# block 1

Figure 1. Placed standard cells (block 1).
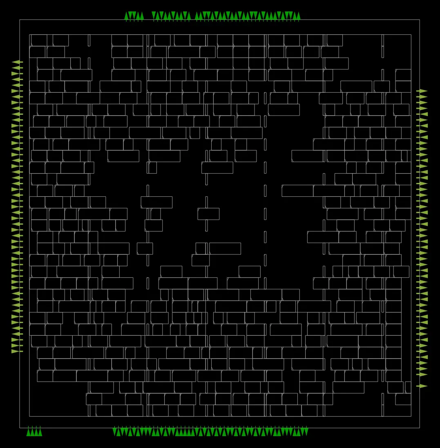
Figure 2. Logic cells by family (block 1).
Scale: 4 px per um.
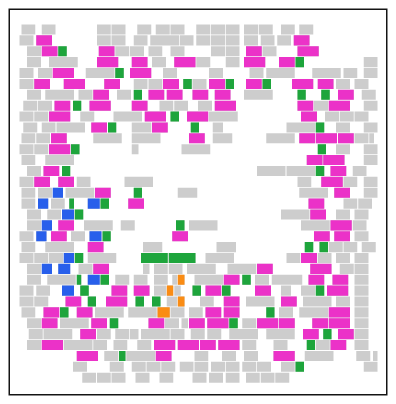
Figure 3. A small window of the routed layout (block 1).
Region (32, 33) to (62, 63) um. Cells in grey, sequential cells in the stronger grey; small squares are vias.
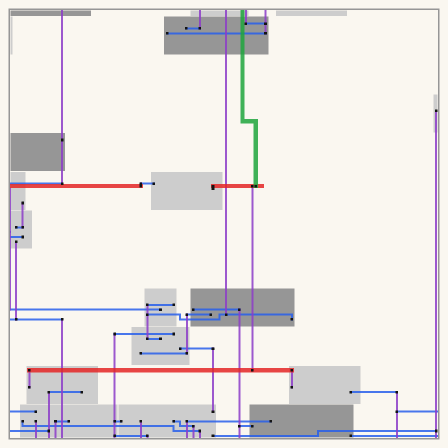
## config.mk

```make
export PLATFORM = sky130hd
export DESIGN_NAME = ram_port_arbiter
export DESIGN_NICKNAME = d
export VERILOG_FILES = /design/src/rtl/ram_arb_pkg.sv /design/src/rtl/ram_arb_byte_merge.sv /design/src/rtl/ram_port_arbiter.sv
export SDC_FILE = /design/constraint.sdc
export NUM_CORES = 1
export LEC_CHECK = 0
export CAP_MARGIN = 30
export CORE_AREA = 2 2 92 94
export CTS_BUF_LIST = sky130_fd_sc_hd__clkbuf_4 sky130_fd_sc_hd__clkbuf_8
export CTS_CLUSTER_DIAMETER = 40
export DETAILED_ROUTE_END_ITERATION = 7
export DIE_AREA = 0 0 94 96
export PLACE_DENSITY = 0.88
export SLEW_MARGIN = 30
export SYNTH_ARGS = -nofsm -noshare
export SYNTH_HDL_FRONTEND = slang
export SYNTH_HIERARCHICAL = 1
export SYNTH_SLANG_ARGS = --single-unit
export TNS_END_PERCENT = 1
```

## constraint.sdc

```tcl
create_clock -name clk -period 4.35 [get_ports clk]
set_clock_uncertainty 0.1 [all_clocks]
set_input_delay 0.435 -clock clk [delete_from_list [all_inputs] [get_ports clk]]
set_output_delay 0.435 -clock clk [all_outputs]
set_load 0.005 [all_outputs]
```

## src/rtl/ram_arb_pkg.sv

```systemverilog
`default_nettype none
//============================================================================
// Module      : ram_arb_pkg
// Description : Shared types and constants for the RAM port arbiter:
//               FSM state encoding, requester identifiers, byte-enable
//               constants and a partial-store classification helper.
// Revision    : 1.0 - initial release
//============================================================================
package ram_arb_pkg;

    // Arbiter FSM: requests are only accepted in ST_IDLE; ST_RMW_WR is the
    // write-back half of a read-modify-write partial store.
    typedef enum logic [0:0] {
        ST_IDLE   = 1'b0,
        ST_RMW_WR = 1'b1
    } arb_state_e;

    // Requester identity (also the encoding of the round-robin pointer).
    typedef enum logic [0:0] {
        REQ_IFU = 1'b0,
        REQ_LSU = 1'b1
    } req_id_e;

    localparam logic [3:0] BE_FULL = 4'hF;
    localparam logic [3:0] BE_NONE = 4'h0;

    // A store that touches some but not all byte lanes needs read-modify-write.
    function automatic logic is_partial_be(input logic [3:0] be);
        return (be != BE_NONE) && (be != BE_FULL);
    endfunction

endpackage
`default_nettype wire

```

## src/rtl/ram_arb_byte_merge.sv

```systemverilog
`default_nettype none
//============================================================================
// Module      : ram_arb_byte_merge
// Description : Combinational byte-lane merge. Each lane of the result is
//               taken from i_new_word when its byte enable is set, otherwise
//               from i_old_word.
// Ports       : i_old_word [31:0] - word currently held in RAM
//               i_new_word [31:0] - store data
//               i_be       [3:0]  - byte enables, bit n selects lane n
//               o_merged   [31:0] - merged word
// Revision    : 1.0 - initial release
//============================================================================
module ram_arb_byte_merge (
    input  logic [31:0] i_old_word,
    input  logic [31:0] i_new_word,
    input  logic [3:0]  i_be,
    output logic [31:0] o_merged
);

    for (genvar g = 0; g < 4; g++) begin : g_lane
        assign o_merged[8*g +: 8] = i_be[g] ? i_new_word[8*g +: 8]
                                            : i_old_word[8*g +: 8];
    end

endmodule
`default_nettype wire

```

## src/rtl/ram_port_arbiter.sv

```systemverilog
`default_nettype none
//============================================================================
// Module      : ram_port_arbiter
// Description : Arbitrates an instruction-fetch read port and a load/store
//               port onto one single-port RAM (1-cycle registered read,
//               read-first on write). Partial stores are executed as a
//               two-cycle read-modify-write.
// Config      : RAM_ARB_ROUND_ROBIN_EN - when defined, contention is resolved
//               by a round-robin pointer; otherwise the LSU has fixed priority.
// Ports       : clk, rst                 - clock, synchronous active-high reset
//               ifu_req_* / ifu_rsp_*    - fetch request (valid/ready) and
//                                          response (no backpressure)
//               lsu_req_* / lsu_rsp_*    - load/store request and response
//               ram_we/addr/din, ram_dout- RAM port
// Revision    : 1.0 - initial release
//============================================================================
module ram_port_arbiter
    import ram_arb_pkg::*;
#(
    parameter int ADDR_W = 8,
    parameter int DATA_W = 32
) (
    input  logic              clk,
    input  logic              rst,

    input  logic              ifu_req_valid,
    output logic              ifu_req_ready,
    input  logic [ADDR_W-1:0] ifu_req_addr,
    output logic              ifu_rsp_valid,
    output logic [DATA_W-1:0] ifu_rsp_data,

    input  logic              lsu_req_valid,
    output logic              lsu_req_ready,
    input  logic [ADDR_W-1:0] lsu_req_addr,
    input  logic              lsu_req_we,
    input  logic [3:0]        lsu_req_be,
    input  logic [DATA_W-1:0] lsu_req_wdata,
    output logic              lsu_rsp_valid,
    output logic [DATA_W-1:0] lsu_rsp_data,

    output logic              ram_we,
    output logic [ADDR_W-1:0] ram_addr,
    output logic [DATA_W-1:0] ram_din,
    input  logic [DATA_W-1:0] ram_dout
);

    // Clears the byte-offset bits so the RAM only ever sees word addresses.
    localparam logic [ADDR_W-1:0] c_word_mask = {{(ADDR_W-2){1'b1}}, 2'b00};

    arb_state_e        r_state_q,         w_state_d;
    logic              r_ifu_rsp_valid_q, w_ifu_rsp_valid_d;
    logic              r_lsu_rsp_valid_q, w_lsu_rsp_valid_d;
    logic [ADDR_W-1:0] r_rmw_addr_q,      w_rmw_addr_d;
    logic [DATA_W-1:0] r_rmw_wdata_q,     w_rmw_wdata_d;
    logic [3:0]        r_rmw_be_q,        w_rmw_be_d;

    logic              w_can_accept;
    logic              w_lsu_wins;
    logic              w_ifu_fire;
    logic              w_lsu_fire;
    logic              w_lsu_partial;
    logic              w_lsu_full_wr;
    req_id_e           w_grant_id;
    logic [DATA_W-1:0] w_merged;

    //------------------------------------------------------------------------
    // Contention resolution
    //------------------------------------------------------------------------
`ifdef RAM_ARB_ROUND_ROBIN_EN
    req_id_e r_rr_ptr_q, w_rr_ptr_d;

    // Pointer names the requester favoured next; it moves to the other side
    // after every grant, contended or not.
    always_comb begin
        w_rr_ptr_d = r_rr_ptr_q;
        if (w_ifu_fire) begin
            w_rr_ptr_d = REQ_LSU;
        end else if (w_lsu_fire) begin
            w_rr_ptr_d = REQ_IFU;
        end
    end

    always_ff @(posedge clk) begin
        if (rst) begin
            r_rr_ptr_q <= REQ_IFU;
        end else begin
            r_rr_ptr_q <= w_rr_ptr_d;
        end
    end

    assign w_lsu_wins = (r_rr_ptr_q == REQ_LSU);
`else
    assign w_lsu_wins = 1'b1;
`endif

    //------------------------------------------------------------------------
    // Handshake: ready is a grant, so it depends on the other side's valid.
    //------------------------------------------------------------------------
    assign w_can_accept  = (r_state_q == ST_IDLE) && !rst;
    assign ifu_req_ready = w_can_accept && !(lsu_req_valid &&  w_lsu_wins);
    assign lsu_req_ready = w_can_accept && !(ifu_req_valid && !w_lsu_wins);
    assign w_ifu_fire    = ifu_req_valid && ifu_req_ready;
    assign w_lsu_fire    = lsu_req_valid && lsu_req_ready;
    assign w_grant_id    = w_lsu_fire ? REQ_LSU : REQ_IFU;

    assign w_lsu_partial = lsu_req_we && is_partial_be(lsu_req_be);
    assign w_lsu_full_wr = lsu_req_we && (lsu_req_be == BE_FULL);

    // During ST_RMW_WR the RAM output holds the word read at acceptance.
    ram_arb_byte_merge u_byte_merge (
        .i_old_word (ram_dout),
        .i_new_word (r_rmw_wdata_q),
        .i_be       (r_rmw_be_q),
        .o_merged   (w_merged)
    );

    //------------------------------------------------------------------------
    // Next-state, RAM drive and response generation
    //------------------------------------------------------------------------
    always_comb begin
        w_state_d         = r_state_q;
        w_ifu_rsp_valid_d = 1'b0;
        w_lsu_rsp_valid_d = 1'b0;
        w_rmw_addr_d      = r_rmw_addr_q;
        w_rmw_wdata_d     = r_rmw_wdata_q;
        w_rmw_be_d        = r_rmw_be_q;
        ram_we            = 1'b0;
        ram_addr          = ifu_req_addr & c_word_mask;
        ram_din           = lsu_req_wdata;

        case (r_state_q)
            ST_IDLE: begin
                if (w_grant_id == REQ_LSU) begin
                    ram_addr = lsu_req_addr & c_word_mask;
                end
                if (w_lsu_fire) begin
                    // Full stores write now; partial stores only read now and
                    // write back next cycle; be=0 behaves like a read.
                    ram_we = w_lsu_full_wr;
                    if (w_lsu_partial) begin
                        w_state_d     = ST_RMW_WR;
                        w_rmw_addr_d  = lsu_req_addr & c_word_mask;
                        w_rmw_wdata_d = lsu_req_wdata;
                        w_rmw_be_d    = lsu_req_be;
                    end else begin
                        w_lsu_rsp_valid_d = 1'b1;
                    end
                end else if (w_ifu_fire) begin
                    w_ifu_rsp_valid_d = 1'b1;
                end
            end
            ST_RMW_WR: begin
                // Reset in this cycle must abort the write-back.
                ram_we            = !rst;
                ram_addr          = r_rmw_addr_q;
                ram_din           = w_merged;
                w_lsu_rsp_valid_d = 1'b1;
                w_state_d         = ST_IDLE;
            end
            default: begin
                w_state_d = ST_IDLE;
            end
        endcase
    end

    always_ff @(posedge clk) begin
        if (rst) begin
            r_state_q         <= ST_IDLE;
            r_ifu_rsp_valid_q <= 1'b0;
            r_lsu_rsp_valid_q <= 1'b0;
            r_rmw_addr_q      <= '0;
            r_rmw_wdata_q     <= '0;
            r_rmw_be_q        <= '0;
        end else begin
            r_state_q         <= w_state_d;
            r_ifu_rsp_valid_q <= w_ifu_rsp_valid_d;
            r_lsu_rsp_valid_q <= w_lsu_rsp_valid_d;
            r_rmw_addr_q      <= w_rmw_addr_d;
            r_rmw_wdata_q     <= w_rmw_wdata_d;
            r_rmw_be_q        <= w_rmw_be_d;
        end
    end

    assign ifu_rsp_valid = r_ifu_rsp_valid_q;
    assign lsu_rsp_valid = r_lsu_rsp_valid_q;
    assign ifu_rsp_data  = ram_dout;
    assign lsu_rsp_data  = ram_dout;

endmodule
`default_nettype wire

```

==> ci_impl_report.md <==
### Flow metrics

| Metric | Value |
|---|---|
| Final wirelength | `just under 8 mm` |
| Final Hold Viols | `0` |
| Xor/xnor share | `0%` |
| Commonest flop | `dfxtp_1` |
| Clock group | `0.000257 W` |
| Final setup margin | `1570 ps` |
| CTS max path bufs | `2` |
| Synthesized cell area | `0.00330 mm^2` |
| Core area | `0.00805 mm^2` |
| Die ar. | `0.00902 mm^2` |
| Max reg flops | `32` |
| First-pass GRT wire length | `12.1 mm` |
| Internal power | `0.000801 W` |
| CP arrival | `2250 ps` |
| Ratio of cells with drive above 1 in the final layout | `approximately 28%` |
| Combinational share of cell area | `between 30% and 40%` |
| Status | `completed` |
| Layout area overhead | `46.7%` |
| Met3 WL post-DR | `584 um` |
| Comb power frac | `about a third` |
About Figure 1:
fraction of area in registers: 18.6%
fin cells: 527

About Figure 2:
- orange: aoi and oai cells (cells 4; where south)
- blue: non-inverting ao/oa cells (cells 12; where west)
- magenta: mux cells (cells 106; where spread over the die)
- green: nor cells (cells 47; where spread over the die)

About Figure 3:
- green: M4
- purple: M2
- red: M3
- blue: M1
- sequential cells in the window: 4
- netlist names of flops here include: `r_rmw_be_q` (2)
- cells with their middle in the window: 11
- most frequent: dfxtp_1 (4), clkbuf_8 (3), nor3b_4 (2)

==> stage by stage <==
stage | std cells | hold WS, ps | area [um^2] | utilization (%)
2_1_floorplan | 304 | 443 | 3300 | -
3_3_place_gp | 519 | 458 | 4750 | 59.1
3_5_place_dp | 519 | 484 | 4750 | 59.1
4_1_cts | 527 | 440 | 4840 | 60.1
5_1_grt | 527 | 460 | 4840 | 60.1
6_report | 527 | 450 | 4840 | 60.1
==> critical path, stage by stage <==
cell	delay, ps
clkdlybuf4s50_1	550
nor3b_4	410
nor2_1	190
a21o_1	220
clkdlybuf4s50_1	440

# block 2

===== src/rtl/profile_pkg.sv =====
// Shared opcodes, FSM encoding and STATUS layout for the profiling CI controller.
package profile_pkg;

  localparam int WINDOW_W = 24;

  localparam logic [2:0] OP_READ     = 3'd0;
  localparam logic [2:0] OP_SET_EN   = 3'd1;
  localparam logic [2:0] OP_CLEAR    = 3'd2;
  localparam logic [2:0] OP_WINDOW   = 3'd3;
  localparam logic [2:0] OP_STATUS   = 3'd4;
  localparam logic [2:0] OP_IRQ_MASK = 3'd5;

  localparam int STAT_EN_LSB      = 0;
  localparam int STAT_ACTIVE_BIT  = 4;
  localparam int STAT_EXPIRED_BIT = 5;

  typedef enum logic [1:0] {
    ST_IDLE    = 2'd0,
    ST_READSEL = 2'd1,
    ST_RESP    = 2'd2
  } state_t;

  function automatic logic [31:0] status_word(input logic       expired,
                                              input logic       active,
                                              input logic [3:0] en);
    logic [31:0] w;
    w = '0;
    w[STAT_EN_LSB +: 4]    = en;
    w[STAT_ACTIVE_BIT]     = active;
    w[STAT_EXPIRED_BIT]    = expired;
    return w;
  endfunction

endpackage


===== src/rtl/profile_ci_ctrl_if.sv =====
// CPU custom-instruction bus: CPU side drives the command, controller returns done/result.
interface profile_ci_ctrl_if;
  logic        start;
  logic [7:0]  ciN;
  logic [31:0] valueA;
  logic [31:0] valueB;
  logic        done;
  logic [31:0] result;

  modport master (output start, ciN, valueA, valueB, input done, result);
  modport slave  (input start, ciN, valueA, valueB, output done, result);
endinterface


===== src/rtl/profile_window_timer.sv =====
// Measurement window down-counter: load N, count down while active, expire pulse on the last cycle.
// Load has priority over cancel; expire is combinational from the registered count.
module profile_window_timer
  import profile_pkg::*;
(
  input  logic                clock,
  input  logic                reset,
  input  logic                load,
  input  logic [WINDOW_W-1:0] load_val,
  input  logic                cancel,
  output logic                active,
  output logic                expire
);

  logic [WINDOW_W-1:0] cnt_q, cnt_d;
  logic                active_q, active_d;

  assign active = active_q;
  assign expire = active_q && (cnt_q == WINDOW_W'(1));

  always_comb begin
    cnt_d    = cnt_q;
    active_d = active_q;
    if (load) begin
      cnt_d    = load_val;
      active_d = (load_val != '0);
    end else if (cancel) begin
      active_d = 1'b0;
    end else if (active_q) begin
      cnt_d = cnt_q - WINDOW_W'(1);
      if (expire) active_d = 1'b0;
    end
  end

  always_ff @(posedge clock or negedge reset) begin
    if (!reset) begin
      cnt_q    <= '0;
      active_q <= 1'b0;
    end else begin
      cnt_q    <= cnt_d;
      active_q <= active_d;
    end
  end

endmodule


===== src/rtl/profile_ci_ctrl.sv =====
// Profiling CI controller: decodes CI commands into counter enable/clear/select, with auto-stop window.
// PROFILE_CTRL_IRQ_EN adds an irq output and a mask written by opcode 5.
module profile_ci_ctrl
  import profile_pkg::*;
#(
  parameter logic [7:0] customId    = 8'd9,
  parameter int         NR_COUNTERS = 4
) (
  input  logic                   clock,
  input  logic                   reset,
  profile_ci_ctrl_if.slave       ci,
  output logic [NR_COUNTERS-1:0] cntEnable,
  output logic [NR_COUNTERS-1:0] cntClear,
  output logic [1:0]             cntSel,
  input  logic [31:0]            cntValue
`ifdef PROFILE_CTRL_IRQ_EN
  ,
  output logic                   irq
`endif
);

  state_t                 state_q, state_d;
  logic                   done_q, done_d;
  logic [31:0]            result_q, result_d;
  logic [NR_COUNTERS-1:0] en_q, en_d;
  logic [NR_COUNTERS-1:0] clr_q, clr_d;
  logic [1:0]             sel_q, sel_d;
  logic                   expired_q, expired_d;
  logic                   stat_resp_q, stat_resp_d;

  logic [2:0] opcode;
  logic       accept, cmd_wins, expire_set;
  logic       win_active, win_expire;
  logic       unused_bits;

  assign opcode      = ci.valueA[2:0];
  assign accept      = ci.start && (ci.ciN == customId) && (state_q == ST_IDLE);
  assign cmd_wins    = accept && ((opcode == OP_SET_EN) || (opcode == OP_WINDOW));
  assign expire_set  = win_expire && !cmd_wins;
  assign unused_bits = ^{ci.valueA[7:3], ci.valueB[31:NR_COUNTERS]};

  profile_window_timer u_timer (
    .clock    (clock),
    .reset    (reset),
    .load     (accept && (opcode == OP_WINDOW)),
    .load_val (ci.valueA[31:8]),
    .cancel   (accept && (opcode == OP_SET_EN)),
    .active   (win_active),
    .expire   (win_expire)
  );

  always_comb begin
    state_d     = state_q;
    done_d      = 1'b0;
    result_d    = result_q;
    en_d        = expire_set ? '0 : en_q;
    clr_d       = '0;
    sel_d       = sel_q;
    expired_d   = expired_q;
    stat_resp_d = 1'b0;
    case (state_q)
      ST_IDLE: begin
        if (accept) begin
          result_d    = '0;
          stat_resp_d = (opcode == OP_STATUS);
          if (opcode == OP_READ) begin
            state_d = ST_READSEL;
          end else begin
            state_d = ST_RESP;
            done_d  = 1'b1;
          end
          case (opcode)
            OP_READ:   sel_d    = ci.valueB[1:0];
            OP_SET_EN: en_d     = ci.valueB[NR_COUNTERS-1:0];
            OP_CLEAR:  clr_d    = ci.valueB[NR_COUNTERS-1:0];
            OP_WINDOW: en_d     = ci.valueB[NR_COUNTERS-1:0];
            OP_STATUS: result_d = status_word(expired_q, win_active, en_q);
            default: ;
          endcase
        end
      end
      ST_READSEL: begin
        result_d = cntValue;
        done_d   = 1'b1;
        state_d  = ST_RESP;
      end
      ST_RESP: begin
        result_d = '0;
        state_d  = ST_IDLE;
        if (stat_resp_q) expired_d = 1'b0;
      end
      default: state_d = ST_IDLE;
    endcase
    // A fresh expiry outranks the STATUS read-clear so the event is never lost.
    if (expire_set) expired_d = 1'b1;
  end

  always_ff @(posedge clock or negedge reset) begin
    if (!reset) begin
      state_q     <= ST_IDLE;
      done_q      <= 1'b0;
      result_q    <= '0;
      en_q        <= '0;
      clr_q       <= '0;
      sel_q       <= '0;
      expired_q   <= 1'b0;
      stat_resp_q <= 1'b0;
    end else begin
      state_q     <= state_d;
      done_q      <= done_d;
      result_q    <= result_d;
      en_q        <= en_d;
      clr_q       <= clr_d;
      sel_q       <= sel_d;
      expired_q   <= expired_d;
      stat_resp_q <= stat_resp_d;
    end
  end

  assign ci.done   = done_q;
  assign ci.result = result_q;
  assign cntEnable = en_q;
  assign cntClear  = clr_q;
  assign cntSel    = sel_q;

`ifdef PROFILE_CTRL_IRQ_EN
  logic irq_mask_q, irq_mask_d;
  logic irq_q, irq_d;

  always_comb begin
    irq_mask_d = irq_mask_q;
    if (accept && (opcode == OP_IRQ_MASK)) irq_mask_d = ci.valueB[0];
    irq_d = expire_set && irq_mask_q;
  end

  always_ff @(posedge clock or negedge reset) begin
    if (!reset) begin
      irq_mask_q <= 1'b0;
      irq_q      <= 1'b0;
    end else begin
      irq_mask_q <= irq_mask_d;
      irq_q      <= irq_d;
    end
  end

  assign irq = irq_q;
`endif

endmodule


===== src/flat_wrapper.sv =====
// flat-port wrapper written by rule: the top's interface ports become plain ports
module profile_ci_ctrl_flat import profile_pkg::*;
#(
  parameter logic [7:0] customId    = 8'd9,
  parameter int         NR_COUNTERS = 4
)
  (clock, reset, cntEnable, cntClear, cntSel, cntValue, ci_start, ci_ciN, ci_valueA, ci_valueB, ci_done, ci_result);
  profile_ci_ctrl_if ci_i ();
  input  logic clock;
  input  logic reset;
  output logic [NR_COUNTERS-1:0] cntEnable;
  output logic [NR_COUNTERS-1:0] cntClear;
  output logic [1:0] cntSel;
  input  logic [31:0] cntValue;
  input wire logic [$bits(ci_i.start)-1:0] ci_start;
  input wire logic [$bits(ci_i.ciN)-1:0] ci_ciN;
  input wire logic [$bits(ci_i.valueA)-1:0] ci_valueA;
  input wire logic [$bits(ci_i.valueB)-1:0] ci_valueB;
  output wire logic [$bits(ci_i.done)-1:0] ci_done;
  output wire logic [$bits(ci_i.result)-1:0] ci_result;
  assign ci_i.start = ci_start;
  assign ci_i.ciN = ci_ciN;
  assign ci_i.valueA = ci_valueA;
  assign ci_i.valueB = ci_valueB;
  assign ci_done = ci_i.done;
  assign ci_result = ci_i.result;
  profile_ci_ctrl #(.customId(customId), .NR_COUNTERS(NR_COUNTERS)) u_core (.clock(clock), .reset(reset), .ci(ci_i), .cntEnable(cntEnable), .cntClear(cntClear), .cntSel(cntSel), .cntValue(cntValue));
endmodule

===== config.mk =====
export PLATFORM = sky130hd
export DESIGN_NAME = profile_ci_ctrl_flat
export DESIGN_NICKNAME = d
export VERILOG_FILES = /design/src/rtl/profile_pkg.sv /design/src/rtl/profile_ci_ctrl_if.sv /design/src/rtl/profile_window_timer.sv /design/src/rtl/profile_ci_ctrl.sv /design/src/flat_wrapper.sv
export SDC_FILE = /design/constraint.sdc
export NUM_CORES = 1
export LEC_CHECK = 0
export CORE_ASPECT_RATIO = 0.7
export CORE_MARGIN = 4
export CORE_UTILIZATION = 30
export DETAILED_ROUTE_END_ITERATION = 6
export PLACE_DENSITY = 0.72
export SYNTH_ARGS = -nofsm -noshare
export SYNTH_HDL_FRONTEND = slang
export SYNTH_SLANG_ARGS = --single-unit

===== constraint.sdc =====
create_clock -name clock -period 2.4 [get_ports clock]
set_clock_uncertainty 0.1 [all_clocks]
set_input_delay 0.24 -clock clock [delete_from_list [all_inputs] [get_ports clock]]
set_output_delay 0.24 -clock clock [all_outputs]
set_load 0.005 [all_outputs]

Figure 4. Wire density map (block 2).
Scale: 2 px per um. The die is cut into 28 by 20 equal tiles; dark purple is low, yellow is high, scaled to the fullest tile. Values are wire area over tile area, all layers added.
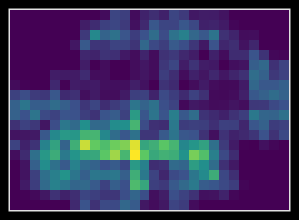
- fullest tile: 0.76
- mean over tiles: 0.14
- tiles over half the peak: 7.7%
- emptiest ninth of the die: north-west
- densest ninth of the die: south
- nearly empty tiles: 23%

==> ci_impl_report.md <==
### Flow metrics

| Metric | Value |
|---|---|
| Slew HR | `63.4%` |
| Gr ovfl total | `0` |
| Switching Share | `37.1%` |
| Setup tns final | `0 ps` |
| Hold buffer count at CTS | `1` |
| Synth flops | `72` |
| Clk pwr share | `26.1%` |
| Routed metal-1 wirelength | `5.68 mm` |
| Syn nets | `around 500` |
| DR DRC count | `0` |
| Final wirelength | `12.2 mm` |
| Pwr Total | `0.00468 W` |
| Dominant comb cell | `simple AND/OR/NAND/NOR gates` |
| Placed Instances | `688` |
| Status | `completed` |
| Synthesized cell area | `~0.0036 mm^2` |
| PwrDens | `848 mW/mm^2` |
sequential cells by signal, indices dropped and copies added, names as in the netlist:
signal,cells
u_core.cntSel,2
u_core.ci.result,32
u_core.cntEnable,4
u_core.u_timer.cnt_q,24
u_core.cntClear,4
u_core.u_timer.active,1
u_core.ci.done,1
u_core.stat_resp_q,1
u_core.expired_q,1
u_core.state_q,2
area by class of cell:
cell class | instances | area, um^2
clock buffer | 12 | 246
clock inverter | 4 | 30.0
fill | 1109 | 6250
inverter | 4 | 15.0
multi-input combinational | 298 | 1730
sequential | 72 | 1800
tap | 157 | 196
timing repair buffer | 158 | 1500

# block 3

Figure 5. Logic cells by family (block 3).
Scale: 6 px per um.
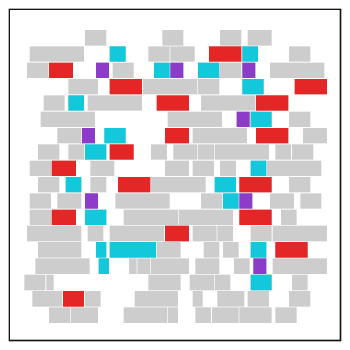
Figure 6. A small window of the routed layout (block 3).
Region (12, 12) to (42, 42) um. Cells in grey, sequential cells in the stronger grey; small squares are vias.
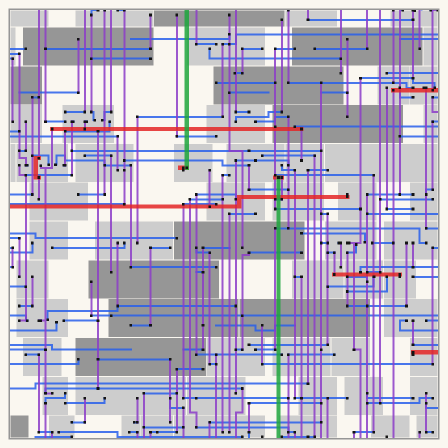
Figure 7. Wire density map (block 3).
Scale: 4 px per um. The die is cut into 11 by 11 equal tiles; dark purple is low, yellow is high, scaled to the fullest tile. Values are wire area over tile area, all layers added.
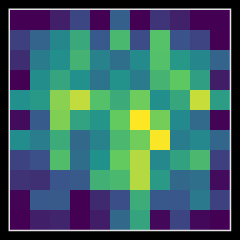
$ cat config.mk
export PLATFORM = sky130hd
export DESIGN_NAME = sfr_fwd_mux
export DESIGN_NICKNAME = d
export VERILOG_FILES = /design/src/rtl/sfr_pkg.sv /design/src/rtl/sfr_hist_shreg.sv /design/src/rtl/sfr_fwd_mux.sv
export SDC_FILE = /design/constraint.sdc
export NUM_CORES = 1
export LEC_CHECK = 0
export CAP_MARGIN = 20
export CORE_MARGIN = 2
export CORE_UTILIZATION = 43
export CTS_CLUSTER_DIAMETER = 50
export DETAILED_ROUTE_END_ITERATION = 12
export PLACE_DENSITY_LB_ADDON = 0.05
export SKIP_CTS_REPAIR_TIMING = 1
export SYNTH_ARGS = -nofsm -noshare
export SYNTH_HDL_FRONTEND = slang
export SYNTH_HIERARCHICAL = 1
export SYNTH_SLANG_ARGS = --single-unit
$ cat constraint.sdc
create_clock -name clock -period 1.25 [get_ports clock]
set_input_delay 0.25 -clock clock [delete_from_list [all_inputs] [get_ports clock]]
set_output_delay 0.25 -clock clock [all_outputs]
set_load 0.05 [all_outputs]
$ cat src/rtl/sfr_pkg.sv
// Shared constants and select-index helpers for the SFR forwarding mux.
package sfr_pkg;

  localparam int unsigned SFR_DATA_W     = 8;
  localparam int unsigned SEL_EX_MEM_BOT = 0;

  function automatic int unsigned sel_top_idx(input int unsigned k);
    return 1 + 2 * k;
  endfunction

  function automatic int unsigned sel_bot_idx(input int unsigned k);
    return 2 + 2 * k;
  endfunction

endpackage

$ cat src/rtl/sfr_hist_shreg.sv
// MEM/WB history shift register. Age 0 is the live input; ages 1..HIST_DEPTH-1 are registered.
module sfr_hist_shreg #(
  parameter int unsigned DATA_W     = 8,
  parameter int unsigned HIST_DEPTH = 2
) (
  input  logic                                  clock,
  input  logic                                  reset_n,
  input  logic                                  advance,
  input  logic                                  flush,
  input  logic [DATA_W-1:0]                     live_top,
  input  logic [DATA_W-1:0]                     live_bot,
  input  logic                                  live_vld,
  output logic [HIST_DEPTH-1:0][DATA_W-1:0]     age_top,
  output logic [HIST_DEPTH-1:0][DATA_W-1:0]     age_bot,
  output logic [HIST_DEPTH-1:0]                 age_vld
);

  assign age_top[0] = live_top;
  assign age_bot[0] = live_bot;
  assign age_vld[0] = live_vld;

  if (HIST_DEPTH > 1) begin : g_hist
    logic [DATA_W-1:0] r_top [1:HIST_DEPTH-1];
    logic [DATA_W-1:0] r_bot [1:HIST_DEPTH-1];
    logic              r_vld [1:HIST_DEPTH-1];

    // Flush only drops valids; data is left in place.
    always_ff @(posedge clock or negedge reset_n) begin
      if (!reset_n) begin
        for (int k = 1; k < HIST_DEPTH; k++) begin
          r_top[k] <= '0;
          r_bot[k] <= '0;
          r_vld[k] <= 1'b0;
        end
      end else if (flush) begin
        for (int k = 1; k < HIST_DEPTH; k++) begin
          r_vld[k] <= 1'b0;
        end
      end else if (advance) begin
        r_top[1] <= live_top;
        r_bot[1] <= live_bot;
        r_vld[1] <= live_vld;
        for (int k = 2; k < HIST_DEPTH; k++) begin
          r_top[k] <= r_top[k-1];
          r_bot[k] <= r_bot[k-1];
          r_vld[k] <= r_vld[k-1];
        end
      end
    end

    for (genvar k = 1; k < HIST_DEPTH; k++) begin : g_age
      assign age_top[k] = r_top[k];
      assign age_bot[k] = r_bot[k];
      assign age_vld[k] = r_vld[k];
    end
  end

endmodule

$ cat src/rtl/sfr_fwd_mux.sv
// SFR write-data forwarding mux: AND-OR select over EX/MEM and MEM/WB history,
// with one-hot validity, sticky multi-select error and optional output register.
module sfr_fwd_mux
  import sfr_pkg::*;
#(
  parameter int unsigned DATA_W     = SFR_DATA_W,
  parameter int unsigned HIST_DEPTH = 2,
  parameter bit          REG_OUT    = 1'b0,
  localparam int unsigned NUM_SEL   = 1 + 2 * HIST_DEPTH
) (
  input  logic               clock,
  input  logic               reset_n,
  input  logic               advance,
  input  logic               flush,
  input  logic [DATA_W-1:0]  ex_mem_data_bot,
  input  logic [DATA_W-1:0]  mem_wb_data_top,
  input  logic [DATA_W-1:0]  mem_wb_data_bot,
  input  logic               mem_wb_valid,
  input  logic [NUM_SEL-1:0] sel_signals,
  output logic [DATA_W-1:0]  sfr_data_input,
  output logic               sfr_data_valid,
  output logic               sel_multi,
  output logic               sel_err
);

  logic [HIST_DEPTH-1:0][DATA_W-1:0] w_age_top;
  logic [HIST_DEPTH-1:0][DATA_W-1:0] w_age_bot;
  logic [HIST_DEPTH-1:0]             w_age_vld;
  logic [NUM_SEL-1:0][DATA_W-1:0]    w_src;
  logic [NUM_SEL-1:0]                w_src_vld;
  logic [DATA_W-1:0]                 w_data;
  logic                              w_vld;
  logic                              w_sel_any;
  logic                              w_sel_multi;
  logic                              r_sel_err;

  sfr_hist_shreg #(
    .DATA_W     (DATA_W),
    .HIST_DEPTH (HIST_DEPTH)
  ) u_hist (
    .clock    (clock),
    .reset_n  (reset_n),
    .advance  (advance),
    .flush    (flush),
    .live_top (mem_wb_data_top),
    .live_bot (mem_wb_data_bot),
    .live_vld (mem_wb_valid),
    .age_top  (w_age_top),
    .age_bot  (w_age_bot),
    .age_vld  (w_age_vld)
  );

  assign w_src[SEL_EX_MEM_BOT]     = ex_mem_data_bot;
  assign w_src_vld[SEL_EX_MEM_BOT] = 1'b1;

  for (genvar k = 0; k < HIST_DEPTH; k++) begin : g_src
    assign w_src[sel_top_idx(k)]     = w_age_top[k];
    assign w_src[sel_bot_idx(k)]     = w_age_bot[k];
    assign w_src_vld[sel_top_idx(k)] = w_age_vld[k];
    assign w_src_vld[sel_bot_idx(k)] = w_age_vld[k];
  end

  // Plain AND-OR: a multi-hot select yields the OR of the chosen sources.
  always_comb begin
    w_data = '0;
    for (int i = 0; i < NUM_SEL; i++) begin
      w_data = w_data | (w_src[i] & {DATA_W{sel_signals[i]}});
    end
  end

  assign w_sel_any   = |sel_signals;
  assign w_sel_multi = |(sel_signals & (sel_signals - NUM_SEL'(1)));
  assign w_vld       = w_sel_any & ~w_sel_multi & |(sel_signals & w_src_vld);
  assign sel_multi   = w_sel_multi;

  always_ff @(posedge clock or negedge reset_n) begin
    if (!reset_n) begin
      r_sel_err <= 1'b0;
    end else if (w_sel_multi) begin
      r_sel_err <= 1'b1;
    end
  end

  assign sel_err = r_sel_err;

  if (REG_OUT) begin : g_reg_out
    logic [DATA_W-1:0] r_data;
    logic              r_vld;

    always_ff @(posedge clock or negedge reset_n) begin
      if (!reset_n) begin
        r_data <= '0;
        r_vld  <= 1'b0;
      end else if (flush) begin
        r_data <= w_data;
        r_vld  <= 1'b0;
      end else if (advance) begin
        r_data <= w_data;
        r_vld  <= w_vld;
      end
    end

    assign sfr_data_input = r_data;
    assign sfr_data_valid = r_vld;
  end else begin : g_comb_out
    assign sfr_data_input = w_data;
    assign sfr_data_valid = w_vld;
  end

endmodule

==> ci_impl_report.md <==
### Flow metrics

| Metric | Value |
|---|---|
| Status | `complete, but fails checks` |
| Violations in the final reports | `setup timing` |
| # setup viols final | `10` |
| M2 GR Usage | `about a third` |
| CP cell instances | `a222oi_1 > nand2_2 > buf_6` |
| Worst-margin pin slew | `364 ps` |
| Die Y | `54.9 um` |
| Clock Skew | `0 ps` |
| Clock Pin Slew Worst Setup and Hold Paths | `110 ps` |
| Top cells by count, synth | `18 x buf_4, 18 x dfrtp_1, 10 x mux2_4` |
| Final setup margin | `-369 ps` |
| GRT Util Overall | `between 10% and 20%` |
| Pre-Place Util | `45.1%` |
| Final instance area | `0.00170 mm^2` |
| Die x size | `54.9 um` |
| Warning total across the stage logs | `28` |
| Die ar. | `0.00302 mm^2` |
| Core area | `0.00248 mm^2` |
| Most frequent cells in the layout | `27 x clkdlybuf4s50_1, 18 x dfrtp_1, 13 x buf_4` |
| CTS max path bufs | `2` |
| DP HPWL | `1.95 mm` |
| Ratio of cells with drive above 1 in the final layout | `between 40% and 50%` |
| Leading area contributor after synthesis | `dfrtp_1` |
About Figure 5:
- red: mux cells (cells 17)
- purple: nand cells (cells 8)
- cyan: aoi and oai cells (cells 19)

About Figure 6:
- blue: M1
- green: M4
- red: M3
- purple: M2
- netlist names of flops here include: `u_hist/g_hist.r_bot` (6), `u_hist/g_hist.r_top` (2)
- sequential cells in the window: 9
- cells with their middle in the window: 54
- most frequent: dfrtp_1 (9), buf_4 (7)

About Figure 7:
- nearly empty tiles: 12%
- fullest tile: 0.39
- densest ninth of the die: centre

## final cells by class
type	instances	area [um^2]
Multi-Input combinational cell	50	513
Timing Repair Buffer	62	654
Fill cell	210	782
Tap cell	30	37.5
Sequential cell	18	450
Clock buffer	4	36.3
Inverter	1	3.75
## cell families (layout without fill, tap and decap cells)
group / count (synthesis) / after routing / share of synthesized area, %
buffers and inverters: 26 / 67 / 17.7
AOI/OAI and AO/OA: 21 / 21 / 15.8
DFF: 18 / 18 / 40.4
adders and majority gates: 1 / 1 / 0.897
muxes: 17 / 17 / 20.4
and+or+nand+nor: 11 / 11 / 4.82

# block 4

Figure 8. Wire density map (block 4).
Scale: 1 px per um. The die is cut into 29 by 29 equal tiles; dark purple is low, yellow is high, scaled to the fullest tile. Values are wire area over tile area, all layers added.
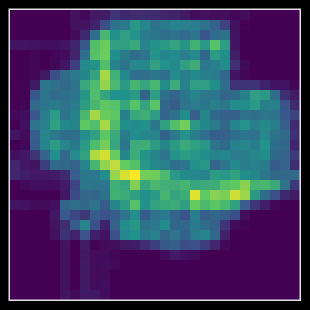
Figure 9. A small window of the routed layout (block 4).
Region (130, 130) to (160, 160) um. Cells in grey, sequential cells in the stronger grey; small squares are vias.
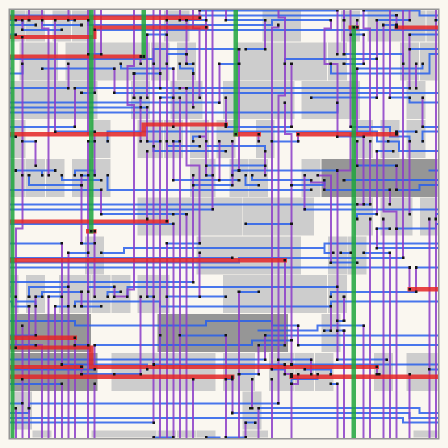
$ cat config.mk
export PLATFORM = sky130hd
export DESIGN_NAME = sorter_stream_flat
export DESIGN_NICKNAME = d
export VERILOG_FILES = /design/src/rtl/sorter_pkg.sv /design/src/rtl/sorter_stream_if.sv /design/src/rtl/sorter_cmp_swap.sv /design/src/rtl/sorter_stream.sv /design/src/flat_wrapper.sv
export SDC_FILE = /design/constraint.sdc
export NUM_CORES = 1
export LEC_CHECK = 0
export ABC_AREA = 1
export CORE_MARGIN = 1.5
export CORE_UTILIZATION = 30
export CTS_BUF_LIST = sky130_fd_sc_hd__clkbuf_8
export DETAILED_ROUTE_END_ITERATION = 7
export GPL_ROUTABILITY_DRIVEN = 0
export SLEW_MARGIN = 25
export SYNTH_ARGS = -nofsm -noshare
export SYNTH_HDL_FRONTEND = slang
export SYNTH_SLANG_ARGS = --single-unit
export TNS_END_PERCENT = 1
$ cat constraint.sdc
create_clock -name clk -period 2.85 [get_ports clk]
set_input_delay 0.57 -clock clk [delete_from_list [all_inputs] [get_ports clk]]
set_output_delay 0.57 -clock clk [all_outputs]
set_load 0.02 [all_outputs]
$ cat src/rtl/sorter_pkg.sv
// sorter_pkg: shared types and constants for the streaming sorter.
//   state_t   - controller states (load frame, sort in place, drain sorted frame)
//   ORD_ASC / ORD_DESC - values of the per-frame sort-order bit
package sorter_pkg;

  typedef enum logic [1:0] {
    ST_LOAD,
    ST_SORT,
    ST_DRAIN
  } state_t;

  localparam logic ORD_ASC  = 1'b0;
  localparam logic ORD_DESC = 1'b1;

endpackage

$ cat src/rtl/sorter_stream_if.sv
// sorter_stream_if: stream/status bundle of the sorter.
//   master - the environment: drives desc, in_valid/in_data/in_last, out_ready
//   slave  - the sorter: drives in_ready, out_valid/out_data/out_last, busy, frame_len
// Parameters DATA_W and DEPTH must match the attached sorter_stream instance.
interface sorter_stream_if #(
  parameter int DATA_W = 32,
  parameter int DEPTH  = 8
);
  localparam int CNT_W = $clog2(DEPTH + 1);

  logic              desc;
  logic              in_valid;
  logic              in_ready;
  logic [DATA_W-1:0] in_data;
  logic              in_last;
  logic              out_valid;
  logic              out_ready;
  logic [DATA_W-1:0] out_data;
  logic              out_last;
  logic              busy;
  logic [CNT_W-1:0]  frame_len;

  modport master (
    output desc, in_valid, in_data, in_last, out_ready,
    input  in_ready, out_valid, out_data, out_last, busy, frame_len
  );

  modport slave (
    input  desc, in_valid, in_data, in_last, out_ready,
    output in_ready, out_valid, out_data, out_last, busy, frame_len
  );
endinterface

$ cat src/rtl/sorter_cmp_swap.sv
// sorter_cmp_swap: combinational compare-exchange cell.
//   a, b    - elements at positions i and i+1
//   desc    - 0 ascending, 1 descending
//   enable  - cell participates in the current phase
//   lo, hi  - new values for positions i and i+1 (lo is the "first" slot in
//             the selected order, so it holds the larger key when descending)
// Macro SORTER_SIGNED_EN: compare as two's-complement signed; otherwise unsigned.
// Swaps only on strict inequality so equal keys keep their order.
module sorter_cmp_swap #(
  parameter int DATA_W = 32
) (
  input  logic [DATA_W-1:0] a,
  input  logic [DATA_W-1:0] b,
  input  logic              desc,
  input  logic              enable,
  output logic [DATA_W-1:0] lo,
  output logic [DATA_W-1:0] hi
);
  import sorter_pkg::*;

  logic a_gt_b;
  logic a_lt_b;
  logic swap;

  always_comb begin
`ifdef SORTER_SIGNED_EN
    a_gt_b = $signed(a) > $signed(b);
    a_lt_b = $signed(a) < $signed(b);
`else
    a_gt_b = a > b;
    a_lt_b = a < b;
`endif
    swap = enable && ((desc == ORD_DESC) ? a_lt_b : a_gt_b);
    lo   = swap ? b : a;
    hi   = swap ? a : b;
  end

endmodule

$ cat src/rtl/sorter_stream.sv
// sorter_stream: loads a frame of up to DEPTH words, sorts it in place with an
// odd-even transposition network (DEPTH phases), then streams it out.
//   clk, rstn - clock (rising edge), asynchronous active-low reset
//   s         - sorter_stream_if.slave: input stream (desc sampled on the final
//               word), output stream with backpressure, busy, frame_len
// Macro SORTER_SIGNED_EN (in sorter_cmp_swap): signed element compare.
module sorter_stream #(
  parameter int DATA_W = 32,
  parameter int DEPTH  = 8
) (
  input logic            clk,
  input logic            rstn,
  sorter_stream_if.slave s
);
  import sorter_pkg::*;

  localparam int CNT_W = $clog2(DEPTH + 1);
  localparam int IDX_W = $clog2(DEPTH);

  state_t            state;
  logic [DATA_W-1:0] mem     [DEPTH];
  logic [DATA_W-1:0] nxt     [DEPTH];
  logic [DATA_W-1:0] lo_w    [DEPTH-1];
  logic [DATA_W-1:0] hi_w    [DEPTH-1];
  logic [DEPTH-2:0]  cell_en;
  logic [CNT_W-1:0]  cnt;
  logic [CNT_W-1:0]  rd;
  logic [CNT_W-1:0]  rd_nxt;
  logic [CNT_W-1:0]  phase;
  logic [CNT_W-1:0]  frame_len_q;
  logic              ord_q;
  logic              in_ready_q;
  logic              out_valid_q;
  logic              out_last_q;
  logic              busy_q;
  logic [DATA_W-1:0] out_data_q;

  assign s.in_ready  = in_ready_q;
  assign s.out_valid = out_valid_q;
  assign s.out_last  = out_last_q;
  assign s.out_data  = out_data_q;
  assign s.busy      = busy_q;
  assign s.frame_len = frame_len_q;

  assign rd_nxt = rd + CNT_W'(1);

  // Even phases enable cells 0,2,4..., odd phases 1,3,5...; cells reaching
  // past the frame are held off so stale entries never move.
  always_comb begin
    cell_en = '0;
    for (int unsigned i = 0; i < DEPTH - 1; i++) begin
      cell_en[i] = (state == ST_SORT) && (i[0] == phase[0]) &&
                   (CNT_W'(i + 1) < frame_len_q);
    end
  end

  for (genvar g = 0; g < DEPTH - 1; g++) begin : g_cell
    sorter_cmp_swap #(.DATA_W(DATA_W)) u_cell (
      .a      (mem[g]),
      .b      (mem[g+1]),
      .desc   (ord_q),
      .enable (cell_en[g]),
      .lo     (lo_w[g]),
      .hi     (hi_w[g])
    );
  end

  // Enabled cells of one phase cover disjoint pairs, so each slot has at most
  // one writer.
  always_comb begin
    for (int unsigned j = 0; j < DEPTH; j++) nxt[j] = mem[j];
    for (int unsigned i = 0; i < DEPTH - 1; i++) begin
      if (cell_en[i]) begin
        nxt[i]   = lo_w[i];
        nxt[i+1] = hi_w[i];
      end
    end
  end

  always_ff @(posedge clk or negedge rstn) begin
    if (!rstn) begin
      state       <= ST_LOAD;
      in_ready_q  <= 1'b1;
      out_valid_q <= 1'b0;
      out_last_q  <= 1'b0;
      busy_q      <= 1'b0;
      out_data_q  <= '0;
      frame_len_q <= '0;
      cnt         <= '0;
      rd          <= '0;
      phase       <= '0;
      ord_q       <= ORD_ASC;
      for (int unsigned j = 0; j < DEPTH; j++) mem[j] <= '0;
    end else begin
      case (state)
        ST_LOAD: begin
          if (s.in_valid) begin
            mem[cnt[IDX_W-1:0]] <= s.in_data;
            if (s.in_last || cnt == CNT_W'(DEPTH - 1)) begin
              frame_len_q <= cnt + CNT_W'(1);
              ord_q       <= s.desc;
              cnt         <= '0;
              phase       <= '0;
              in_ready_q  <= 1'b0;
              busy_q      <= 1'b1;
              state       <= ST_SORT;
            end else begin
              cnt <= cnt + CNT_W'(1);
            end
          end
        end
        ST_SORT: begin
          for (int unsigned j = 0; j < DEPTH; j++) mem[j] <= nxt[j];
          if (phase == CNT_W'(DEPTH - 1)) begin
            // First output word is taken straight from the final phase's
            // result so out_valid rises without an extra cycle.
            state       <= ST_DRAIN;
            out_valid_q <= 1'b1;
            out_data_q  <= nxt[0];
            out_last_q  <= (frame_len_q == CNT_W'(1));
            rd          <= '0;
          end else begin
            phase <= phase + CNT_W'(1);
          end
        end
        ST_DRAIN: begin
          if (s.out_ready) begin
            if (out_last_q) begin
              state       <= ST_LOAD;
              out_valid_q <= 1'b0;
              out_last_q  <= 1'b0;
              busy_q      <= 1'b0;
              in_ready_q  <= 1'b1;
              cnt         <= '0;
            end else begin
              rd          <= rd_nxt;
              out_data_q  <= mem[rd_nxt[IDX_W-1:0]];
              out_last_q  <= (rd_nxt == frame_len_q - CNT_W'(1));
            end
          end
        end
        default: state <= ST_LOAD;
      endcase
    end
  end

endmodule

$ cat src/flat_wrapper.sv
// flat-port wrapper written by rule: the top's interface ports become plain ports
module sorter_stream_flat import sorter_pkg::*;
#(
  parameter int DATA_W = 32,
  parameter int DEPTH  = 8
)
  (clk, rstn, s_desc, s_in_valid, s_in_data, s_in_last, s_out_ready, s_in_ready, s_out_valid, s_out_data, s_out_last, s_busy, s_frame_len);
  sorter_stream_if #(.DATA_W(DATA_W), .DEPTH(DEPTH)) s_i ();
  input logic clk;
  input logic rstn;
  input wire logic [$bits(s_i.desc)-1:0] s_desc;
  input wire logic [$bits(s_i.in_valid)-1:0] s_in_valid;
  input wire logic [$bits(s_i.in_data)-1:0] s_in_data;
  input wire logic [$bits(s_i.in_last)-1:0] s_in_last;
  input wire logic [$bits(s_i.out_ready)-1:0] s_out_ready;
  output wire logic [$bits(s_i.in_ready)-1:0] s_in_ready;
  output wire logic [$bits(s_i.out_valid)-1:0] s_out_valid;
  output wire logic [$bits(s_i.out_data)-1:0] s_out_data;
  output wire logic [$bits(s_i.out_last)-1:0] s_out_last;
  output wire logic [$bits(s_i.busy)-1:0] s_busy;
  output wire logic [$bits(s_i.frame_len)-1:0] s_frame_len;
  assign s_i.desc = s_desc;
  assign s_i.in_valid = s_in_valid;
  assign s_i.in_data = s_in_data;
  assign s_i.in_last = s_in_last;
  assign s_i.out_ready = s_out_ready;
  assign s_in_ready = s_i.in_ready;
  assign s_out_valid = s_i.out_valid;
  assign s_out_data = s_i.out_data;
  assign s_out_last = s_i.out_last;
  assign s_busy = s_i.busy;
  assign s_frame_len = s_i.frame_len;
  sorter_stream #(.DATA_W(DATA_W), .DEPTH(DEPTH)) u_core (.clk(clk), .rstn(rstn), .s(s_i));
endmodule
==> ci_impl_report.md <==
### Flow metrics

| Metric | Value |
|---|---|
| First-pass GRT wire length | `between 150 and 200 mm` |
| Post-synthesis cell count | `3,502` |
| Status | `completed` |
| Crit path DRT | `3470 ps` |
| Clock Buffer Count | `75` |
| Worst r2r path cells | `16` |
| Synthesized cell area | `0.0246 mm^2` |
| Dominant comb cell | `simple AND/OR/NAND/NOR gates` |
| M2 GR Usage | `35.6%` |
| Top Consumer | `combinational cells` |
| Reg area | `0.00779 mm^2` |
| Cts bufs inserted | `58` |
| Most frequent cells in the layout | `960 x nand2_1, 380 x inv_1, 341 x nand3_1` |
| Xor/xnor share | `less than 1%` |
| Synth mux share | `0%` |
| Post-CTS resize count | `3` |
| Fin util | `35.9%` |
| Simple Share, Synth | `between 20% and 30%` |
| Count leader, synth | `nand2_1` |
| GRT Util Overall | `a little under a quarter` |
| Crit path from | `u_core.mem[143]` |
| Fillers | `around 8,600` |
| Most used logic cell in the final layout | `nand2_1` |
| Lkg Pwr | `13.9 nW` |
| EDFF count, synth | `0` |
| Reg-to-Reg End | `u_core.mem[130]` |
| Worst-margin pin slew | `897 ps` |
| Clock Network Area Fraction | `4.24%` |
| Clock group | `0.00480 W` |
Notes on Figure 8 above:
- densest ninth of the die: centre
- fullest tile: 0.77
- emptiest ninth of the die: south-east
- nearly empty tiles: 30%

Notes on Figure 9 above:
- blue: M1
- green: M4
- red: M3
- purple: M2
- most frequent: nand2_1 (35), buf_12 (5)
- cells with their middle in the window: 70
- sequential cells in the window: 4
- netlist names of flops here include: `u_core.mem` (3), `u_core.s.out_data` (1)

per-stage QoR:
| stage | hold slack [ps] | TNS [ps] | power (W) |
|---|---|---|---|
| global placement | 455 | -6200 | 0.0275 |
| CTS | 367 | 0 | 0.0325 |
| finish | 381 | 0 | 0.0339 |
| detailed placement | 462 | -5630 | 0.0276 |
| floorplan | 274 | 0 | 0.0183 |
| global route | 416 | -1860 | 0.0357 |
critical path, delay by kind of cell (launching register included):
family / cells / cell delay [ps]
compound gates: 1 / 70
fa+ha+maj: 1 / 320
simple gates: 11 / 1340
buf+inv: 3 / 540
flops: 1 / 410

# block 5

Figure 10. Wire density map (block 5).
Scale: 1.5 px per um. The die is cut into 33 by 33 equal tiles; dark purple is low, yellow is high, scaled to the fullest tile. Values are wire area over tile area, all layers added.
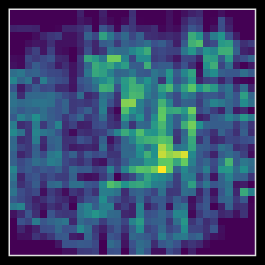
Figure 11. A small window of the routed layout (block 5).
Region (67, 67) to (97, 97) um. Cells in grey, sequential cells in the stronger grey; small squares are vias.
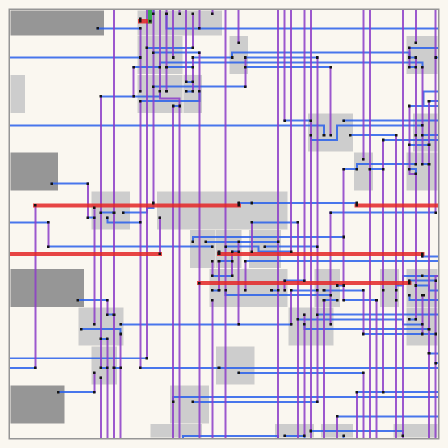
File: src/rtl/tob_frame_tx_if.sv
// Book-update inputs and byte-stream output of the top-of-book frame transmitter.
interface tob_frame_tx_if;
    logic        buyUpdatedIn;
    logic [31:0] buyPriceIn;
    logic [31:0] buyQuantIn;
    logic        sellUpdatedIn;
    logic [31:0] sellPriceIn;
    logic [31:0] sellQuantIn;
    logic [7:0]  txDataOut;
    logic        txValidOut;
    logic        txLastOut;
    logic        txReadyIn;
    logic [15:0] coalesceCntOut;

    modport master (
        output buyUpdatedIn, buyPriceIn, buyQuantIn,
        output sellUpdatedIn, sellPriceIn, sellQuantIn,
        output txReadyIn,
        input  txDataOut, txValidOut, txLastOut, coalesceCntOut
    );

    modport slave (
        input  buyUpdatedIn, buyPriceIn, buyQuantIn,
        input  sellUpdatedIn, sellPriceIn, sellQuantIn,
        input  txReadyIn,
        output txDataOut, txValidOut, txLastOut, coalesceCntOut
    );
endinterface

File: src/rtl/tob_frame_tx.sv
// Packs the latest buy/sell top-of-book snapshots into 30-byte Ethernet frames,
// alternating sides on contention and coalescing updates that arrive while busy.
module tob_frame_tx #(
    parameter logic [47:0] DEST_MAC = 48'hFFFFFFFFFFFF,
    parameter logic [47:0] SRC_MAC  = 48'h000A35000001,
    parameter logic [15:0] ETH_TYPE = 16'h88B5,
    parameter logic [15:0] SEQ_INIT = 16'h0000
) (
    input logic           clkIn,
    input logic           rstBIn,
    tob_frame_tx_if.slave bus
);
    localparam logic [4:0] LAST_IDX  = 5'd29;
    localparam logic       SIDE_BUY  = 1'b0;
    localparam logic       SIDE_SELL = 1'b1;

    typedef enum logic {IDLE, SEND} state_t;
    state_t state, state_nxt;

    logic        buy_vld, sell_vld;
    logic [31:0] buy_price, buy_quant, sell_price, sell_quant;
    logic        last_side;
    logic [15:0] seq;
    logic [15:0] coal_cnt;
    logic [4:0]  byte_idx;

    logic        frame_side;
    logic [15:0] frame_seq;
    logic [31:0] frame_price, frame_quant;

    logic        load, load_sell, accept;
    logic        buy_coal, sell_coal;
    logic [7:0]  tx_byte;

    function automatic logic [15:0] sat_add16(input logic [15:0] v, input logic [1:0] n);
        logic [16:0] s;
        s = {1'b0, v} + {15'd0, n};
        return s[16] ? 16'hFFFF : s[15:0];
    endfunction

    always_comb begin
        state_nxt = state;
        load      = 1'b0;
        load_sell = 1'b0;
        accept    = 1'b0;
        case (state)
            IDLE: begin
                if (buy_vld || sell_vld) begin
                    load      = 1'b1;
                    state_nxt = SEND;
                    // On a tie, serve the side that was not sent last.
                    load_sell = sell_vld && (!buy_vld || last_side == SIDE_BUY);
                end
            end
            SEND: begin
                accept = bus.txReadyIn;
                if (bus.txReadyIn && byte_idx == LAST_IDX)
                    state_nxt = IDLE;
            end
            default: state_nxt = IDLE;
        endcase
    end

    always_ff @(posedge clkIn) begin
        if (!rstBIn) state <= IDLE;
        else         state <= state_nxt;
    end

    // A fresh update on the side being loaded refills the slot and is not a coalesce.
    assign buy_coal  = bus.buyUpdatedIn  && buy_vld  && !(load && !load_sell);
    assign sell_coal = bus.sellUpdatedIn && sell_vld && !(load && load_sell);

    always_ff @(posedge clkIn) begin
        if (!rstBIn) begin
            buy_vld  <= 1'b0;
            sell_vld <= 1'b0;
            coal_cnt <= 16'h0000;
        end else begin
            if (bus.buyUpdatedIn)         buy_vld <= 1'b1;
            else if (load && !load_sell)  buy_vld <= 1'b0;
            if (bus.sellUpdatedIn)        sell_vld <= 1'b1;
            else if (load && load_sell)   sell_vld <= 1'b0;
            coal_cnt <= sat_add16(coal_cnt, {1'b0, buy_coal} + {1'b0, sell_coal});
        end
    end

    always_ff @(posedge clkIn) begin
        if (bus.buyUpdatedIn) begin
            buy_price <= bus.buyPriceIn;
            buy_quant <= bus.buyQuantIn;
        end
        if (bus.sellUpdatedIn) begin
            sell_price <= bus.sellPriceIn;
            sell_quant <= bus.sellQuantIn;
        end
    end

    always_ff @(posedge clkIn) begin
        if (!rstBIn) begin
            byte_idx  <= 5'd0;
            seq       <= SEQ_INIT;
            last_side <= SIDE_SELL;
        end else if (load) begin
            byte_idx  <= 5'd0;
            seq       <= seq + 16'd1;
            last_side <= load_sell;
        end else if (accept) begin
            byte_idx  <= (byte_idx == LAST_IDX) ? 5'd0 : byte_idx + 5'd1;
        end
    end

    // The in-flight frame only changes on a load, so updates during SEND never disturb it.
    always_ff @(posedge clkIn) begin
        if (load) begin
            frame_side  <= load_sell;
            frame_seq   <= seq;
            frame_price <= load_sell ? sell_price : buy_price;
            frame_quant <= load_sell ? sell_quant : buy_quant;
        end
    end

    always_comb begin
        tx_byte = 8'h00;
        case (byte_idx)
            5'd0:    tx_byte = DEST_MAC[47:40];
            5'd1:    tx_byte = DEST_MAC[39:32];
            5'd2:    tx_byte = DEST_MAC[31:24];
            5'd3:    tx_byte = DEST_MAC[23:16];
            5'd4:    tx_byte = DEST_MAC[15:8];
            5'd5:    tx_byte = DEST_MAC[7:0];
            5'd6:    tx_byte = SRC_MAC[47:40];
            5'd7:    tx_byte = SRC_MAC[39:32];
            5'd8:    tx_byte = SRC_MAC[31:24];
            5'd9:    tx_byte = SRC_MAC[23:16];
            5'd10:   tx_byte = SRC_MAC[15:8];
            5'd11:   tx_byte = SRC_MAC[7:0];
            5'd12:   tx_byte = ETH_TYPE[15:8];
            5'd13:   tx_byte = ETH_TYPE[7:0];
            5'd14:   tx_byte = 8'h54;
            5'd15:   tx_byte = frame_side ? 8'h53 : 8'h42;
            5'd16:   tx_byte = frame_seq[15:8];
            5'd17:   tx_byte = frame_seq[7:0];
            5'd18:   tx_byte = frame_price[31:24];
            5'd19:   tx_byte = frame_price[23:16];
            5'd20:   tx_byte = frame_price[15:8];
            5'd21:   tx_byte = frame_price[7:0];
            5'd22:   tx_byte = frame_quant[31:24];
            5'd23:   tx_byte = frame_quant[23:16];
            5'd24:   tx_byte = frame_quant[15:8];
            5'd25:   tx_byte = frame_quant[7:0];
            default: tx_byte = 8'h00;
        endcase
    end

    assign bus.txValidOut     = (state == SEND);
    assign bus.txDataOut      = (state == SEND) ? tx_byte : 8'h00;
    assign bus.txLastOut      = (state == SEND) && (byte_idx == LAST_IDX);
    assign bus.coalesceCntOut = coal_cnt;
endmodule

File: src/flat_wrapper.sv
// flat-port wrapper written by rule: the top's interface ports become plain ports
module tob_frame_tx_flat 
#(
    parameter logic [47:0] DEST_MAC = 48'hFFFFFFFFFFFF,
    parameter logic [47:0] SRC_MAC  = 48'h000A35000001,
    parameter logic [15:0] ETH_TYPE = 16'h88B5,
    parameter logic [15:0] SEQ_INIT = 16'h0000
)
  (clkIn, rstBIn, bus_buyUpdatedIn, bus_buyPriceIn, bus_buyQuantIn, bus_sellUpdatedIn, bus_sellPriceIn, bus_sellQuantIn, bus_txReadyIn, bus_txDataOut, bus_txValidOut, bus_txLastOut, bus_coalesceCntOut);
  tob_frame_tx_if bus_i ();
  input logic clkIn;
  input logic rstBIn;
  input wire logic [$bits(bus_i.buyUpdatedIn)-1:0] bus_buyUpdatedIn;
  input wire logic [$bits(bus_i.buyPriceIn)-1:0] bus_buyPriceIn;
  input wire logic [$bits(bus_i.buyQuantIn)-1:0] bus_buyQuantIn;
  input wire logic [$bits(bus_i.sellUpdatedIn)-1:0] bus_sellUpdatedIn;
  input wire logic [$bits(bus_i.sellPriceIn)-1:0] bus_sellPriceIn;
  input wire logic [$bits(bus_i.sellQuantIn)-1:0] bus_sellQuantIn;
  input wire logic [$bits(bus_i.txReadyIn)-1:0] bus_txReadyIn;
  output wire logic [$bits(bus_i.txDataOut)-1:0] bus_txDataOut;
  output wire logic [$bits(bus_i.txValidOut)-1:0] bus_txValidOut;
  output wire logic [$bits(bus_i.txLastOut)-1:0] bus_txLastOut;
  output wire logic [$bits(bus_i.coalesceCntOut)-1:0] bus_coalesceCntOut;
  assign bus_i.buyUpdatedIn = bus_buyUpdatedIn;
  assign bus_i.buyPriceIn = bus_buyPriceIn;
  assign bus_i.buyQuantIn = bus_buyQuantIn;
  assign bus_i.sellUpdatedIn = bus_sellUpdatedIn;
  assign bus_i.sellPriceIn = bus_sellPriceIn;
  assign bus_i.sellQuantIn = bus_sellQuantIn;
  assign bus_i.txReadyIn = bus_txReadyIn;
  assign bus_txDataOut = bus_i.txDataOut;
  assign bus_txValidOut = bus_i.txValidOut;
  assign bus_txLastOut = bus_i.txLastOut;
  assign bus_coalesceCntOut = bus_i.coalesceCntOut;
  tob_frame_tx #(.DEST_MAC(DEST_MAC), .SRC_MAC(SRC_MAC), .ETH_TYPE(ETH_TYPE), .SEQ_INIT(SEQ_INIT)) u_core (.clkIn(clkIn), .rstBIn(rstBIn), .bus(bus_i));
endmodule
File: config.mk
export PLATFORM = sky130hd
export DESIGN_NAME = tob_frame_tx_flat
export DESIGN_NICKNAME = d
export VERILOG_FILES = /design/src/rtl/tob_frame_tx_if.sv /design/src/rtl/tob_frame_tx.sv /design/src/flat_wrapper.sv
export SDC_FILE = /design/constraint.sdc
export NUM_CORES = 1
export LEC_CHECK = 0
export CORE_MARGIN = 3
export CORE_UTILIZATION = 40
export CTS_CLUSTER_SIZE = 20
export DETAILED_ROUTE_END_ITERATION = 12
export SKIP_CTS_REPAIR_TIMING = 1
export SLEW_MARGIN = 10
export SYNTH_ARGS = -nofsm -noshare
export SYNTH_HDL_FRONTEND = slang
export SYNTH_SLANG_ARGS = --single-unit
File: constraint.sdc
create_clock -name clkIn -period 3.6 [get_ports clkIn]
set_input_delay 0.72 -clock clkIn [delete_from_list [all_inputs] [get_ports clkIn]]
set_output_delay 0.72 -clock clkIn [all_outputs]
set_load 0.005 [all_outputs]
==> ci_impl_report.md <==
### Flow metrics

| Metric | Value |
|---|---|
| PwrDens | `500 mW/mm^2` |
| Syn_area_per_cell | `15.5 um^2` |
| P_sw | `between 0.001 and 0.0015 W` |
| First-pass GRT wire length | `35.2 mm` |
| Seq_cells | `250` |
| 1st-pass router iterations | `6` |
| Status | `completed` |
| Final setup margin | `~240 ps` |
| Count leader, synth | `edfxtp_1` |
| Combinational gate area | `approximately 0.0027 mm^2` |
| Largest net degree at the start of global routing | `67` |
| Synth mux share | `between 8 and 9%` |
| Clock Pin Slew Worst Setup and Hold Paths | `60 ps` |
| CP max stage cell | `dfxtp_4` |
| Non-CTS inverters | `8` |
Notes on Figure 10 above:
- fullest tile: 0.53
- nearly empty tiles: 12%
- densest ninth of the die: centre
- emptiest ninth of the die: north-west

Notes on Figure 11 above:
- green: M4
- purple: M2
- blue: M1
- red: M3
- most frequent: nand2_1 (4), buf_4 (3)
- netlist names of flops here include: `u_core.frame_price` (1)
- cells with their middle in the window: 26
- sequential cells in the window: 1

## power by group through the flow
stage / sequential [W] / clock [W] / combinational [W]
final: 0.00347 / 0.00245 / 0.000492
after global routing: 0.00349 / 0.00264 / 0.000537
after CTS: 0.00348 / 0.00252 / 0.000495
after detailed placement: 0.00353 / 0 / 0.000490
after global placement: 0.00353 / 0 / 0.000484
after floorplan: 0.00349 / 0 / 0.000208
## final timing paths
kind	end	cells after the start
min reg2reg	u_core.frame_seq[15]	0
max reg2reg	u_core.bus.coalesceCntOut[3]	10
max	bus_txDataOut[3]	10
min	u_core.frame_seq[15]	0

# block 6

Figure 12. Placed standard cells (block 6).
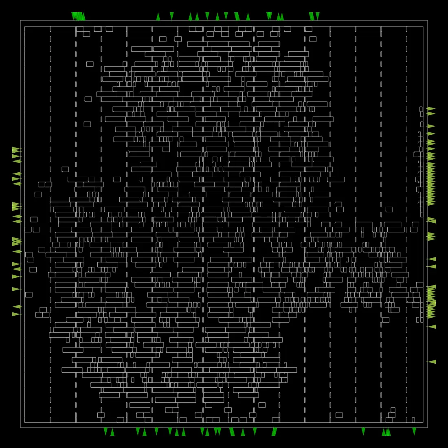
Figure 13. Wire density map (block 6).
Scale: 1 px per um. The die is cut into 22 by 22 equal tiles; dark purple is low, yellow is high, scaled to the fullest tile. Values are wire area over tile area, all layers added.
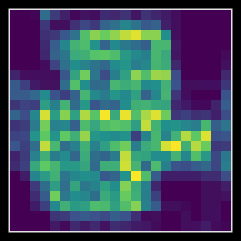
Figure 14. Logic cells by family (block 6).
Scale: 1.5 px per um.
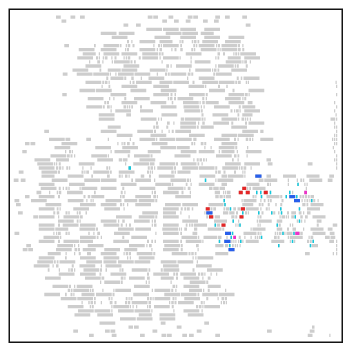
--- src/rtl/hero_write_rx.sv ---
// Hero write receiver: buffers speculative beats and exposes them only once the DONE beat commits
// the transaction. Define HERO_WRITE_RX_STATS_EN to enable the saturating commit/drop counters.
module hero_write_rx #(
  parameter int unsigned HERO_WIDTH = 36,
  parameter int unsigned DEPTH      = 8,
  parameter int unsigned MAX_BEATS  = 16
) (
  input  logic                  clk,
  input  logic                  rst_n,
  input  logic [3:0]            hero_cycle_type,
  input  logic [HERO_WIDTH-1:0] hero_wdat,
  input  logic                  hero_clk_en,
  output logic                  out_valid,
  input  logic                  out_ready,
  output logic [HERO_WIDTH-1:0] out_data,
  output logic                  out_last,
  output logic                  err_overflow,
  output logic                  err_protocol,
  output logic                  err_too_long,
  output logic                  busy,
  output logic [15:0]           stat_commit_cnt,
  output logic [15:0]           stat_drop_cnt
);

  localparam int unsigned AW = (DEPTH > 1) ? $clog2(DEPTH) : 1;
  localparam int unsigned PW = AW + 1;
  localparam logic [PW-1:0] DepthP    = PW'(DEPTH);
  localparam logic [4:0]    MaxBeatsP = 5'(MAX_BEATS);
  localparam logic [3:0]    CtIdle    = 4'd0;
  localparam logic [3:0]    CtValid   = 4'd1;
  localparam logic [3:0]    CtDone    = 4'd2;

  typedef enum logic [1:0] {StIdle, StActive, StDrop} state_e;

  state_e        state_q, state_d;
  logic [PW-1:0] rd_q, rd_d, cm_q, cm_d, wr_q, wr_d;
  logic [4:0]    beats_q, beats_d;
  logic          err_ovf_q, err_ovf_d;
  logic          err_prot_q, err_prot_d;
  logic          err_long_q, err_long_d;

  logic beat_valid, beat_done, beat_idle, beat_bad;
  logic full, pop, wr_en, wr_last;
  logic commit_evt, drop_evt;

  logic [HERO_WIDTH-1:0] mem_data [DEPTH];
  logic                  mem_last [DEPTH];

  always_comb begin
    beat_valid = hero_clk_en && (hero_cycle_type == CtValid);
    beat_done  = hero_clk_en && (hero_cycle_type == CtDone);
    beat_idle  = hero_clk_en && (hero_cycle_type == CtIdle);
    beat_bad   = hero_clk_en && (hero_cycle_type > CtDone);
    // Occupancy counts speculative entries too and ignores a same-cycle pop.
    full       = (wr_q - rd_q) == DepthP;
    out_valid  = rd_q != cm_q;
    pop        = out_valid && out_ready;
    out_data   = out_valid ? mem_data[rd_q[AW-1:0]] : '0;
    out_last   = out_valid ? mem_last[rd_q[AW-1:0]] : 1'b0;
  end

  always_comb begin
    state_d    = state_q;
    rd_d       = pop ? rd_q + 1'b1 : rd_q;
    cm_d       = cm_q;
    wr_d       = wr_q;
    beats_d    = beats_q;
    err_ovf_d  = 1'b0;
    err_prot_d = 1'b0;
    err_long_d = 1'b0;
    wr_en      = 1'b0;
    wr_last    = 1'b0;
    commit_evt = 1'b0;
    drop_evt   = 1'b0;
    unique case (state_q)
      StIdle: begin
        if (beat_bad) begin
          err_prot_d = 1'b1;
        end else if (beat_valid || beat_done) begin
          if (full) begin
            err_ovf_d = 1'b1;
            drop_evt  = 1'b1;
            if (beat_valid) state_d = StDrop;
          end else begin
            wr_en = 1'b1;
            wr_d  = wr_q + 1'b1;
            if (beat_done) begin
              wr_last    = 1'b1;
              cm_d       = wr_q + 1'b1;
              commit_evt = 1'b1;
            end else begin
              state_d = StActive;
              beats_d = 5'd1;
            end
          end
        end
      end
      StActive: begin
        if (beat_bad || beat_idle) begin
          err_prot_d = 1'b1;
          drop_evt   = 1'b1;
          wr_d       = cm_q;
          beats_d    = '0;
          state_d    = StIdle;
        end else if (beat_valid || beat_done) begin
          if (full) begin
            err_ovf_d = 1'b1;
            drop_evt  = 1'b1;
            wr_d      = cm_q;
            beats_d   = '0;
            state_d   = beat_valid ? StDrop : StIdle;
          end else if (beat_valid && (beats_q == MaxBeatsP)) begin
            err_long_d = 1'b1;
            drop_evt   = 1'b1;
            wr_d       = cm_q;
            beats_d    = '0;
            state_d    = StDrop;
          end else begin
            wr_en   = 1'b1;
            wr_d    = wr_q + 1'b1;
            beats_d = beats_q + 1'b1;
            if (beat_done) begin
              wr_last    = 1'b1;
              cm_d       = wr_q + 1'b1;
              commit_evt = 1'b1;
              beats_d    = '0;
              state_d    = StIdle;
            end
          end
        end
      end
      StDrop: begin
        // The drop was already counted when the transaction aborted.
        if (beat_bad) begin
          err_prot_d = 1'b1;
          state_d    = StIdle;
        end else if (beat_done) begin
          state_d = StIdle;
        end
      end
      default: state_d = StIdle;
    endcase
  end

  always_ff @(posedge clk or negedge rst_n) begin
    if (!rst_n) begin
      state_q    <= StIdle;
      rd_q       <= '0;
      cm_q       <= '0;
      wr_q       <= '0;
      beats_q    <= '0;
      err_ovf_q  <= 1'b0;
      err_prot_q <= 1'b0;
      err_long_q <= 1'b0;
    end else begin
      state_q    <= state_d;
      rd_q       <= rd_d;
      cm_q       <= cm_d;
      wr_q       <= wr_d;
      beats_q    <= beats_d;
      err_ovf_q  <= err_ovf_d;
      err_prot_q <= err_prot_d;
      err_long_q <= err_long_d;
    end
  end

  always_ff @(posedge clk) begin
    if (wr_en) begin
      mem_data[wr_q[AW-1:0]] <= hero_wdat;
      mem_last[wr_q[AW-1:0]] <= wr_last;
    end
  end

  assign err_overflow = err_ovf_q;
  assign err_protocol = err_prot_q;
  assign err_too_long = err_long_q;
  assign busy         = state_q != StIdle;

`ifdef HERO_WRITE_RX_STATS_EN
  logic [15:0] commit_cnt_q, commit_cnt_d, drop_cnt_q, drop_cnt_d;

  always_comb begin
    commit_cnt_d = commit_cnt_q;
    drop_cnt_d   = drop_cnt_q;
    if (commit_evt && (commit_cnt_q != 16'hFFFF)) commit_cnt_d = commit_cnt_q + 16'd1;
    if (drop_evt && (drop_cnt_q != 16'hFFFF))     drop_cnt_d   = drop_cnt_q + 16'd1;
  end

  always_ff @(posedge clk or negedge rst_n) begin
    if (!rst_n) begin
      commit_cnt_q <= '0;
      drop_cnt_q   <= '0;
    end else begin
      commit_cnt_q <= commit_cnt_d;
      drop_cnt_q   <= drop_cnt_d;
    end
  end

  assign stat_commit_cnt = commit_cnt_q;
  assign stat_drop_cnt   = drop_cnt_q;
`else
  logic unused_stat_evt;
  assign unused_stat_evt = commit_evt ^ drop_evt;
  assign stat_commit_cnt = '0;
  assign stat_drop_cnt   = '0;
`endif

endmodule

--- config.mk ---
export PLATFORM = sky130hd
export DESIGN_NAME = hero_write_rx
export DESIGN_NICKNAME = d
export VERILOG_FILES = /design/src/rtl/hero_write_rx.sv
export SDC_FILE = /design/constraint.sdc
export NUM_CORES = 1
export LEC_CHECK = 0
export ABC_AREA = 1
export ABC_CLOCK_PERIOD_IN_PS = 7250
export CAP_MARGIN = 20
export CORE_MARGIN = 2
export CORE_UTILIZATION = 28
export DETAILED_ROUTE_END_ITERATION = 12
export PLACE_DENSITY = 0.5
export SLEW_MARGIN = 20
export SYNTH_ARGS = -nofsm -noshare
export SYNTH_HDL_FRONTEND = slang
export SYNTH_SLANG_ARGS = --single-unit
--- constraint.sdc ---
create_clock -name clk -period 7.25 [get_ports clk]
set_input_delay 0.725 -clock clk [delete_from_list [all_inputs] [get_ports clk]]
set_output_delay 0.725 -clock clk [all_outputs]
set_load 0.01 [all_outputs]
==> ci_impl_report.md <==
### Flow metrics

| Metric | Value |
|---|---|
| Synth mux share | `less than 1%` |
| Synthesized cell area | `0.0132 mm^2` |
| Simple Share, Synth | `10.5%` |
| EDFF count, synth | `between 200 and 300` |
| Clk pwr share | `~28%` |
| Clock group | `0.00175 W` |
| Status | `completed` |
| First-pass GRT wire length | `50.1 mm` |
| Fin nets | `1,212` |
| Top cells by count, synth | `296 x edfxtp_1, 241 x nor2_1, 161 x o21ai_0` |
| Combinational gate area | `roughly 0.0033 mm^2` |
| CTS max path bufs | `3` |
| Via total after detailed routing | `8,474` |
| Xor/xnor share | `less than 1%` |
| Critical path endpoint category | `output pin` |
| Pwr Total | `0.00635 W` |
| Crit path DRT | `6520 ps` |
| Largest delay share family, worst path | `buffers and inverters` |
| Internal power | `0.00400 W` |
## Picture notes: Figure 12
core area: 0.0465 mm^2
seq_cells: 318
Tapcell Cnt: 607

## Picture notes: Figure 13
- tiles over half the peak: 29%
- fullest tile: 0.33
- densest ninth of the die: centre
- nearly empty tiles: 18%
- mean over tiles: 0.11

## Picture notes: Figure 14
- blue: fa/ha/maj cells (cells 7)
- red: xor and xnor cells (cells 9)
- magenta: and/or cells (cells 3)
- cyan: inv cells (cells 38; where east)

[layout make-up]
class	instances	share of cell area, %
clock buffers	43	6.04
well taps	607	4.84
clock inverters	25	1.28
inverters	38	0.925
repair buffers	98	6.01
flip-flops and latches	318	60.2
multi-input cells	668	20.7
[sequential cells by signal, indices dropped and copies added (netlist names)]
| signal | cells |
|---|---|
| mem_data | 288 |
| wr_q | 4 |
| err_protocol | 1 |
| beats_q | 5 |
| mem_last | 8 |
| state_q | 2 |
| err_overflow | 1 |
| err_too_long | 1 |
| rd_q | 4 |
| cm_q | 4 |

# block 7

$ cat src/rtl/axis_dense_layer_pkg.sv
// Shared definitions for the AXI-Stream dense (fully connected) layer.
//   - FSM state encoding
//   - settings-bus register offsets, relative to SR_BASE
//   - acc_w(): accumulator width that cannot overflow over one frame
package axis_dense_layer_pkg;

  localparam logic [1:0] ST_ACCUM = 2'd0;
  localparam logic [1:0] ST_EMIT  = 2'd1;
  localparam logic [1:0] ST_DRAIN = 2'd2;

  localparam int SR_COEF_IDX  = 0;
  localparam int SR_COEF_DATA = 1;
  localparam int SR_CTRL      = 2;

  // Each product needs 2*data_w bits. Summing n_in of them needs clog2(n_in)
  // more bits. The bias, pre-shifted by FRAC, needs one extra bit on top.
  function automatic int acc_w(input int data_w, input int n_in);
    return 2 * data_w + $clog2(n_in) + 1;
  endfunction

endpackage

$ cat src/rtl/dense_mac_lane.sv
// One output neuron: a multiply-accumulate register, then saturate and ReLU.
// Ports:
//   clk, rst     clock and synchronous active-high reset
//   mac_en       accumulate x*w this cycle
//   first        first sample of the frame: start from bias<<FRAC, not acc
//   relu         clamp negative results to zero
//   x, w, bias   signed sample, weight and bias (FRAC fractional bits)
//   y            sat(acc >>> FRAC), after the optional ReLU
module dense_mac_lane #(
  parameter int DATA_W = 16,
  parameter int FRAC   = 8,
  parameter int ACC_W  = 35
) (
  input  logic                     clk,
  input  logic                     rst,
  input  logic                     mac_en,
  input  logic                     first,
  input  logic                     relu,
  input  logic signed [DATA_W-1:0] x,
  input  logic signed [DATA_W-1:0] w,
  input  logic signed [DATA_W-1:0] bias,
  output logic        [DATA_W-1:0] y
);

  localparam logic signed [ACC_W-1:0] SAT_MAX = {{(ACC_W-DATA_W+1){1'b0}}, {(DATA_W-1){1'b1}}};
  localparam logic signed [ACC_W-1:0] SAT_MIN = {{(ACC_W-DATA_W+1){1'b1}}, {(DATA_W-1){1'b0}}};

  logic signed [2*DATA_W-1:0] x_ext, w_ext, prod;
  logic signed [ACC_W-1:0]    prod_ext, bias_ext, base, acc, shifted;

  // Sign-extend both operands first, so the full product is kept.
  assign x_ext    = {{DATA_W{x[DATA_W-1]}}, x};
  assign w_ext    = {{DATA_W{w[DATA_W-1]}}, w};
  assign prod     = x_ext * w_ext;
  assign prod_ext = {{(ACC_W-2*DATA_W){prod[2*DATA_W-1]}}, prod};
  assign bias_ext = {{(ACC_W-DATA_W){bias[DATA_W-1]}}, bias} <<< FRAC;

  // The bias is folded into the first product of the frame. A frame that
  // is discarded therefore never leaves stale state behind.
  assign base = first ? bias_ext : acc;

  // NOTE: registers take non-blocking assignments, so every flop samples the
  // pre-edge values regardless of statement order.
  always_ff @(posedge clk) begin
    if (rst) begin
      acc <= '0;
    end else if (mac_en) begin
      acc <= base + prod_ext;
    end
  end

  assign shifted = acc >>> FRAC;

  // NOTE: y gets a default before any branch, so no path leaves it
  // unassigned and no latch is inferred.
  always_comb begin
    y = shifted[DATA_W-1:0];
    if (shifted > SAT_MAX) begin
      y = {1'b0, {(DATA_W-1){1'b1}}};
    end else if (shifted < SAT_MIN) begin
      y = {1'b1, {(DATA_W-1){1'b0}}};
    end
    if (relu && y[DATA_W-1]) begin
      y = '0;
    end
  end

endmodule

$ cat src/rtl/axis_dense_layer.sv
// AXI-Stream dense layer: y[j] = sat((b[j]<<FRAC + sum_i x_i*w[i][j]) >>> FRAC).
// Each frame has N_IN input samples and produces N_OUT output samples.
// Ports:
//   ce_clk, ce_rst               clock and synchronous active-high reset
//   set_stb/set_addr/set_data    settings bus: coefficient index, coefficient
//                                write (auto-increment), control register
//   s_axis_*                     input sample stream
//   m_axis_*                     output sample stream; combinational pass-through
//                                when bypassed
//   err_short, err_long          sticky frame-length errors, cleared by ctrl bit2
//   frame_cnt                    emitted-frame counter (wraps)
module axis_dense_layer
  import axis_dense_layer_pkg::*;
#(
  parameter int DATA_W  = 16,
  parameter int FRAC    = 8,
  parameter int N_IN    = 8,
  parameter int N_OUT   = 4,
  parameter int SR_BASE = 128
) (
  input  logic              ce_clk,
  input  logic              ce_rst,
  input  logic              set_stb,
  input  logic [7:0]        set_addr,
  input  logic [31:0]       set_data,
  input  logic [DATA_W-1:0] s_axis_tdata,
  input  logic              s_axis_tlast,
  input  logic              s_axis_tvalid,
  output logic              s_axis_tready,
  output logic [DATA_W-1:0] m_axis_tdata,
  output logic              m_axis_tlast,
  output logic              m_axis_tvalid,
  input  logic              m_axis_tready,
  output logic              err_short,
  output logic              err_long,
  output logic [31:0]       frame_cnt
);

  localparam int ACC_W    = acc_w(DATA_W, N_IN);
  localparam int NUM_COEF = (N_IN + 1) * N_OUT;
  localparam int IDX_W    = $clog2(NUM_COEF);
  localparam int CNT_W    = $clog2(N_IN);
  localparam int OI_W     = (N_OUT > 1) ? $clog2(N_OUT) : 1;

  localparam logic [7:0] ADDR_IDX  = 8'(SR_BASE + SR_COEF_IDX);
  localparam logic [7:0] ADDR_COEF = 8'(SR_BASE + SR_COEF_DATA);
  localparam logic [7:0] ADDR_CTRL = 8'(SR_BASE + SR_CTRL);

  logic [DATA_W-1:0] coef [NUM_COEF];
  logic [31:0]       coef_idx;
  logic              ctrl_en, ctrl_relu;
  logic              en_q, relu_q;
  logic [1:0]        state;
  logic [CNT_W-1:0]  count;
  logic [OI_W-1:0]   out_idx;
  logic              long_q;

  logic wr_idx, wr_coef, wr_ctrl, clr_err;
  logic s_fire, m_fire, first, last_in, out_last, mac_en;
  logic set_short, set_long;
  logic [DATA_W-1:0] lane_y [N_OUT];

  assign wr_idx  = set_stb && (set_addr == ADDR_IDX);
  assign wr_coef = set_stb && (set_addr == ADDR_COEF);
  assign wr_ctrl = set_stb && (set_addr == ADDR_CTRL);
  assign clr_err = wr_ctrl && set_data[2];

  // NOTE: the coefficient store is built from flops rather than RAM, so it
  // can be cleared by reset like any other register.
  always_ff @(posedge ce_clk) begin
    if (ce_rst) begin
      coef_idx  <= '0;
      ctrl_en   <= 1'b0;
      ctrl_relu <= 1'b0;
      for (int k = 0; k < NUM_COEF; k++) coef[k] <= '0;
    end else begin
      if (wr_idx) begin
        coef_idx <= set_data;
      end else if (wr_coef) begin
        if (coef_idx < 32'(NUM_COEF)) coef[coef_idx[IDX_W-1:0]] <= set_data[DATA_W-1:0];
        coef_idx <= coef_idx + 32'd1;
      end
      if (wr_ctrl) begin
        ctrl_en   <= set_data[0];
        ctrl_relu <= set_data[1];
      end
    end
  end

  assign s_fire    = s_axis_tvalid && s_axis_tready;
  assign m_fire    = m_axis_tvalid && m_axis_tready;
  assign first     = (state == ST_ACCUM) && (count == '0);
  assign last_in   = (count == CNT_W'(N_IN - 1));
  assign out_last  = (out_idx == OI_W'(N_OUT - 1));
  assign mac_en    = en_q && (state == ST_ACCUM) && s_fire;
  assign set_short = mac_en && s_axis_tlast && !last_in;
  assign set_long  = mac_en && !s_axis_tlast && last_in;

  always_ff @(posedge ce_clk) begin
    if (ce_rst) begin
      state     <= ST_ACCUM;
      count     <= '0;
      out_idx   <= '0;
      long_q    <= 1'b0;
      en_q      <= 1'b0;
      relu_q    <= 1'b0;
      err_short <= 1'b0;
      err_long  <= 1'b0;
      frame_cnt <= '0;
    end else begin
      // Mode changes only take effect between frames.
      if (first) begin
        en_q   <= ctrl_en;
        relu_q <= ctrl_relu;
      end
      // A clear has priority over a simultaneous error.
      err_short <= !clr_err && (err_short || set_short);
      err_long  <= !clr_err && (err_long || set_long);
      if (en_q) begin
        case (state)
          ST_ACCUM: if (s_fire) begin
            if (last_in) begin
              count  <= '0;
              long_q <= !s_axis_tlast;
              state  <= ST_EMIT;
            end else if (s_axis_tlast) begin
              count <= '0;
            end else begin
              count <= count + 1'b1;
            end
          end
          ST_EMIT: if (m_fire) begin
            if (out_last) begin
              out_idx   <= '0;
              frame_cnt <= frame_cnt + 32'd1;
              state     <= long_q ? ST_DRAIN : ST_ACCUM;
            end else begin
              out_idx <= out_idx + 1'b1;
            end
          end
          ST_DRAIN: if (s_fire && s_axis_tlast) begin
            long_q <= 1'b0;
            state  <= ST_ACCUM;
          end
          default: state <= ST_ACCUM;
        endcase
      end
    end
  end

  // The accumulators stay frozen during EMIT, so tdata is stable under
  // backpressure without an extra output register.
  always_comb begin
    s_axis_tready = 1'b0;
    m_axis_tvalid = 1'b0;
    m_axis_tdata  = lane_y[out_idx];
    m_axis_tlast  = out_last;
    if (!en_q) begin
      s_axis_tready = m_axis_tready;
      m_axis_tvalid = s_axis_tvalid;
      m_axis_tdata  = s_axis_tdata;
      m_axis_tlast  = s_axis_tlast;
    end else begin
      case (state)
        ST_ACCUM: s_axis_tready = 1'b1;
        ST_EMIT:  m_axis_tvalid = 1'b1;
        ST_DRAIN: s_axis_tready = 1'b1;
        default:  ;
      endcase
    end
  end

  for (genvar j = 0; j < N_OUT; j++) begin : g_lane
    dense_mac_lane #(
      .DATA_W(DATA_W),
      .FRAC  (FRAC),
      .ACC_W (ACC_W)
    ) u_lane (
      .clk   (ce_clk),
      .rst   (ce_rst),
      .mac_en(mac_en),
      .first (first),
      .relu  (relu_q),
      .x     (s_axis_tdata),
      .w     (coef[IDX_W'(int'(count) * N_OUT + j)]),
      .bias  (coef[IDX_W'(N_IN * N_OUT + j)]),
      .y     (lane_y[j])
    );
  end

endmodule
$ cat config.mk
export PLATFORM = sky130hd
export DESIGN_NAME = axis_dense_layer
export DESIGN_NICKNAME = d
export VERILOG_FILES = /design/src/rtl/axis_dense_layer_pkg.sv /design/src/rtl/dense_mac_lane.sv /design/src/rtl/axis_dense_layer.sv
export SDC_FILE = /design/constraint.sdc
export NUM_CORES = 2
export LEC_CHECK = 0
export CAP_MARGIN = 0
export CORE_MARGIN = 1.5
export CORE_UTILIZATION = 35
export DETAILED_ROUTE_END_ITERATION = 10
export PLACE_DENSITY_LB_ADDON = 0.3
export SETUP_SLACK_MARGIN = 0.5
export SLEW_MARGIN = 20
export SYNTH_ARGS = -nofsm -noshare
export SYNTH_HDL_FRONTEND = slang
export SYNTH_HIERARCHICAL = 1
export SYNTH_SLANG_ARGS = --single-unit
$ cat constraint.sdc
create_clock -name ce_clk -period 8.57 [get_ports ce_clk]
set_clock_uncertainty 0.15 [all_clocks]
set_input_delay 1.714 -clock ce_clk [delete_from_list [all_inputs] [get_ports ce_clk]]
set_output_delay 1.714 -clock ce_clk [all_outputs]
set_load 0.02 [all_outputs]
==> ci_impl_report.md <==
### Flow metrics

| Metric | Value |
|---|---|
| Status | `completed` |
| Met1 Use GR | `29.2%` |
| Max-Cap Viols | `0` |
| DP HPWL | `196 mm` |
| Comb power frac | `70.3%` |
| Slew HR | `31.0%` |
| Vias in the first global route | `~64,000` |
| Multi-In Gates | `about 5,600` |
| Non-CTS inverters | `1,488` |
| Final instance area | `between 0.09 and 0.1 mm^2` |
| Final wirelength | `260 mm` |
| Top Usage Layer GRT | `met2` |
| Critical path type | `reg2reg` |
| RD Place Congestion | `0.916` |
| Synth top area share | `30.1%` |
| Routed metal-1 wirelength | `107 mm` |
| Synthesis warning total | `6` |
| Reg-to-Reg End | `g_lane[1].u_lane/acc[35]` |
| Core Rows | `179` |
| First-pass GRT wire length | `between 300 and 400 mm` |
| Yosys cell types | `between 100 and 150` |
| Dpl ws | `-8.63 ps` |
| Lkg Pwr | `40.2 nW` |
| Simple Share, Synth | `between 10% and 20%` |
| Clock Buffer Count | `131` |
| Most frequent cells in the layout | `1,482 x inv_1, 1,253 x fa_1, 897 x nor2_1` |
| Worst Hold Class | `reg2reg` |
| Worst setup SP type | `flip-flop` |
| Min-delay src | `err_long` |
| FF-to-FF setup slack | `740 ps` |
| CTS max path bufs | `3` |
| Chip area line of the yosys report | `0.0835 mm^2` |
| Via total after detailed routing | `60,200` |
[registers in the layout, indices dropped and copies added, names as in the netlist, named ones only]
name,flops
count,3
frame_cnt,32
state,2
g_lane.u_lane/acc,144
ctrl_en,1
relu_q,1
out_idx,2
en_q,1
err_long,1
ctrl_relu,1
err_short,1
long_q,1
coef,576
coef_idx,32
[worst min-delay path by stage]
stage	cells past startpoint	endpoint	slack [ps]
finish	2	err_long	330
global route	2	err_long	350
CTS	2	err_long	330
detailed placement	2	g_lane[3].u_lane/acc[4]	320
global placement	2	err_long	310
floorplan	2	g_lane[1].u_lane/acc[6]	300
Figure 15. Placed standard cells (block 7).
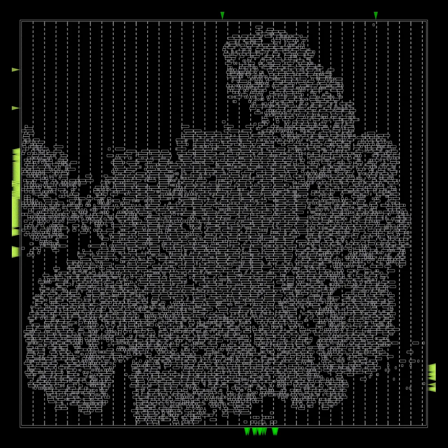
core area: 0.238 mm^2
seq_cells: 801


# block 8

## src/rtl/score_game_controller_pkg.sv

```systemverilog
// Shared definitions for the score game controller: game-state encodings
// and the widths of the status-line address, score and lives mirrors.
package score_game_controller_pkg;

  localparam int DIGIT_ADDR_W = 4;
  localparam int SCORE_W      = 7;
  localparam int LIVES_W      = 3;

  typedef enum logic [1:0] {
    ST_IDLE      = 2'd0,
    ST_SERVE     = 2'd1,
    ST_PLAY      = 2'd2,
    ST_GAME_OVER = 2'd3
  } game_state_e;

endpackage

```

## src/rtl/score_game_controller_strobe_queue.sv

```systemverilog
// Saturating 2-bit pending counter that drains as one-cycle strobes with at
// least one low cycle between consecutive strobes; flush discards everything.
module score_game_controller_strobe_queue
  import score_game_controller_pkg::*;
(
  input  logic clk,
  input  logic reset,
  input  logic push,
  input  logic flush,
  output logic strobe
);

  logic [1:0] pend_q, pend_d, pend_in;
  logic       strobe_q, strobe_d;

  always_comb begin
    pend_in  = pend_q;
    pend_d   = pend_q;
    strobe_d = 1'b0;
    if (push && (pend_q != 2'd3)) begin
      pend_in = pend_q + 2'd1;
    end
    pend_d = pend_in;
    // A fresh event can fire on the very next cycle when the line is idle.
    if (flush) begin
      pend_d = 2'd0;
    end else if (!strobe_q && (pend_in != 2'd0)) begin
      strobe_d = 1'b1;
      pend_d   = pend_in - 2'd1;
    end
  end

  always_ff @(posedge clk or negedge reset) begin
    if (!reset) begin
      pend_q   <= 2'd0;
      strobe_q <= 1'b0;
    end else begin
      pend_q   <= pend_d;
      strobe_q <= strobe_d;
    end
  end

  assign strobe = strobe_q;

endmodule

```

## src/rtl/score_game_controller.sv

```systemverilog
// Game-flow sequencer between the ball logic and the score register, plus the
// status-line digit address scanner.
//   state        | meaning
//   ST_IDLE      | waiting for start after reset
//   ST_SERVE     | counting frame ticks before the ball is released
//   ST_PLAY      | ball live; hits score, misses cost a life
//   ST_GAME_OVER | lives exhausted; waiting for start
module score_game_controller
  import score_game_controller_pkg::*;
#(
  parameter int NUM_LIVES    = 5,
  parameter int MAX_SCORE    = 99,
  parameter int SERVE_FRAMES = 60,
  parameter int SCAN_DIV     = 16,
  parameter int NUM_DIGITS   = 10
) (
  input  logic                    clk,
  input  logic                    reset,
  input  logic                    start,
  input  logic                    frame_tick,
  input  logic                    hit_event,
  input  logic                    miss_event,
  output logic                    score_strobe,
  output logic                    life_strobe,
  output logic                    score_clear,
  output logic [DIGIT_ADDR_W-1:0] digit_addr,
  output logic [LIVES_W-1:0]      lives_left,
  output logic [SCORE_W-1:0]      score_value,
  output logic [1:0]              game_state,
  output logic                    ball_enable
);

  localparam int SERVE_W = (SERVE_FRAMES > 1) ? $clog2(SERVE_FRAMES) : 1;
  localparam int SCAN_W  = $clog2(SCAN_DIV);

  game_state_e               state_q, state_d;
  logic [SERVE_W-1:0]        serve_cnt_q, serve_cnt_d;
  logic [LIVES_W-1:0]        lives_q, lives_d;
  logic [SCORE_W-1:0]        score_q, score_d;
  logic                      clear_q, clear_d;
  logic [SCAN_W-1:0]         scan_cnt_q, scan_cnt_d;
  logic [DIGIT_ADDR_W-1:0]   digit_addr_q, digit_addr_d;
  logic                      score_push, life_push;

  always_comb begin
    state_d     = state_q;
    serve_cnt_d = serve_cnt_q;
    lives_d     = lives_q;
    score_d     = score_q;
    clear_d     = 1'b0;
    score_push  = 1'b0;
    life_push   = 1'b0;
    case (state_q)
      ST_IDLE, ST_GAME_OVER: begin
        if (start) begin
          state_d     = ST_SERVE;
          clear_d     = 1'b1;
          lives_d     = LIVES_W'(NUM_LIVES);
          score_d     = '0;
          serve_cnt_d = '0;
        end
      end
      ST_SERVE: begin
        if (frame_tick) begin
          if (serve_cnt_q == SERVE_W'(SERVE_FRAMES - 1)) begin
            state_d     = ST_PLAY;
            serve_cnt_d = '0;
          end else begin
            serve_cnt_d = serve_cnt_q + 1'b1;
          end
        end
      end
      ST_PLAY: begin
        if (hit_event && (score_q < SCORE_W'(MAX_SCORE))) begin
          score_push = 1'b1;
          score_d    = score_q + 1'b1;
        end
        // Miss wins the transition even when a hit lands in the same cycle.
        if (miss_event) begin
          life_push   = 1'b1;
          lives_d     = lives_q - 1'b1;
          serve_cnt_d = '0;
          state_d     = (lives_q == LIVES_W'(1)) ? ST_GAME_OVER : ST_SERVE;
        end
      end
      default: state_d = ST_IDLE;
    endcase
  end

  always_comb begin
    scan_cnt_d   = scan_cnt_q + 1'b1;
    digit_addr_d = digit_addr_q;
    if (scan_cnt_q == SCAN_W'(SCAN_DIV - 1)) begin
      scan_cnt_d   = '0;
      digit_addr_d = (digit_addr_q == DIGIT_ADDR_W'(NUM_DIGITS - 1)) ? '0 : digit_addr_q + 1'b1;
    end
  end

  always_ff @(posedge clk or negedge reset) begin
    if (!reset) begin
      state_q      <= ST_IDLE;
      serve_cnt_q  <= '0;
      lives_q      <= LIVES_W'(NUM_LIVES);
      score_q      <= '0;
      clear_q      <= 1'b0;
      scan_cnt_q   <= '0;
      digit_addr_q <= '0;
    end else begin
      state_q      <= state_d;
      serve_cnt_q  <= serve_cnt_d;
      lives_q      <= lives_d;
      score_q      <= score_d;
      clear_q      <= clear_d;
      scan_cnt_q   <= scan_cnt_d;
      digit_addr_q <= digit_addr_d;
    end
  end

  // Queues are flushed on the same edge clear_q rises, so strobes are low while it is high.
  score_game_controller_strobe_queue u_score_q (
    .clk    (clk),
    .reset  (reset),
    .push   (score_push),
    .flush  (clear_d),
    .strobe (score_strobe)
  );

  score_game_controller_strobe_queue u_life_q (
    .clk    (clk),
    .reset  (reset),
    .push   (life_push),
    .flush  (clear_d),
    .strobe (life_strobe)
  );

  assign score_clear = clear_q;
  assign digit_addr  = digit_addr_q;
  assign lives_left  = lives_q;
  assign score_value = score_q;
  assign game_state  = state_q;
  assign ball_enable = (state_q == ST_PLAY);

endmodule

```

## config.mk

```make
export PLATFORM = sky130hd
export DESIGN_NAME = score_game_controller
export DESIGN_NICKNAME = d
export VERILOG_FILES = /design/src/rtl/score_game_controller_pkg.sv /design/src/rtl/score_game_controller_strobe_queue.sv /design/src/rtl/score_game_controller.sv
export SDC_FILE = /design/constraint.sdc
export NUM_CORES = 1
export LEC_CHECK = 0
export CORE_ASPECT_RATIO = 1.1
export CORE_MARGIN = 8
export CORE_UTILIZATION = 45
export DETAILED_ROUTE_END_ITERATION = 8
export MAX_ROUTING_LAYER = met4
export PLACE_DENSITY = 0.79
export RECOVER_POWER = 50
export SLEW_MARGIN = 20
export SYNTH_ARGS = -nofsm -noshare
export SYNTH_HDL_FRONTEND = slang
export SYNTH_HIERARCHICAL = 1
export SYNTH_SLANG_ARGS = --single-unit
```

## constraint.sdc

```tcl
create_clock -name clk -period 2.4 [get_ports clk]
set_input_delay 0.48 -clock clk [delete_from_list [all_inputs] [get_ports clk]]
set_output_delay 0.48 -clock clk [all_outputs]
set_load 0.005 [all_outputs]
```

Figure 16. Signal wires by layer (block 8).
Scale: 4 px per um. Only two layers are drawn.
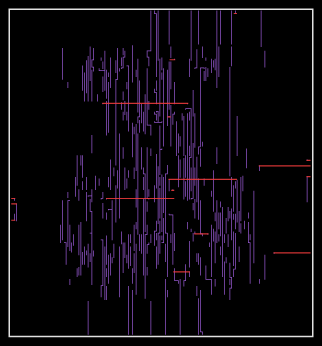
- purple: M2 (wire length 1,890 um)
- red: M3 (wire length 89.2 um)

==> ci_impl_report.md <==
### Flow metrics

| Metric | Value |
|---|---|
| Adder share | `7.85%` |
| Synth flops | `33` |
| Syn_area_per_cell | `between 10 and 15 um^2` |
| Crit path from | `score_value[0]` |
| Placed Instance Area | `about 0.0022 mm^2` |
| Status | `completed` |
| # Cells Yosys | `174` |
| Hold Path End | `scan_cnt_q[0]` |
| RD Place Congestion | `0.848` |
| Worst setup SP type | `flip-flop` |
| Dpl ws | `-53.5 ps` |
| Met1 Use GR | `14.8%` |
| CTS tree | `done` |
| Final setup margin | `66.3 ps` |
| Leading area contributor after synthesis | `dfrtp_1` |
| Dominant comb cell | `simple AND/OR/NAND/NOR gates` |
| Fin util | `59.8%` |
| Worst-margin pin slew | `805 ps` |
| PwrDens | `between 800 and 900 mW/mm^2` |
| WL met2 | `between 1.5 and 2 mm` |
| End point of the critical path | `u_score_q/pend_q[0]` |
| Core area | `0.00384 mm^2` |
| Worst Hold Class | `reg2reg` |
| Ant. Diodes | `0` |
| Most frequent cells in the layout | `31 x dfrtp_1, 24 x clkdlybuf4s50_1, 16 x buf_4` |
| Syn nets | `191` |
| Fin nets | `238` |
| CP cell instances | `a2111oi_2 > buf_4 > o21ai_2 > nor2_1 > nor2b_4 > mux2i_2 > ha_2 > or2_2 > nor2_1 > mux2_1` |
| First-pass GRT wire length | `6.24 mm` |
Figure 17. A small window of the routed layout (block 8).
Region (23, 26) to (53, 56) um. Cells in grey, sequential cells in the stronger grey; small squares are vias.
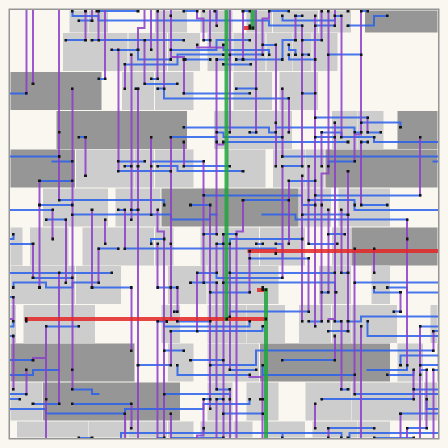
- red: M3
- blue: M1
- purple: M2
- green: M4
- sequential cells in the window: 10
- netlist names of flops here include: `score_value` (3), `lives_left` (2), `serve_cnt_q` (2)
- cells with their middle in the window: 69
- most frequent: buf_4 (10), dfrtp_1 (8)

[timing repair]
item | CTS | global route
gates resized | 0 | 5
setup buffers | 0 | 3
endpoints found under the setup margin | 0 | 1
[cell type report]
cell class	instances	area [um^2]	area share, %
flip-flops and latches	33	828	36.0
repair buffers	42	375	16.3
multi-input cells	127	885	38.5
inverters	12	45.0	1.96
clock inverters	1	5.00	0.218
well taps	52	65.1	2.83
clock buffers	7	96.3	4.19
[where the power goes]
part	switching (W)	internal, W	leakage [nW]
logic	0.000319	0.000347	0.574
clock network	0.000196	0.000259	0.0542
registers	0.0000787	0.000658	0.417

# block 9

--- src/rtl/nonrd_div_param.sv ---
// Parametrised non-restoring integer divider, one quotient bit per clock.
// Signed/unsigned per operation, start/busy/done handshake, divide-by-zero and overflow flags.
module nonrd_div_param #(
    parameter int WIDTH = 8,
    parameter int CNT_W = $clog2(WIDTH)
) (
    input  logic             clk,
    input  logic             rst_b,
    input  logic             start,
    input  logic             signed_mode,
    input  logic [WIDTH-1:0] dividend,
    input  logic [WIDTH-1:0] divisor,
    output logic             busy,
    output logic             done,
    output logic [WIDTH-1:0] quotient,
    output logic [WIDTH-1:0] remainder,
    output logic             div_by_zero,
    output logic             overflow
);

    typedef enum logic [2:0] {S_IDLE, S_LOAD, S_ITER, S_CORR, S_FIN} state_t;

    state_t             state, state_nx;

    logic [WIDTH-1:0]   dvd_r, dvs_r;
    logic               mode_r;
    logic [WIDTH:0]     acc;
    logic [WIDTH-1:0]   q_reg, m_reg;
    logic [CNT_W-1:0]   count;
    logic               sign_q, sign_r;

    logic               dvd_neg, dvs_neg;
    logic [WIDTH-1:0]   dvd_abs, dvs_abs;
    logic [WIDTH:0]     acc_sh, add_a, add_b, add_y;
    logic               add_sub;
    logic [WIDTH-1:0]   rem_mag, q_fix, r_fix;
    logic               dz_det, ovf_det;

    // State register
    always_ff @(posedge clk) begin
        if (rst_b) state <= S_IDLE;
        else       state <= state_nx;
    end

    // Next-state logic
    always_comb begin
        // NOTE: default first so every path assigns state_nx and no latch is inferred.
        state_nx = state;
        case (state)
            S_IDLE: if (start) state_nx = S_LOAD;
            S_LOAD: state_nx = S_ITER;
            S_ITER: if (count == CNT_W'(WIDTH - 1)) state_nx = S_CORR;
            S_CORR: state_nx = S_FIN;
            S_FIN:  state_nx = S_IDLE;
            default: state_nx = S_IDLE;
        endcase
    end

    // Handshake outputs decoded from state
    always_comb begin
        busy = (state == S_LOAD) || (state == S_ITER) || (state == S_CORR);
        done = (state == S_FIN);
    end

    // Operand magnitudes; the most-negative value maps to 2^(WIDTH-1) as unsigned
    always_comb begin
        dvd_neg = mode_r & dvd_r[WIDTH-1];
        dvs_neg = mode_r & dvs_r[WIDTH-1];
        dvd_abs = dvd_neg ? -dvd_r : dvd_r;
        dvs_abs = dvs_neg ? -dvs_r : dvs_r;
    end

    // Single shared adder/subtractor: ITER uses the shifted accumulator, CORR restores with +M
    always_comb begin
        acc_sh  = {acc[WIDTH-1:0], q_reg[WIDTH-1]};
        add_sub = (state == S_ITER) ? ~acc[WIDTH] : 1'b0;
        add_a   = (state == S_ITER) ? acc_sh : acc;
        add_b   = {1'b0, m_reg} ^ {(WIDTH+1){add_sub}};
        add_y   = add_a + add_b + {{WIDTH{1'b0}}, add_sub};
    end

    // Remainder restore, sign fix-up and exception detection
    always_comb begin
        rem_mag = acc[WIDTH] ? add_y[WIDTH-1:0] : acc[WIDTH-1:0];
        q_fix   = sign_q ? -q_reg : q_reg;
        r_fix   = sign_r ? -rem_mag : rem_mag;
        dz_det  = (dvs_r == '0);
        ovf_det = mode_r && (dvd_r == {1'b1, {(WIDTH-1){1'b0}}}) && (dvs_r == '1);
    end

    // Datapath and result registers
    always_ff @(posedge clk) begin
        if (rst_b) begin
            dvd_r       <= '0;
            dvs_r       <= '0;
            mode_r      <= 1'b0;
            acc         <= '0;
            q_reg       <= '0;
            m_reg       <= '0;
            count       <= '0;
            sign_q      <= 1'b0;
            sign_r      <= 1'b0;
            quotient    <= '0;
            remainder   <= '0;
            div_by_zero <= 1'b0;
            overflow    <= 1'b0;
        end else begin
            case (state)
                S_IDLE: begin
                    if (start) begin
                        dvd_r       <= dividend;
                        dvs_r       <= divisor;
                        mode_r      <= signed_mode;
                        div_by_zero <= 1'b0;
                        overflow    <= 1'b0;
                    end
                end
                S_LOAD: begin
                    m_reg  <= dvs_abs;
                    q_reg  <= dvd_abs;
                    acc    <= '0;
                    count  <= '0;
                    sign_q <= dvd_neg ^ dvs_neg;
                    sign_r <= dvd_neg;
                end
                S_ITER: begin
                    acc   <= add_y;
                    q_reg <= {q_reg[WIDTH-2:0], ~add_y[WIDTH]};
                    count <= count + CNT_W'(1);
                end
                S_CORR: begin
                    if (dz_det) begin
                        quotient  <= '1;
                        remainder <= dvd_r;
                    end else if (ovf_det) begin
                        quotient  <= {1'b1, {(WIDTH-1){1'b0}}};
                        remainder <= '0;
                    end else begin
                        quotient  <= q_fix;
                        remainder <= r_fix;
                    end
                    div_by_zero <= dz_det;
                    overflow    <= ovf_det;
                end
                default: ;
            endcase
        end
    end

endmodule

--- config.mk ---
export PLATFORM = sky130hd
export DESIGN_NAME = nonrd_div_param
export DESIGN_NICKNAME = d
export VERILOG_FILES = /design/src/rtl/nonrd_div_param.sv
export SDC_FILE = /design/constraint.sdc
export NUM_CORES = 1
export LEC_CHECK = 0
export CAP_MARGIN = 20
export CORE_UTILIZATION = 55
export DETAILED_ROUTE_END_ITERATION = 6
export PLACE_DENSITY = 0.74
export SYNTH_ARGS = -nofsm -noshare
export SYNTH_HDL_FRONTEND = slang
export SYNTH_SLANG_ARGS = --single-unit
--- constraint.sdc ---
create_clock -name clk -period 8.3 [get_ports clk]
set_clock_uncertainty 0.05 [all_clocks]
set_input_delay 2.075 -clock clk [delete_from_list [all_inputs] [get_ports clk]]
set_output_delay 2.075 -clock clk [all_outputs]
set_load 0.005 [all_outputs]
==> ci_impl_report.md <==
### Flow metrics

| Metric | Value |
|---|---|
| Status | `complete, but fails checks` |
| Violations in the final reports | `DRC` |
| GRT Util Overall | `between 20% and 30%` |
| DR DRC count | `2` |
| Synth top area share | `around 36%` |
| Yosys cell types | `53` |
| Minimum clock period | `3780 ps` |
| Synthesized cell area | `0.00378 mm^2` |
| Clock group | `around 0.00028 W` |
| # setup viols final | `0` |
| Synth area leaders | `dfxtp_1 36%, nand2_1 8.6%, nor2_1 5.7%` |
| Clk Latency, worst-skew pair | `roughly 350 ps` |
| Comb power frac | `approximately 16%` |
| Worst r2r path cells | `12` |
| Hold Path End | `quotient[7]` |
| Top sig layer | `met4` |
[cells by family after synthesis]
group	Yosys count	share of synthesized area [%]
compound gates	123	22.1
xor+xnor	33	7.65
fa+ha+maj	15	5.16
buf+inv	45	4.90
flops	68	36.0
mux	6	1.72
simple gates	190	22.4
[critical path: cells and delay by family (launching register included)]
family	cells	cell delay, ps
AOI/OAI and AO/OA	4	1050
DFF	1	530
muxes	1	290
and+or+nand+nor	4	1170
xor gates and xnor gates	2	290
adders and majority gates	1	250
Figure 18. Placed standard cells (block 9).
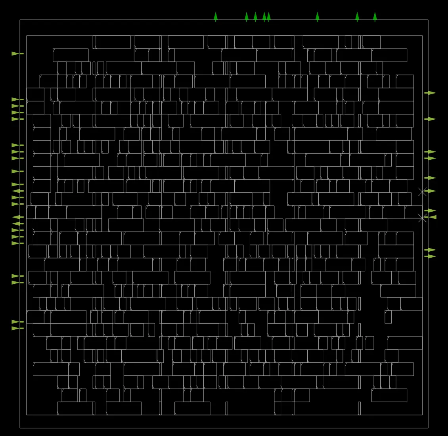
core area: 0.00649 mm^2
fin util: 68.0%


# block 10

Figure 19. Logic cells by family (block 10).
Scale: 6 px per um.
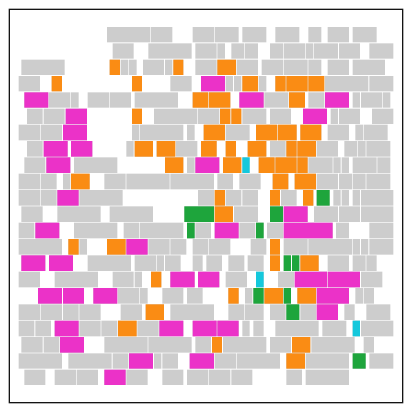
<file path="src/rtl/mem_access_unit_pkg.sv">
// rv_mem_pkg: funct3 codes, memory-unit state encoding and request legality check
package rv_mem_pkg;
  localparam logic [2:0] F3_LB  = 3'b000;
  localparam logic [2:0] F3_LH  = 3'b001;
  localparam logic [2:0] F3_LW  = 3'b010;
  localparam logic [2:0] F3_LBU = 3'b100;
  localparam logic [2:0] F3_LHU = 3'b101;
  typedef enum logic [1:0] {MAU_IDLE = 2'd0, MAU_BUS = 2'd1, MAU_RESP = 2'd2} mau_state_e;
  function automatic logic req_legal(input logic write, input logic [2:0] f3, input logic [1:0] lo);
    logic f3_ok, aligned;
    f3_ok = write ? (f3 == F3_LB || f3 == F3_LH || f3 == F3_LW)
                  : (f3 == F3_LB || f3 == F3_LH || f3 == F3_LW || f3 == F3_LBU || f3 == F3_LHU);
    aligned = f3[1:0] == 2'b01 ? !lo[0] : f3[1:0] == 2'b10 ? lo == 2'b00 : 1'b1;
    return f3_ok && aligned;
  endfunction
endpackage

</file>
<file path="src/rtl/mem_access_unit_lane_align.sv">
// mem_lane_align: store byte-enable/lane replication and load extract with sign/zero extension
module mem_lane_align
  import rv_mem_pkg::*;
(
  input  logic [2:0]  funct3_i,
  input  logic [1:0]  addr_lo_i,
  input  logic        write_i,
  input  logic [31:0] wdata_i,
  input  logic [31:0] rdata_i,
  output logic [3:0]  be_o,
  output logic [31:0] wdata_o,
  output logic [31:0] rdata_o
);
  logic [31:0] shifted;
  always_comb begin
    shifted = rdata_i >> {addr_lo_i, 3'b000};
    be_o    = !write_i ? 4'b1111
            : funct3_i[1:0] == 2'b00 ? 4'b0001 << addr_lo_i
            : funct3_i[1:0] == 2'b01 ? (addr_lo_i[1] ? 4'b1100 : 4'b0011) : 4'b1111;
    wdata_o = funct3_i[1:0] == 2'b00 ? {4{wdata_i[7:0]}}
            : funct3_i[1:0] == 2'b01 ? {2{wdata_i[15:0]}} : wdata_i;
    rdata_o = funct3_i == F3_LB  ? {{24{shifted[7]}}, shifted[7:0]}
            : funct3_i == F3_LH  ? {{16{shifted[15]}}, shifted[15:0]}
            : funct3_i == F3_LBU ? {24'd0, shifted[7:0]}
            : funct3_i == F3_LHU ? {16'd0, shifted[15:0]} : rdata_i;
  end
endmodule

</file>
<file path="config.mk">
export PLATFORM = sky130hd
export DESIGN_NAME = mem_lane_align
export DESIGN_NICKNAME = d
export VERILOG_FILES = /design/src/rtl/mem_access_unit_pkg.sv /design/src/rtl/mem_access_unit_lane_align.sv
export SDC_FILE = /design/constraint.sdc
export NUM_CORES = 1
export LEC_CHECK = 0
export CORE_UTILIZATION = 28
export DETAILED_ROUTE_END_ITERATION = 16
export PLACE_DENSITY = 0.86
export SLEW_MARGIN = 30
export SYNTH_ARGS = -nofsm -noshare
export SYNTH_HDL_FRONTEND = slang
export SYNTH_SLANG_ARGS = --single-unit
</file>
<file path="constraint.sdc">
create_clock -name vclk -period 2.7
set_input_delay 0.675 -clock vclk [all_inputs]
set_output_delay 0.675 -clock vclk [all_outputs]
set_load 0.05 [all_outputs]
</file>
==> ci_impl_report.md <==
### Flow metrics

| Metric | Value |
|---|---|
| Violations in the final reports | `setup timing` |
| # setup viols final | `16` |
| Via total after detailed routing | `~2,000` |
| Leading area contributor after synthesis | `mux2_2` |
| Comb pwr | `approximately 0.0009 W` |
| Pre-Place Util | `approximately 30%` |
| Xor/xnor share | `0%` |
| Comb power frac | `100.0%` |
| Routed metal-1 wirelength | `2.05 mm` |
| Final setup margin | `-54.0 ps` |
| Post-synthesis cell count | `roughly 180` |
| Lkg Pwr | `1.35 nW` |
| Top sig layer | `met4` |
| Fin nets | `about 380` |
| Simple Share, Synth | `around 22%` |
| Fillers | `240` |
| Clock Network Area Fraction | `0%` |
| Repair and plain buffers | `158` |
| Synthesis warning total | `0` |
| Top cells by count, synth | `47 x nand2_1, 29 x o21ai_0, 26 x mux2_2` |
| Status | `complete, but fails checks` |
About Figure 19:
- orange: aoi and oai cells (cells 52)
- magenta: mux cells (cells 36)
- green: nor cells (cells 11)
- cyan: inv cells (cells 3)

through the flow:
stage	instances	util, %
global placement	359	75.8
detailed placement	359	75.8
finish	360	80.3
CTS	360	78.3
global route	360	80.3
floorplan	176	-
tightest hold or removal path, delay by kind of cell:
kind | cells | cell delay [ps]
simple gates | 2 | 130
buf+inv | 2 | 250
repair_timing:
action / in CTS / in global routing
gates resized: 52 / 23
endpoints found under the setup margin: 42 / 27
setup buffers: 0 / 1
pin swaps: 6 / 7
cloned: 1 / 0

# block 11

Figure 20. Signal wires by layer (block 11).
Scale: 2 px per um. Only two layers are drawn.
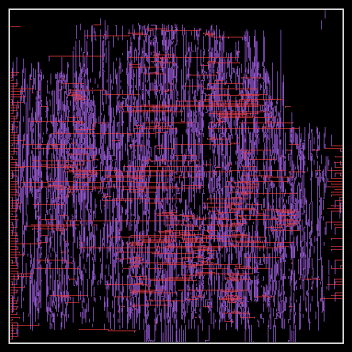
**src/rtl/div_unit_if.sv**
```systemverilog
// Handshake and operand bundle for the iterative divider: operand sources and
// forwarding selects in, status and results out.
interface div_unit_if #(
   parameter int WIDTH = 32
);
   logic             start;
   logic             is_signed;
   logic             flush;
   logic [WIDTH-1:0] reg1;
   logic [WIDTH-1:0] reg2;
   logic [WIDTH-1:0] alu_result;
   logic             forwardA;
   logic             forwardB;
   logic             busy;
   logic             done;
   logic [WIDTH-1:0] quotient;
   logic [WIDTH-1:0] remainder;
   logic             div_by_zero;

   modport master (
      output start, is_signed, flush, reg1, reg2, alu_result, forwardA, forwardB,
      input  busy, done, quotient, remainder, div_by_zero
   );

   modport slave (
      input  start, is_signed, flush, reg1, reg2, alu_result, forwardA, forwardB,
      output busy, done, quotient, remainder, div_by_zero
   );
endinterface

```
**src/rtl/div_unit.sv**
```systemverilog
// Iterative restoring divider (one quotient bit per cycle) with signed/unsigned
// modes, divide-by-zero result, flush, and a fixed WIDTH+2 cycle latency.
module div_unit #(
   parameter int WIDTH = 32
) (
   input  logic      clk,
   input  logic      rst_n,
   div_unit_if.slave bus
);
   localparam int CW = $clog2(WIDTH);
   localparam logic [WIDTH-1:0] MIN_VAL = {1'b1, {(WIDTH-1){1'b0}}};
   localparam logic [CW-1:0]    LAST    = CW'(WIDTH-1);

   // ARM is the capture cycle: raw operands are held, magnitudes loaded next edge
   typedef enum logic [2:0] {IDLE, ARM, RUN, FIX, DONE} state_t;

   state_t           state_reg;
   logic [WIDTH-1:0] a_raw_reg, b_raw_reg;
   logic [WIDTH-1:0] quo_reg, rem_reg, dvs_reg;
   logic             sgn_reg;
   logic [CW-1:0]    cnt_reg;
   logic             busy_reg, done_reg, dbz_reg;
   logic [WIDTH-1:0] q_out_reg, r_out_reg;

   logic [WIDTH-1:0] sel_a, sel_b, mag_a, mag_b;
   logic [WIDTH-1:0] q_next, r_next, q_fin, r_fin;
   logic [WIDTH:0]   trial;
   logic             neg_a, neg_b, dbz_next;

   always_comb begin
      sel_a = bus.reg1;
      sel_b = bus.reg2;
      if (bus.forwardA)
         sel_a = bus.alu_result;
      else if (bus.forwardB)
         sel_b = bus.alu_result;
   end

   always_comb begin
      neg_a = sgn_reg & a_raw_reg[WIDTH-1];
      neg_b = sgn_reg & b_raw_reg[WIDTH-1];
      mag_a = neg_a ? -a_raw_reg : a_raw_reg;
      mag_b = neg_b ? -b_raw_reg : b_raw_reg;
   end

   // One restoring step: shift in the next dividend bit, subtract if it fits
   always_comb begin
      trial = {rem_reg, quo_reg[WIDTH-1]};
      if (trial >= {1'b0, dvs_reg}) begin
         r_next = trial[WIDTH-1:0] - dvs_reg;
         q_next = {quo_reg[WIDTH-2:0], 1'b1};
      end else begin
         r_next = trial[WIDTH-1:0];
         q_next = {quo_reg[WIDTH-2:0], 1'b0};
      end
   end

   always_comb begin
      q_fin    = (neg_a ^ neg_b) ? -quo_reg : quo_reg;
      r_fin    = neg_a ? -rem_reg : rem_reg;
      dbz_next = 1'b0;
      if (b_raw_reg == '0) begin
         q_fin    = '1;
         r_fin    = a_raw_reg;
         dbz_next = 1'b1;
      end else if (sgn_reg && (a_raw_reg == MIN_VAL) && (b_raw_reg == '1)) begin
         q_fin = MIN_VAL;
         r_fin = '0;
      end
   end

   always_ff @(posedge clk or negedge rst_n) begin
      if (!rst_n) begin
         state_reg <= IDLE;
         a_raw_reg <= '0;
         b_raw_reg <= '0;
         quo_reg   <= '0;
         rem_reg   <= '0;
         dvs_reg   <= '0;
         sgn_reg   <= 1'b0;
         cnt_reg   <= '0;
         busy_reg  <= 1'b0;
         done_reg  <= 1'b0;
         dbz_reg   <= 1'b0;
         q_out_reg <= '0;
         r_out_reg <= '0;
      end else begin
         case (state_reg)
            IDLE: begin
               if (bus.start && !bus.flush) begin
                  a_raw_reg <= sel_a;
                  b_raw_reg <= sel_b;
                  sgn_reg   <= bus.is_signed;
                  state_reg <= ARM;
               end
            end
            ARM: begin
               if (bus.flush) begin
                  state_reg <= IDLE;
               end else begin
                  quo_reg   <= mag_a;
                  rem_reg   <= '0;
                  dvs_reg   <= mag_b;
                  cnt_reg   <= '0;
                  busy_reg  <= 1'b1;
                  state_reg <= RUN;
               end
            end
            RUN: begin
               if (bus.flush) begin
                  busy_reg  <= 1'b0;
                  state_reg <= IDLE;
               end else begin
                  quo_reg <= q_next;
                  rem_reg <= r_next;
                  cnt_reg <= cnt_reg + CW'(1);
                  if (cnt_reg == LAST)
                     state_reg <= FIX;
               end
            end
            FIX: begin
               busy_reg <= 1'b0;
               if (bus.flush) begin
                  state_reg <= IDLE;
               end else begin
                  q_out_reg <= q_fin;
                  r_out_reg <= r_fin;
                  dbz_reg   <= dbz_next;
                  done_reg  <= 1'b1;
                  state_reg <= DONE;
               end
            end
            DONE: begin
               done_reg  <= 1'b0;
               state_reg <= IDLE;
            end
            default: state_reg <= IDLE;
         endcase
      end
   end

   assign bus.busy        = busy_reg;
   assign bus.done        = done_reg;
   assign bus.quotient    = q_out_reg;
   assign bus.remainder   = r_out_reg;
   assign bus.div_by_zero = dbz_reg;
endmodule

```
**src/flat_wrapper.sv**
```systemverilog
// flat-port wrapper written by rule: the top's interface ports become plain ports
module div_unit_flat 
#(
   parameter int WIDTH = 32
)
  (clk, rst_n, bus_start, bus_is_signed, bus_flush, bus_reg1, bus_reg2, bus_alu_result, bus_forwardA, bus_forwardB, bus_busy, bus_done, bus_quotient, bus_remainder, bus_div_by_zero);
  div_unit_if #(.WIDTH(WIDTH)) bus_i ();
  input  logic clk;
  input  logic rst_n;
  input wire logic [$bits(bus_i.start)-1:0] bus_start;
  input wire logic [$bits(bus_i.is_signed)-1:0] bus_is_signed;
  input wire logic [$bits(bus_i.flush)-1:0] bus_flush;
  input wire logic [$bits(bus_i.reg1)-1:0] bus_reg1;
  input wire logic [$bits(bus_i.reg2)-1:0] bus_reg2;
  input wire logic [$bits(bus_i.alu_result)-1:0] bus_alu_result;
  input wire logic [$bits(bus_i.forwardA)-1:0] bus_forwardA;
  input wire logic [$bits(bus_i.forwardB)-1:0] bus_forwardB;
  output wire logic [$bits(bus_i.busy)-1:0] bus_busy;
  output wire logic [$bits(bus_i.done)-1:0] bus_done;
  output wire logic [$bits(bus_i.quotient)-1:0] bus_quotient;
  output wire logic [$bits(bus_i.remainder)-1:0] bus_remainder;
  output wire logic [$bits(bus_i.div_by_zero)-1:0] bus_div_by_zero;
  assign bus_i.start = bus_start;
  assign bus_i.is_signed = bus_is_signed;
  assign bus_i.flush = bus_flush;
  assign bus_i.reg1 = bus_reg1;
  assign bus_i.reg2 = bus_reg2;
  assign bus_i.alu_result = bus_alu_result;
  assign bus_i.forwardA = bus_forwardA;
  assign bus_i.forwardB = bus_forwardB;
  assign bus_busy = bus_i.busy;
  assign bus_done = bus_i.done;
  assign bus_quotient = bus_i.quotient;
  assign bus_remainder = bus_i.remainder;
  assign bus_div_by_zero = bus_i.div_by_zero;
  div_unit #(.WIDTH(WIDTH)) u_core (.clk(clk), .rst_n(rst_n), .bus(bus_i));
endmodule
```
**config.mk**
```make
export PLATFORM = sky130hd
export DESIGN_NAME = div_unit_flat
export DESIGN_NICKNAME = d
export VERILOG_FILES = /design/src/rtl/div_unit_if.sv /design/src/rtl/div_unit.sv /design/src/flat_wrapper.sv
export SDC_FILE = /design/constraint.sdc
export NUM_CORES = 1
export LEC_CHECK = 0
export ABC_AREA = 0
export CAP_MARGIN = 10
export CORE_MARGIN = 3
export CORE_UTILIZATION = 57
export DETAILED_ROUTE_END_ITERATION = 8
export PLACE_DENSITY = 0.9
export SKIP_LAST_GASP = 1
export SLEW_MARGIN = 20
export SYNTH_ARGS = -nofsm -noshare
export SYNTH_HDL_FRONTEND = slang
export SYNTH_SLANG_ARGS = --single-unit
```
**constraint.sdc**
```tcl
create_clock -name clk -period 3.3 [get_ports clk]
set_clock_uncertainty 0.15 [all_clocks]
set_input_delay 0.66 -clock clk [delete_from_list [all_inputs] [get_ports clk]]
set_output_delay 0.66 -clock clk [all_outputs]
set_load 0.02 [all_outputs]
```
==> ci_impl_report.md <==
### Flow metrics

| Metric | Value |
|---|---|
| Status | `completed` |
| Switching Share | `45.1%` |
| Fin nets | `roughly 2,000` |
| PwrDens | `981 mW/mm^2` |
| Minimum clock period | `3170 ps` |
| CTS max path bufs | `3` |
| Clock Pin Slew Worst Setup and Hold Paths | `60 ps` |
| CP arrival | `3430 ps` |
| Antenna Violating Nets Remaining | `0` |
| Reg power frac | `28.8%` |
| Final wirelength | `46.9 mm` |
| RD Place Congestion | `between 1 and 1.5` |
| Simple Share, Synth | `15.9%` |
| Dominant comb cell | `AND-OR/OR-AND gates` |
| Largest delay share family, worst path | `simple AND/OR/NAND/NOR gates` |
| Post-CTS Setup Bufs | `0` |
| Initial antenna violation count | `0` |
| Most used logic cell in the final layout | `dfrtp_1` |
| Count leader, synth | `dfrtp_1` |
| Hold buffer count at CTS | `1` |
| Fillers | `~1,800` |
| Critical path endpoint category | `flip-flop` |
| Dpl ws | `-3.80 ps` |
| Min-delay src | `u_core.dvs_reg[26]` |
| Reg-to-Reg End | `u_core.bus.remainder[16]` |
| Top cells by count, synth | `236 x dfrtp_1, 227 x o21ai_0, 226 x nand2_1` |
| CP max stage cell | `or4_1` |
| Final Hold Viols | `0` |
| Crit path max fanout | `20` |
| Synth area leaders | `dfrtp_1 40%, o21ai_0 7.8%, nand2_1 5.8%` |
| # Cells Yosys | `approximately 1,700` |
Notes on Figure 20 above:
- red: M3 (wire length 4,590 um)
- purple: M2 (wire length 21.1 mm)

per-layer routing:
layer	track usage (%)	routed length, um
met1	45.8	18800
met2	52.5	21100
met3	5.36	4590
met4	14.8	2410
met5	0	0
cell type report:
| class | count | area share [%] |
|---|---|---|
| multi-input combinational | 1303 | 45.5 |
| sequential | 236 | 33.0 |
| timing repair buffer | 242 | 13.0 |
| clock buffer | 32 | 3.93 |
| tap | 330 | 2.31 |
| inverter | 56 | 1.17 |
| clock inverter | 13 | 1.10 |


## Gallery

Wire density map.
(a)
Scale: 3 px per um. The die is cut into 17 by 17 equal tiles; dark purple is low, yellow is high, scaled to the fullest tile. Values are wire area over tile area, all layers added.
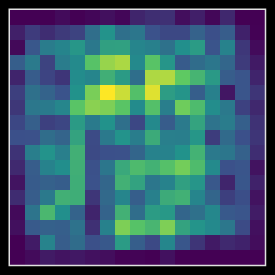
(b)
Scale: 3 px per um. The die is cut into 19 by 19 equal tiles; dark purple is low, yellow is high, scaled to the fullest tile. Values are wire area over tile area, all layers added.
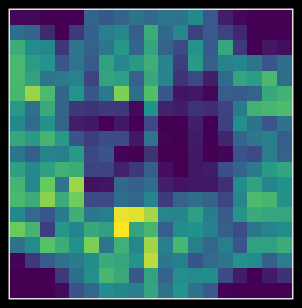
(c)
Scale: 0.5 px per um. The die is cut into 25 by 25 equal tiles; dark purple is low, yellow is high, scaled to the fullest tile. Values are wire area over tile area, all layers added.
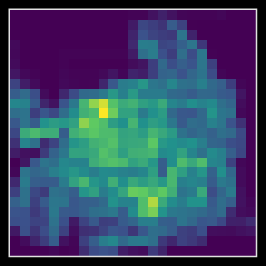
(d)
Scale: 1.5 px per um. The die is cut into 33 by 33 equal tiles; dark purple is low, yellow is high, scaled to the fullest tile. Values are wire area over tile area, all layers added.
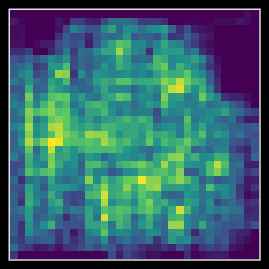
(e)
Scale: 4 px per um. The die is cut into 13 by 13 equal tiles; dark purple is low, yellow is high, scaled to the fullest tile. Values are wire area over tile area, all layers added.
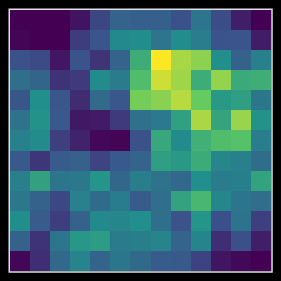
(f)
Scale: 3 px per um. The die is cut into 15 by 16 equal tiles; dark purple is low, yellow is high, scaled to the fullest tile. Values are wire area over tile area, all layers added.
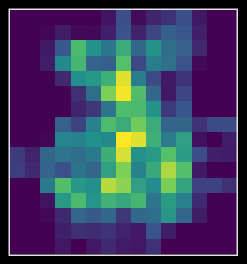
block 7: (c)
block 1: (b)
block 10: (e)
block 8: (f)
block 11: (d)
block 9: (a)
- largest die: (c)

Key to (b):
- emptiest ninth of the die: centre
- nearly empty tiles: 11%
- fullest tile: 0.40
- tiles over half the peak: 27%
- mean over tiles: 0.14


==> screenshots <==
Signal wires by layer.
picture 1
Scale: 6 px per um. Only two layers are drawn.
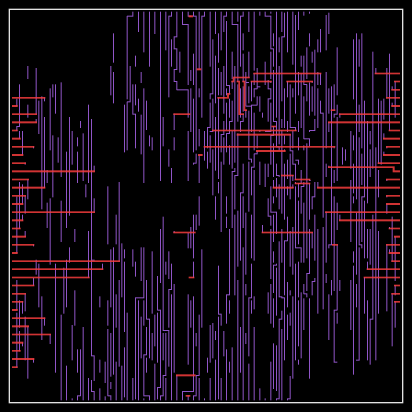
picture 2
Scale: 1 px per um. Only two layers are drawn.
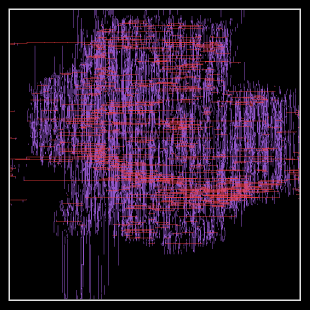
picture 3
Scale: 3 px per um. Only two layers are drawn.
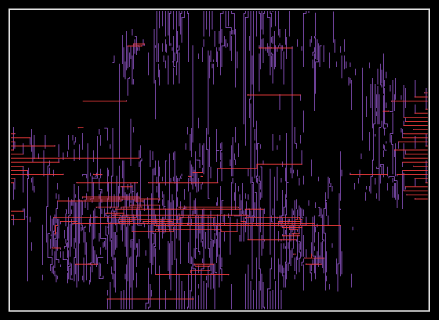
picture 4
Scale: 4 px per um. Only two layers are drawn.
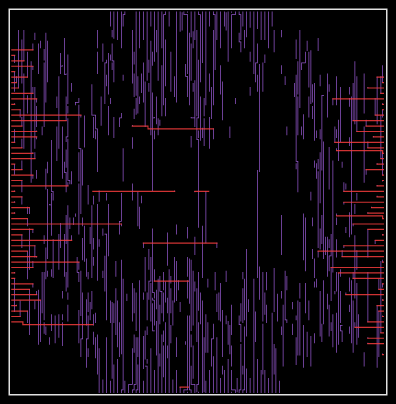
picture 5
Scale: 1 px per um. Only two layers are drawn.
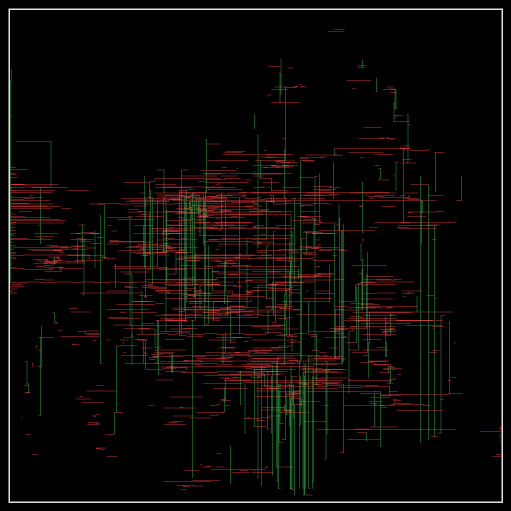
picture 6
Scale: 2 px per um. Only two layers are drawn.
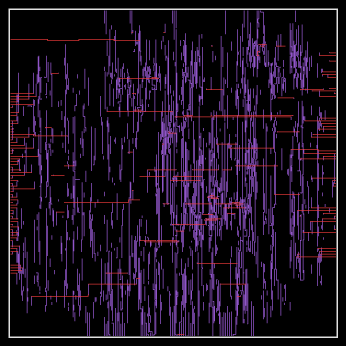
block 5 -> picture 6
block 7 -> picture 5
block 2 -> picture 3
block 10 -> picture 1
block 1 -> picture 4
block 4 -> picture 2
The one with the largest die is picture 5.
The one with the least wire is picture 1.

Key to picture 5:
- green: M4 (wire length 12,100 um)
- red: M3 (wire length 21.3 mm)

No activity file was given, so power comes from the tool's default toggle rates.
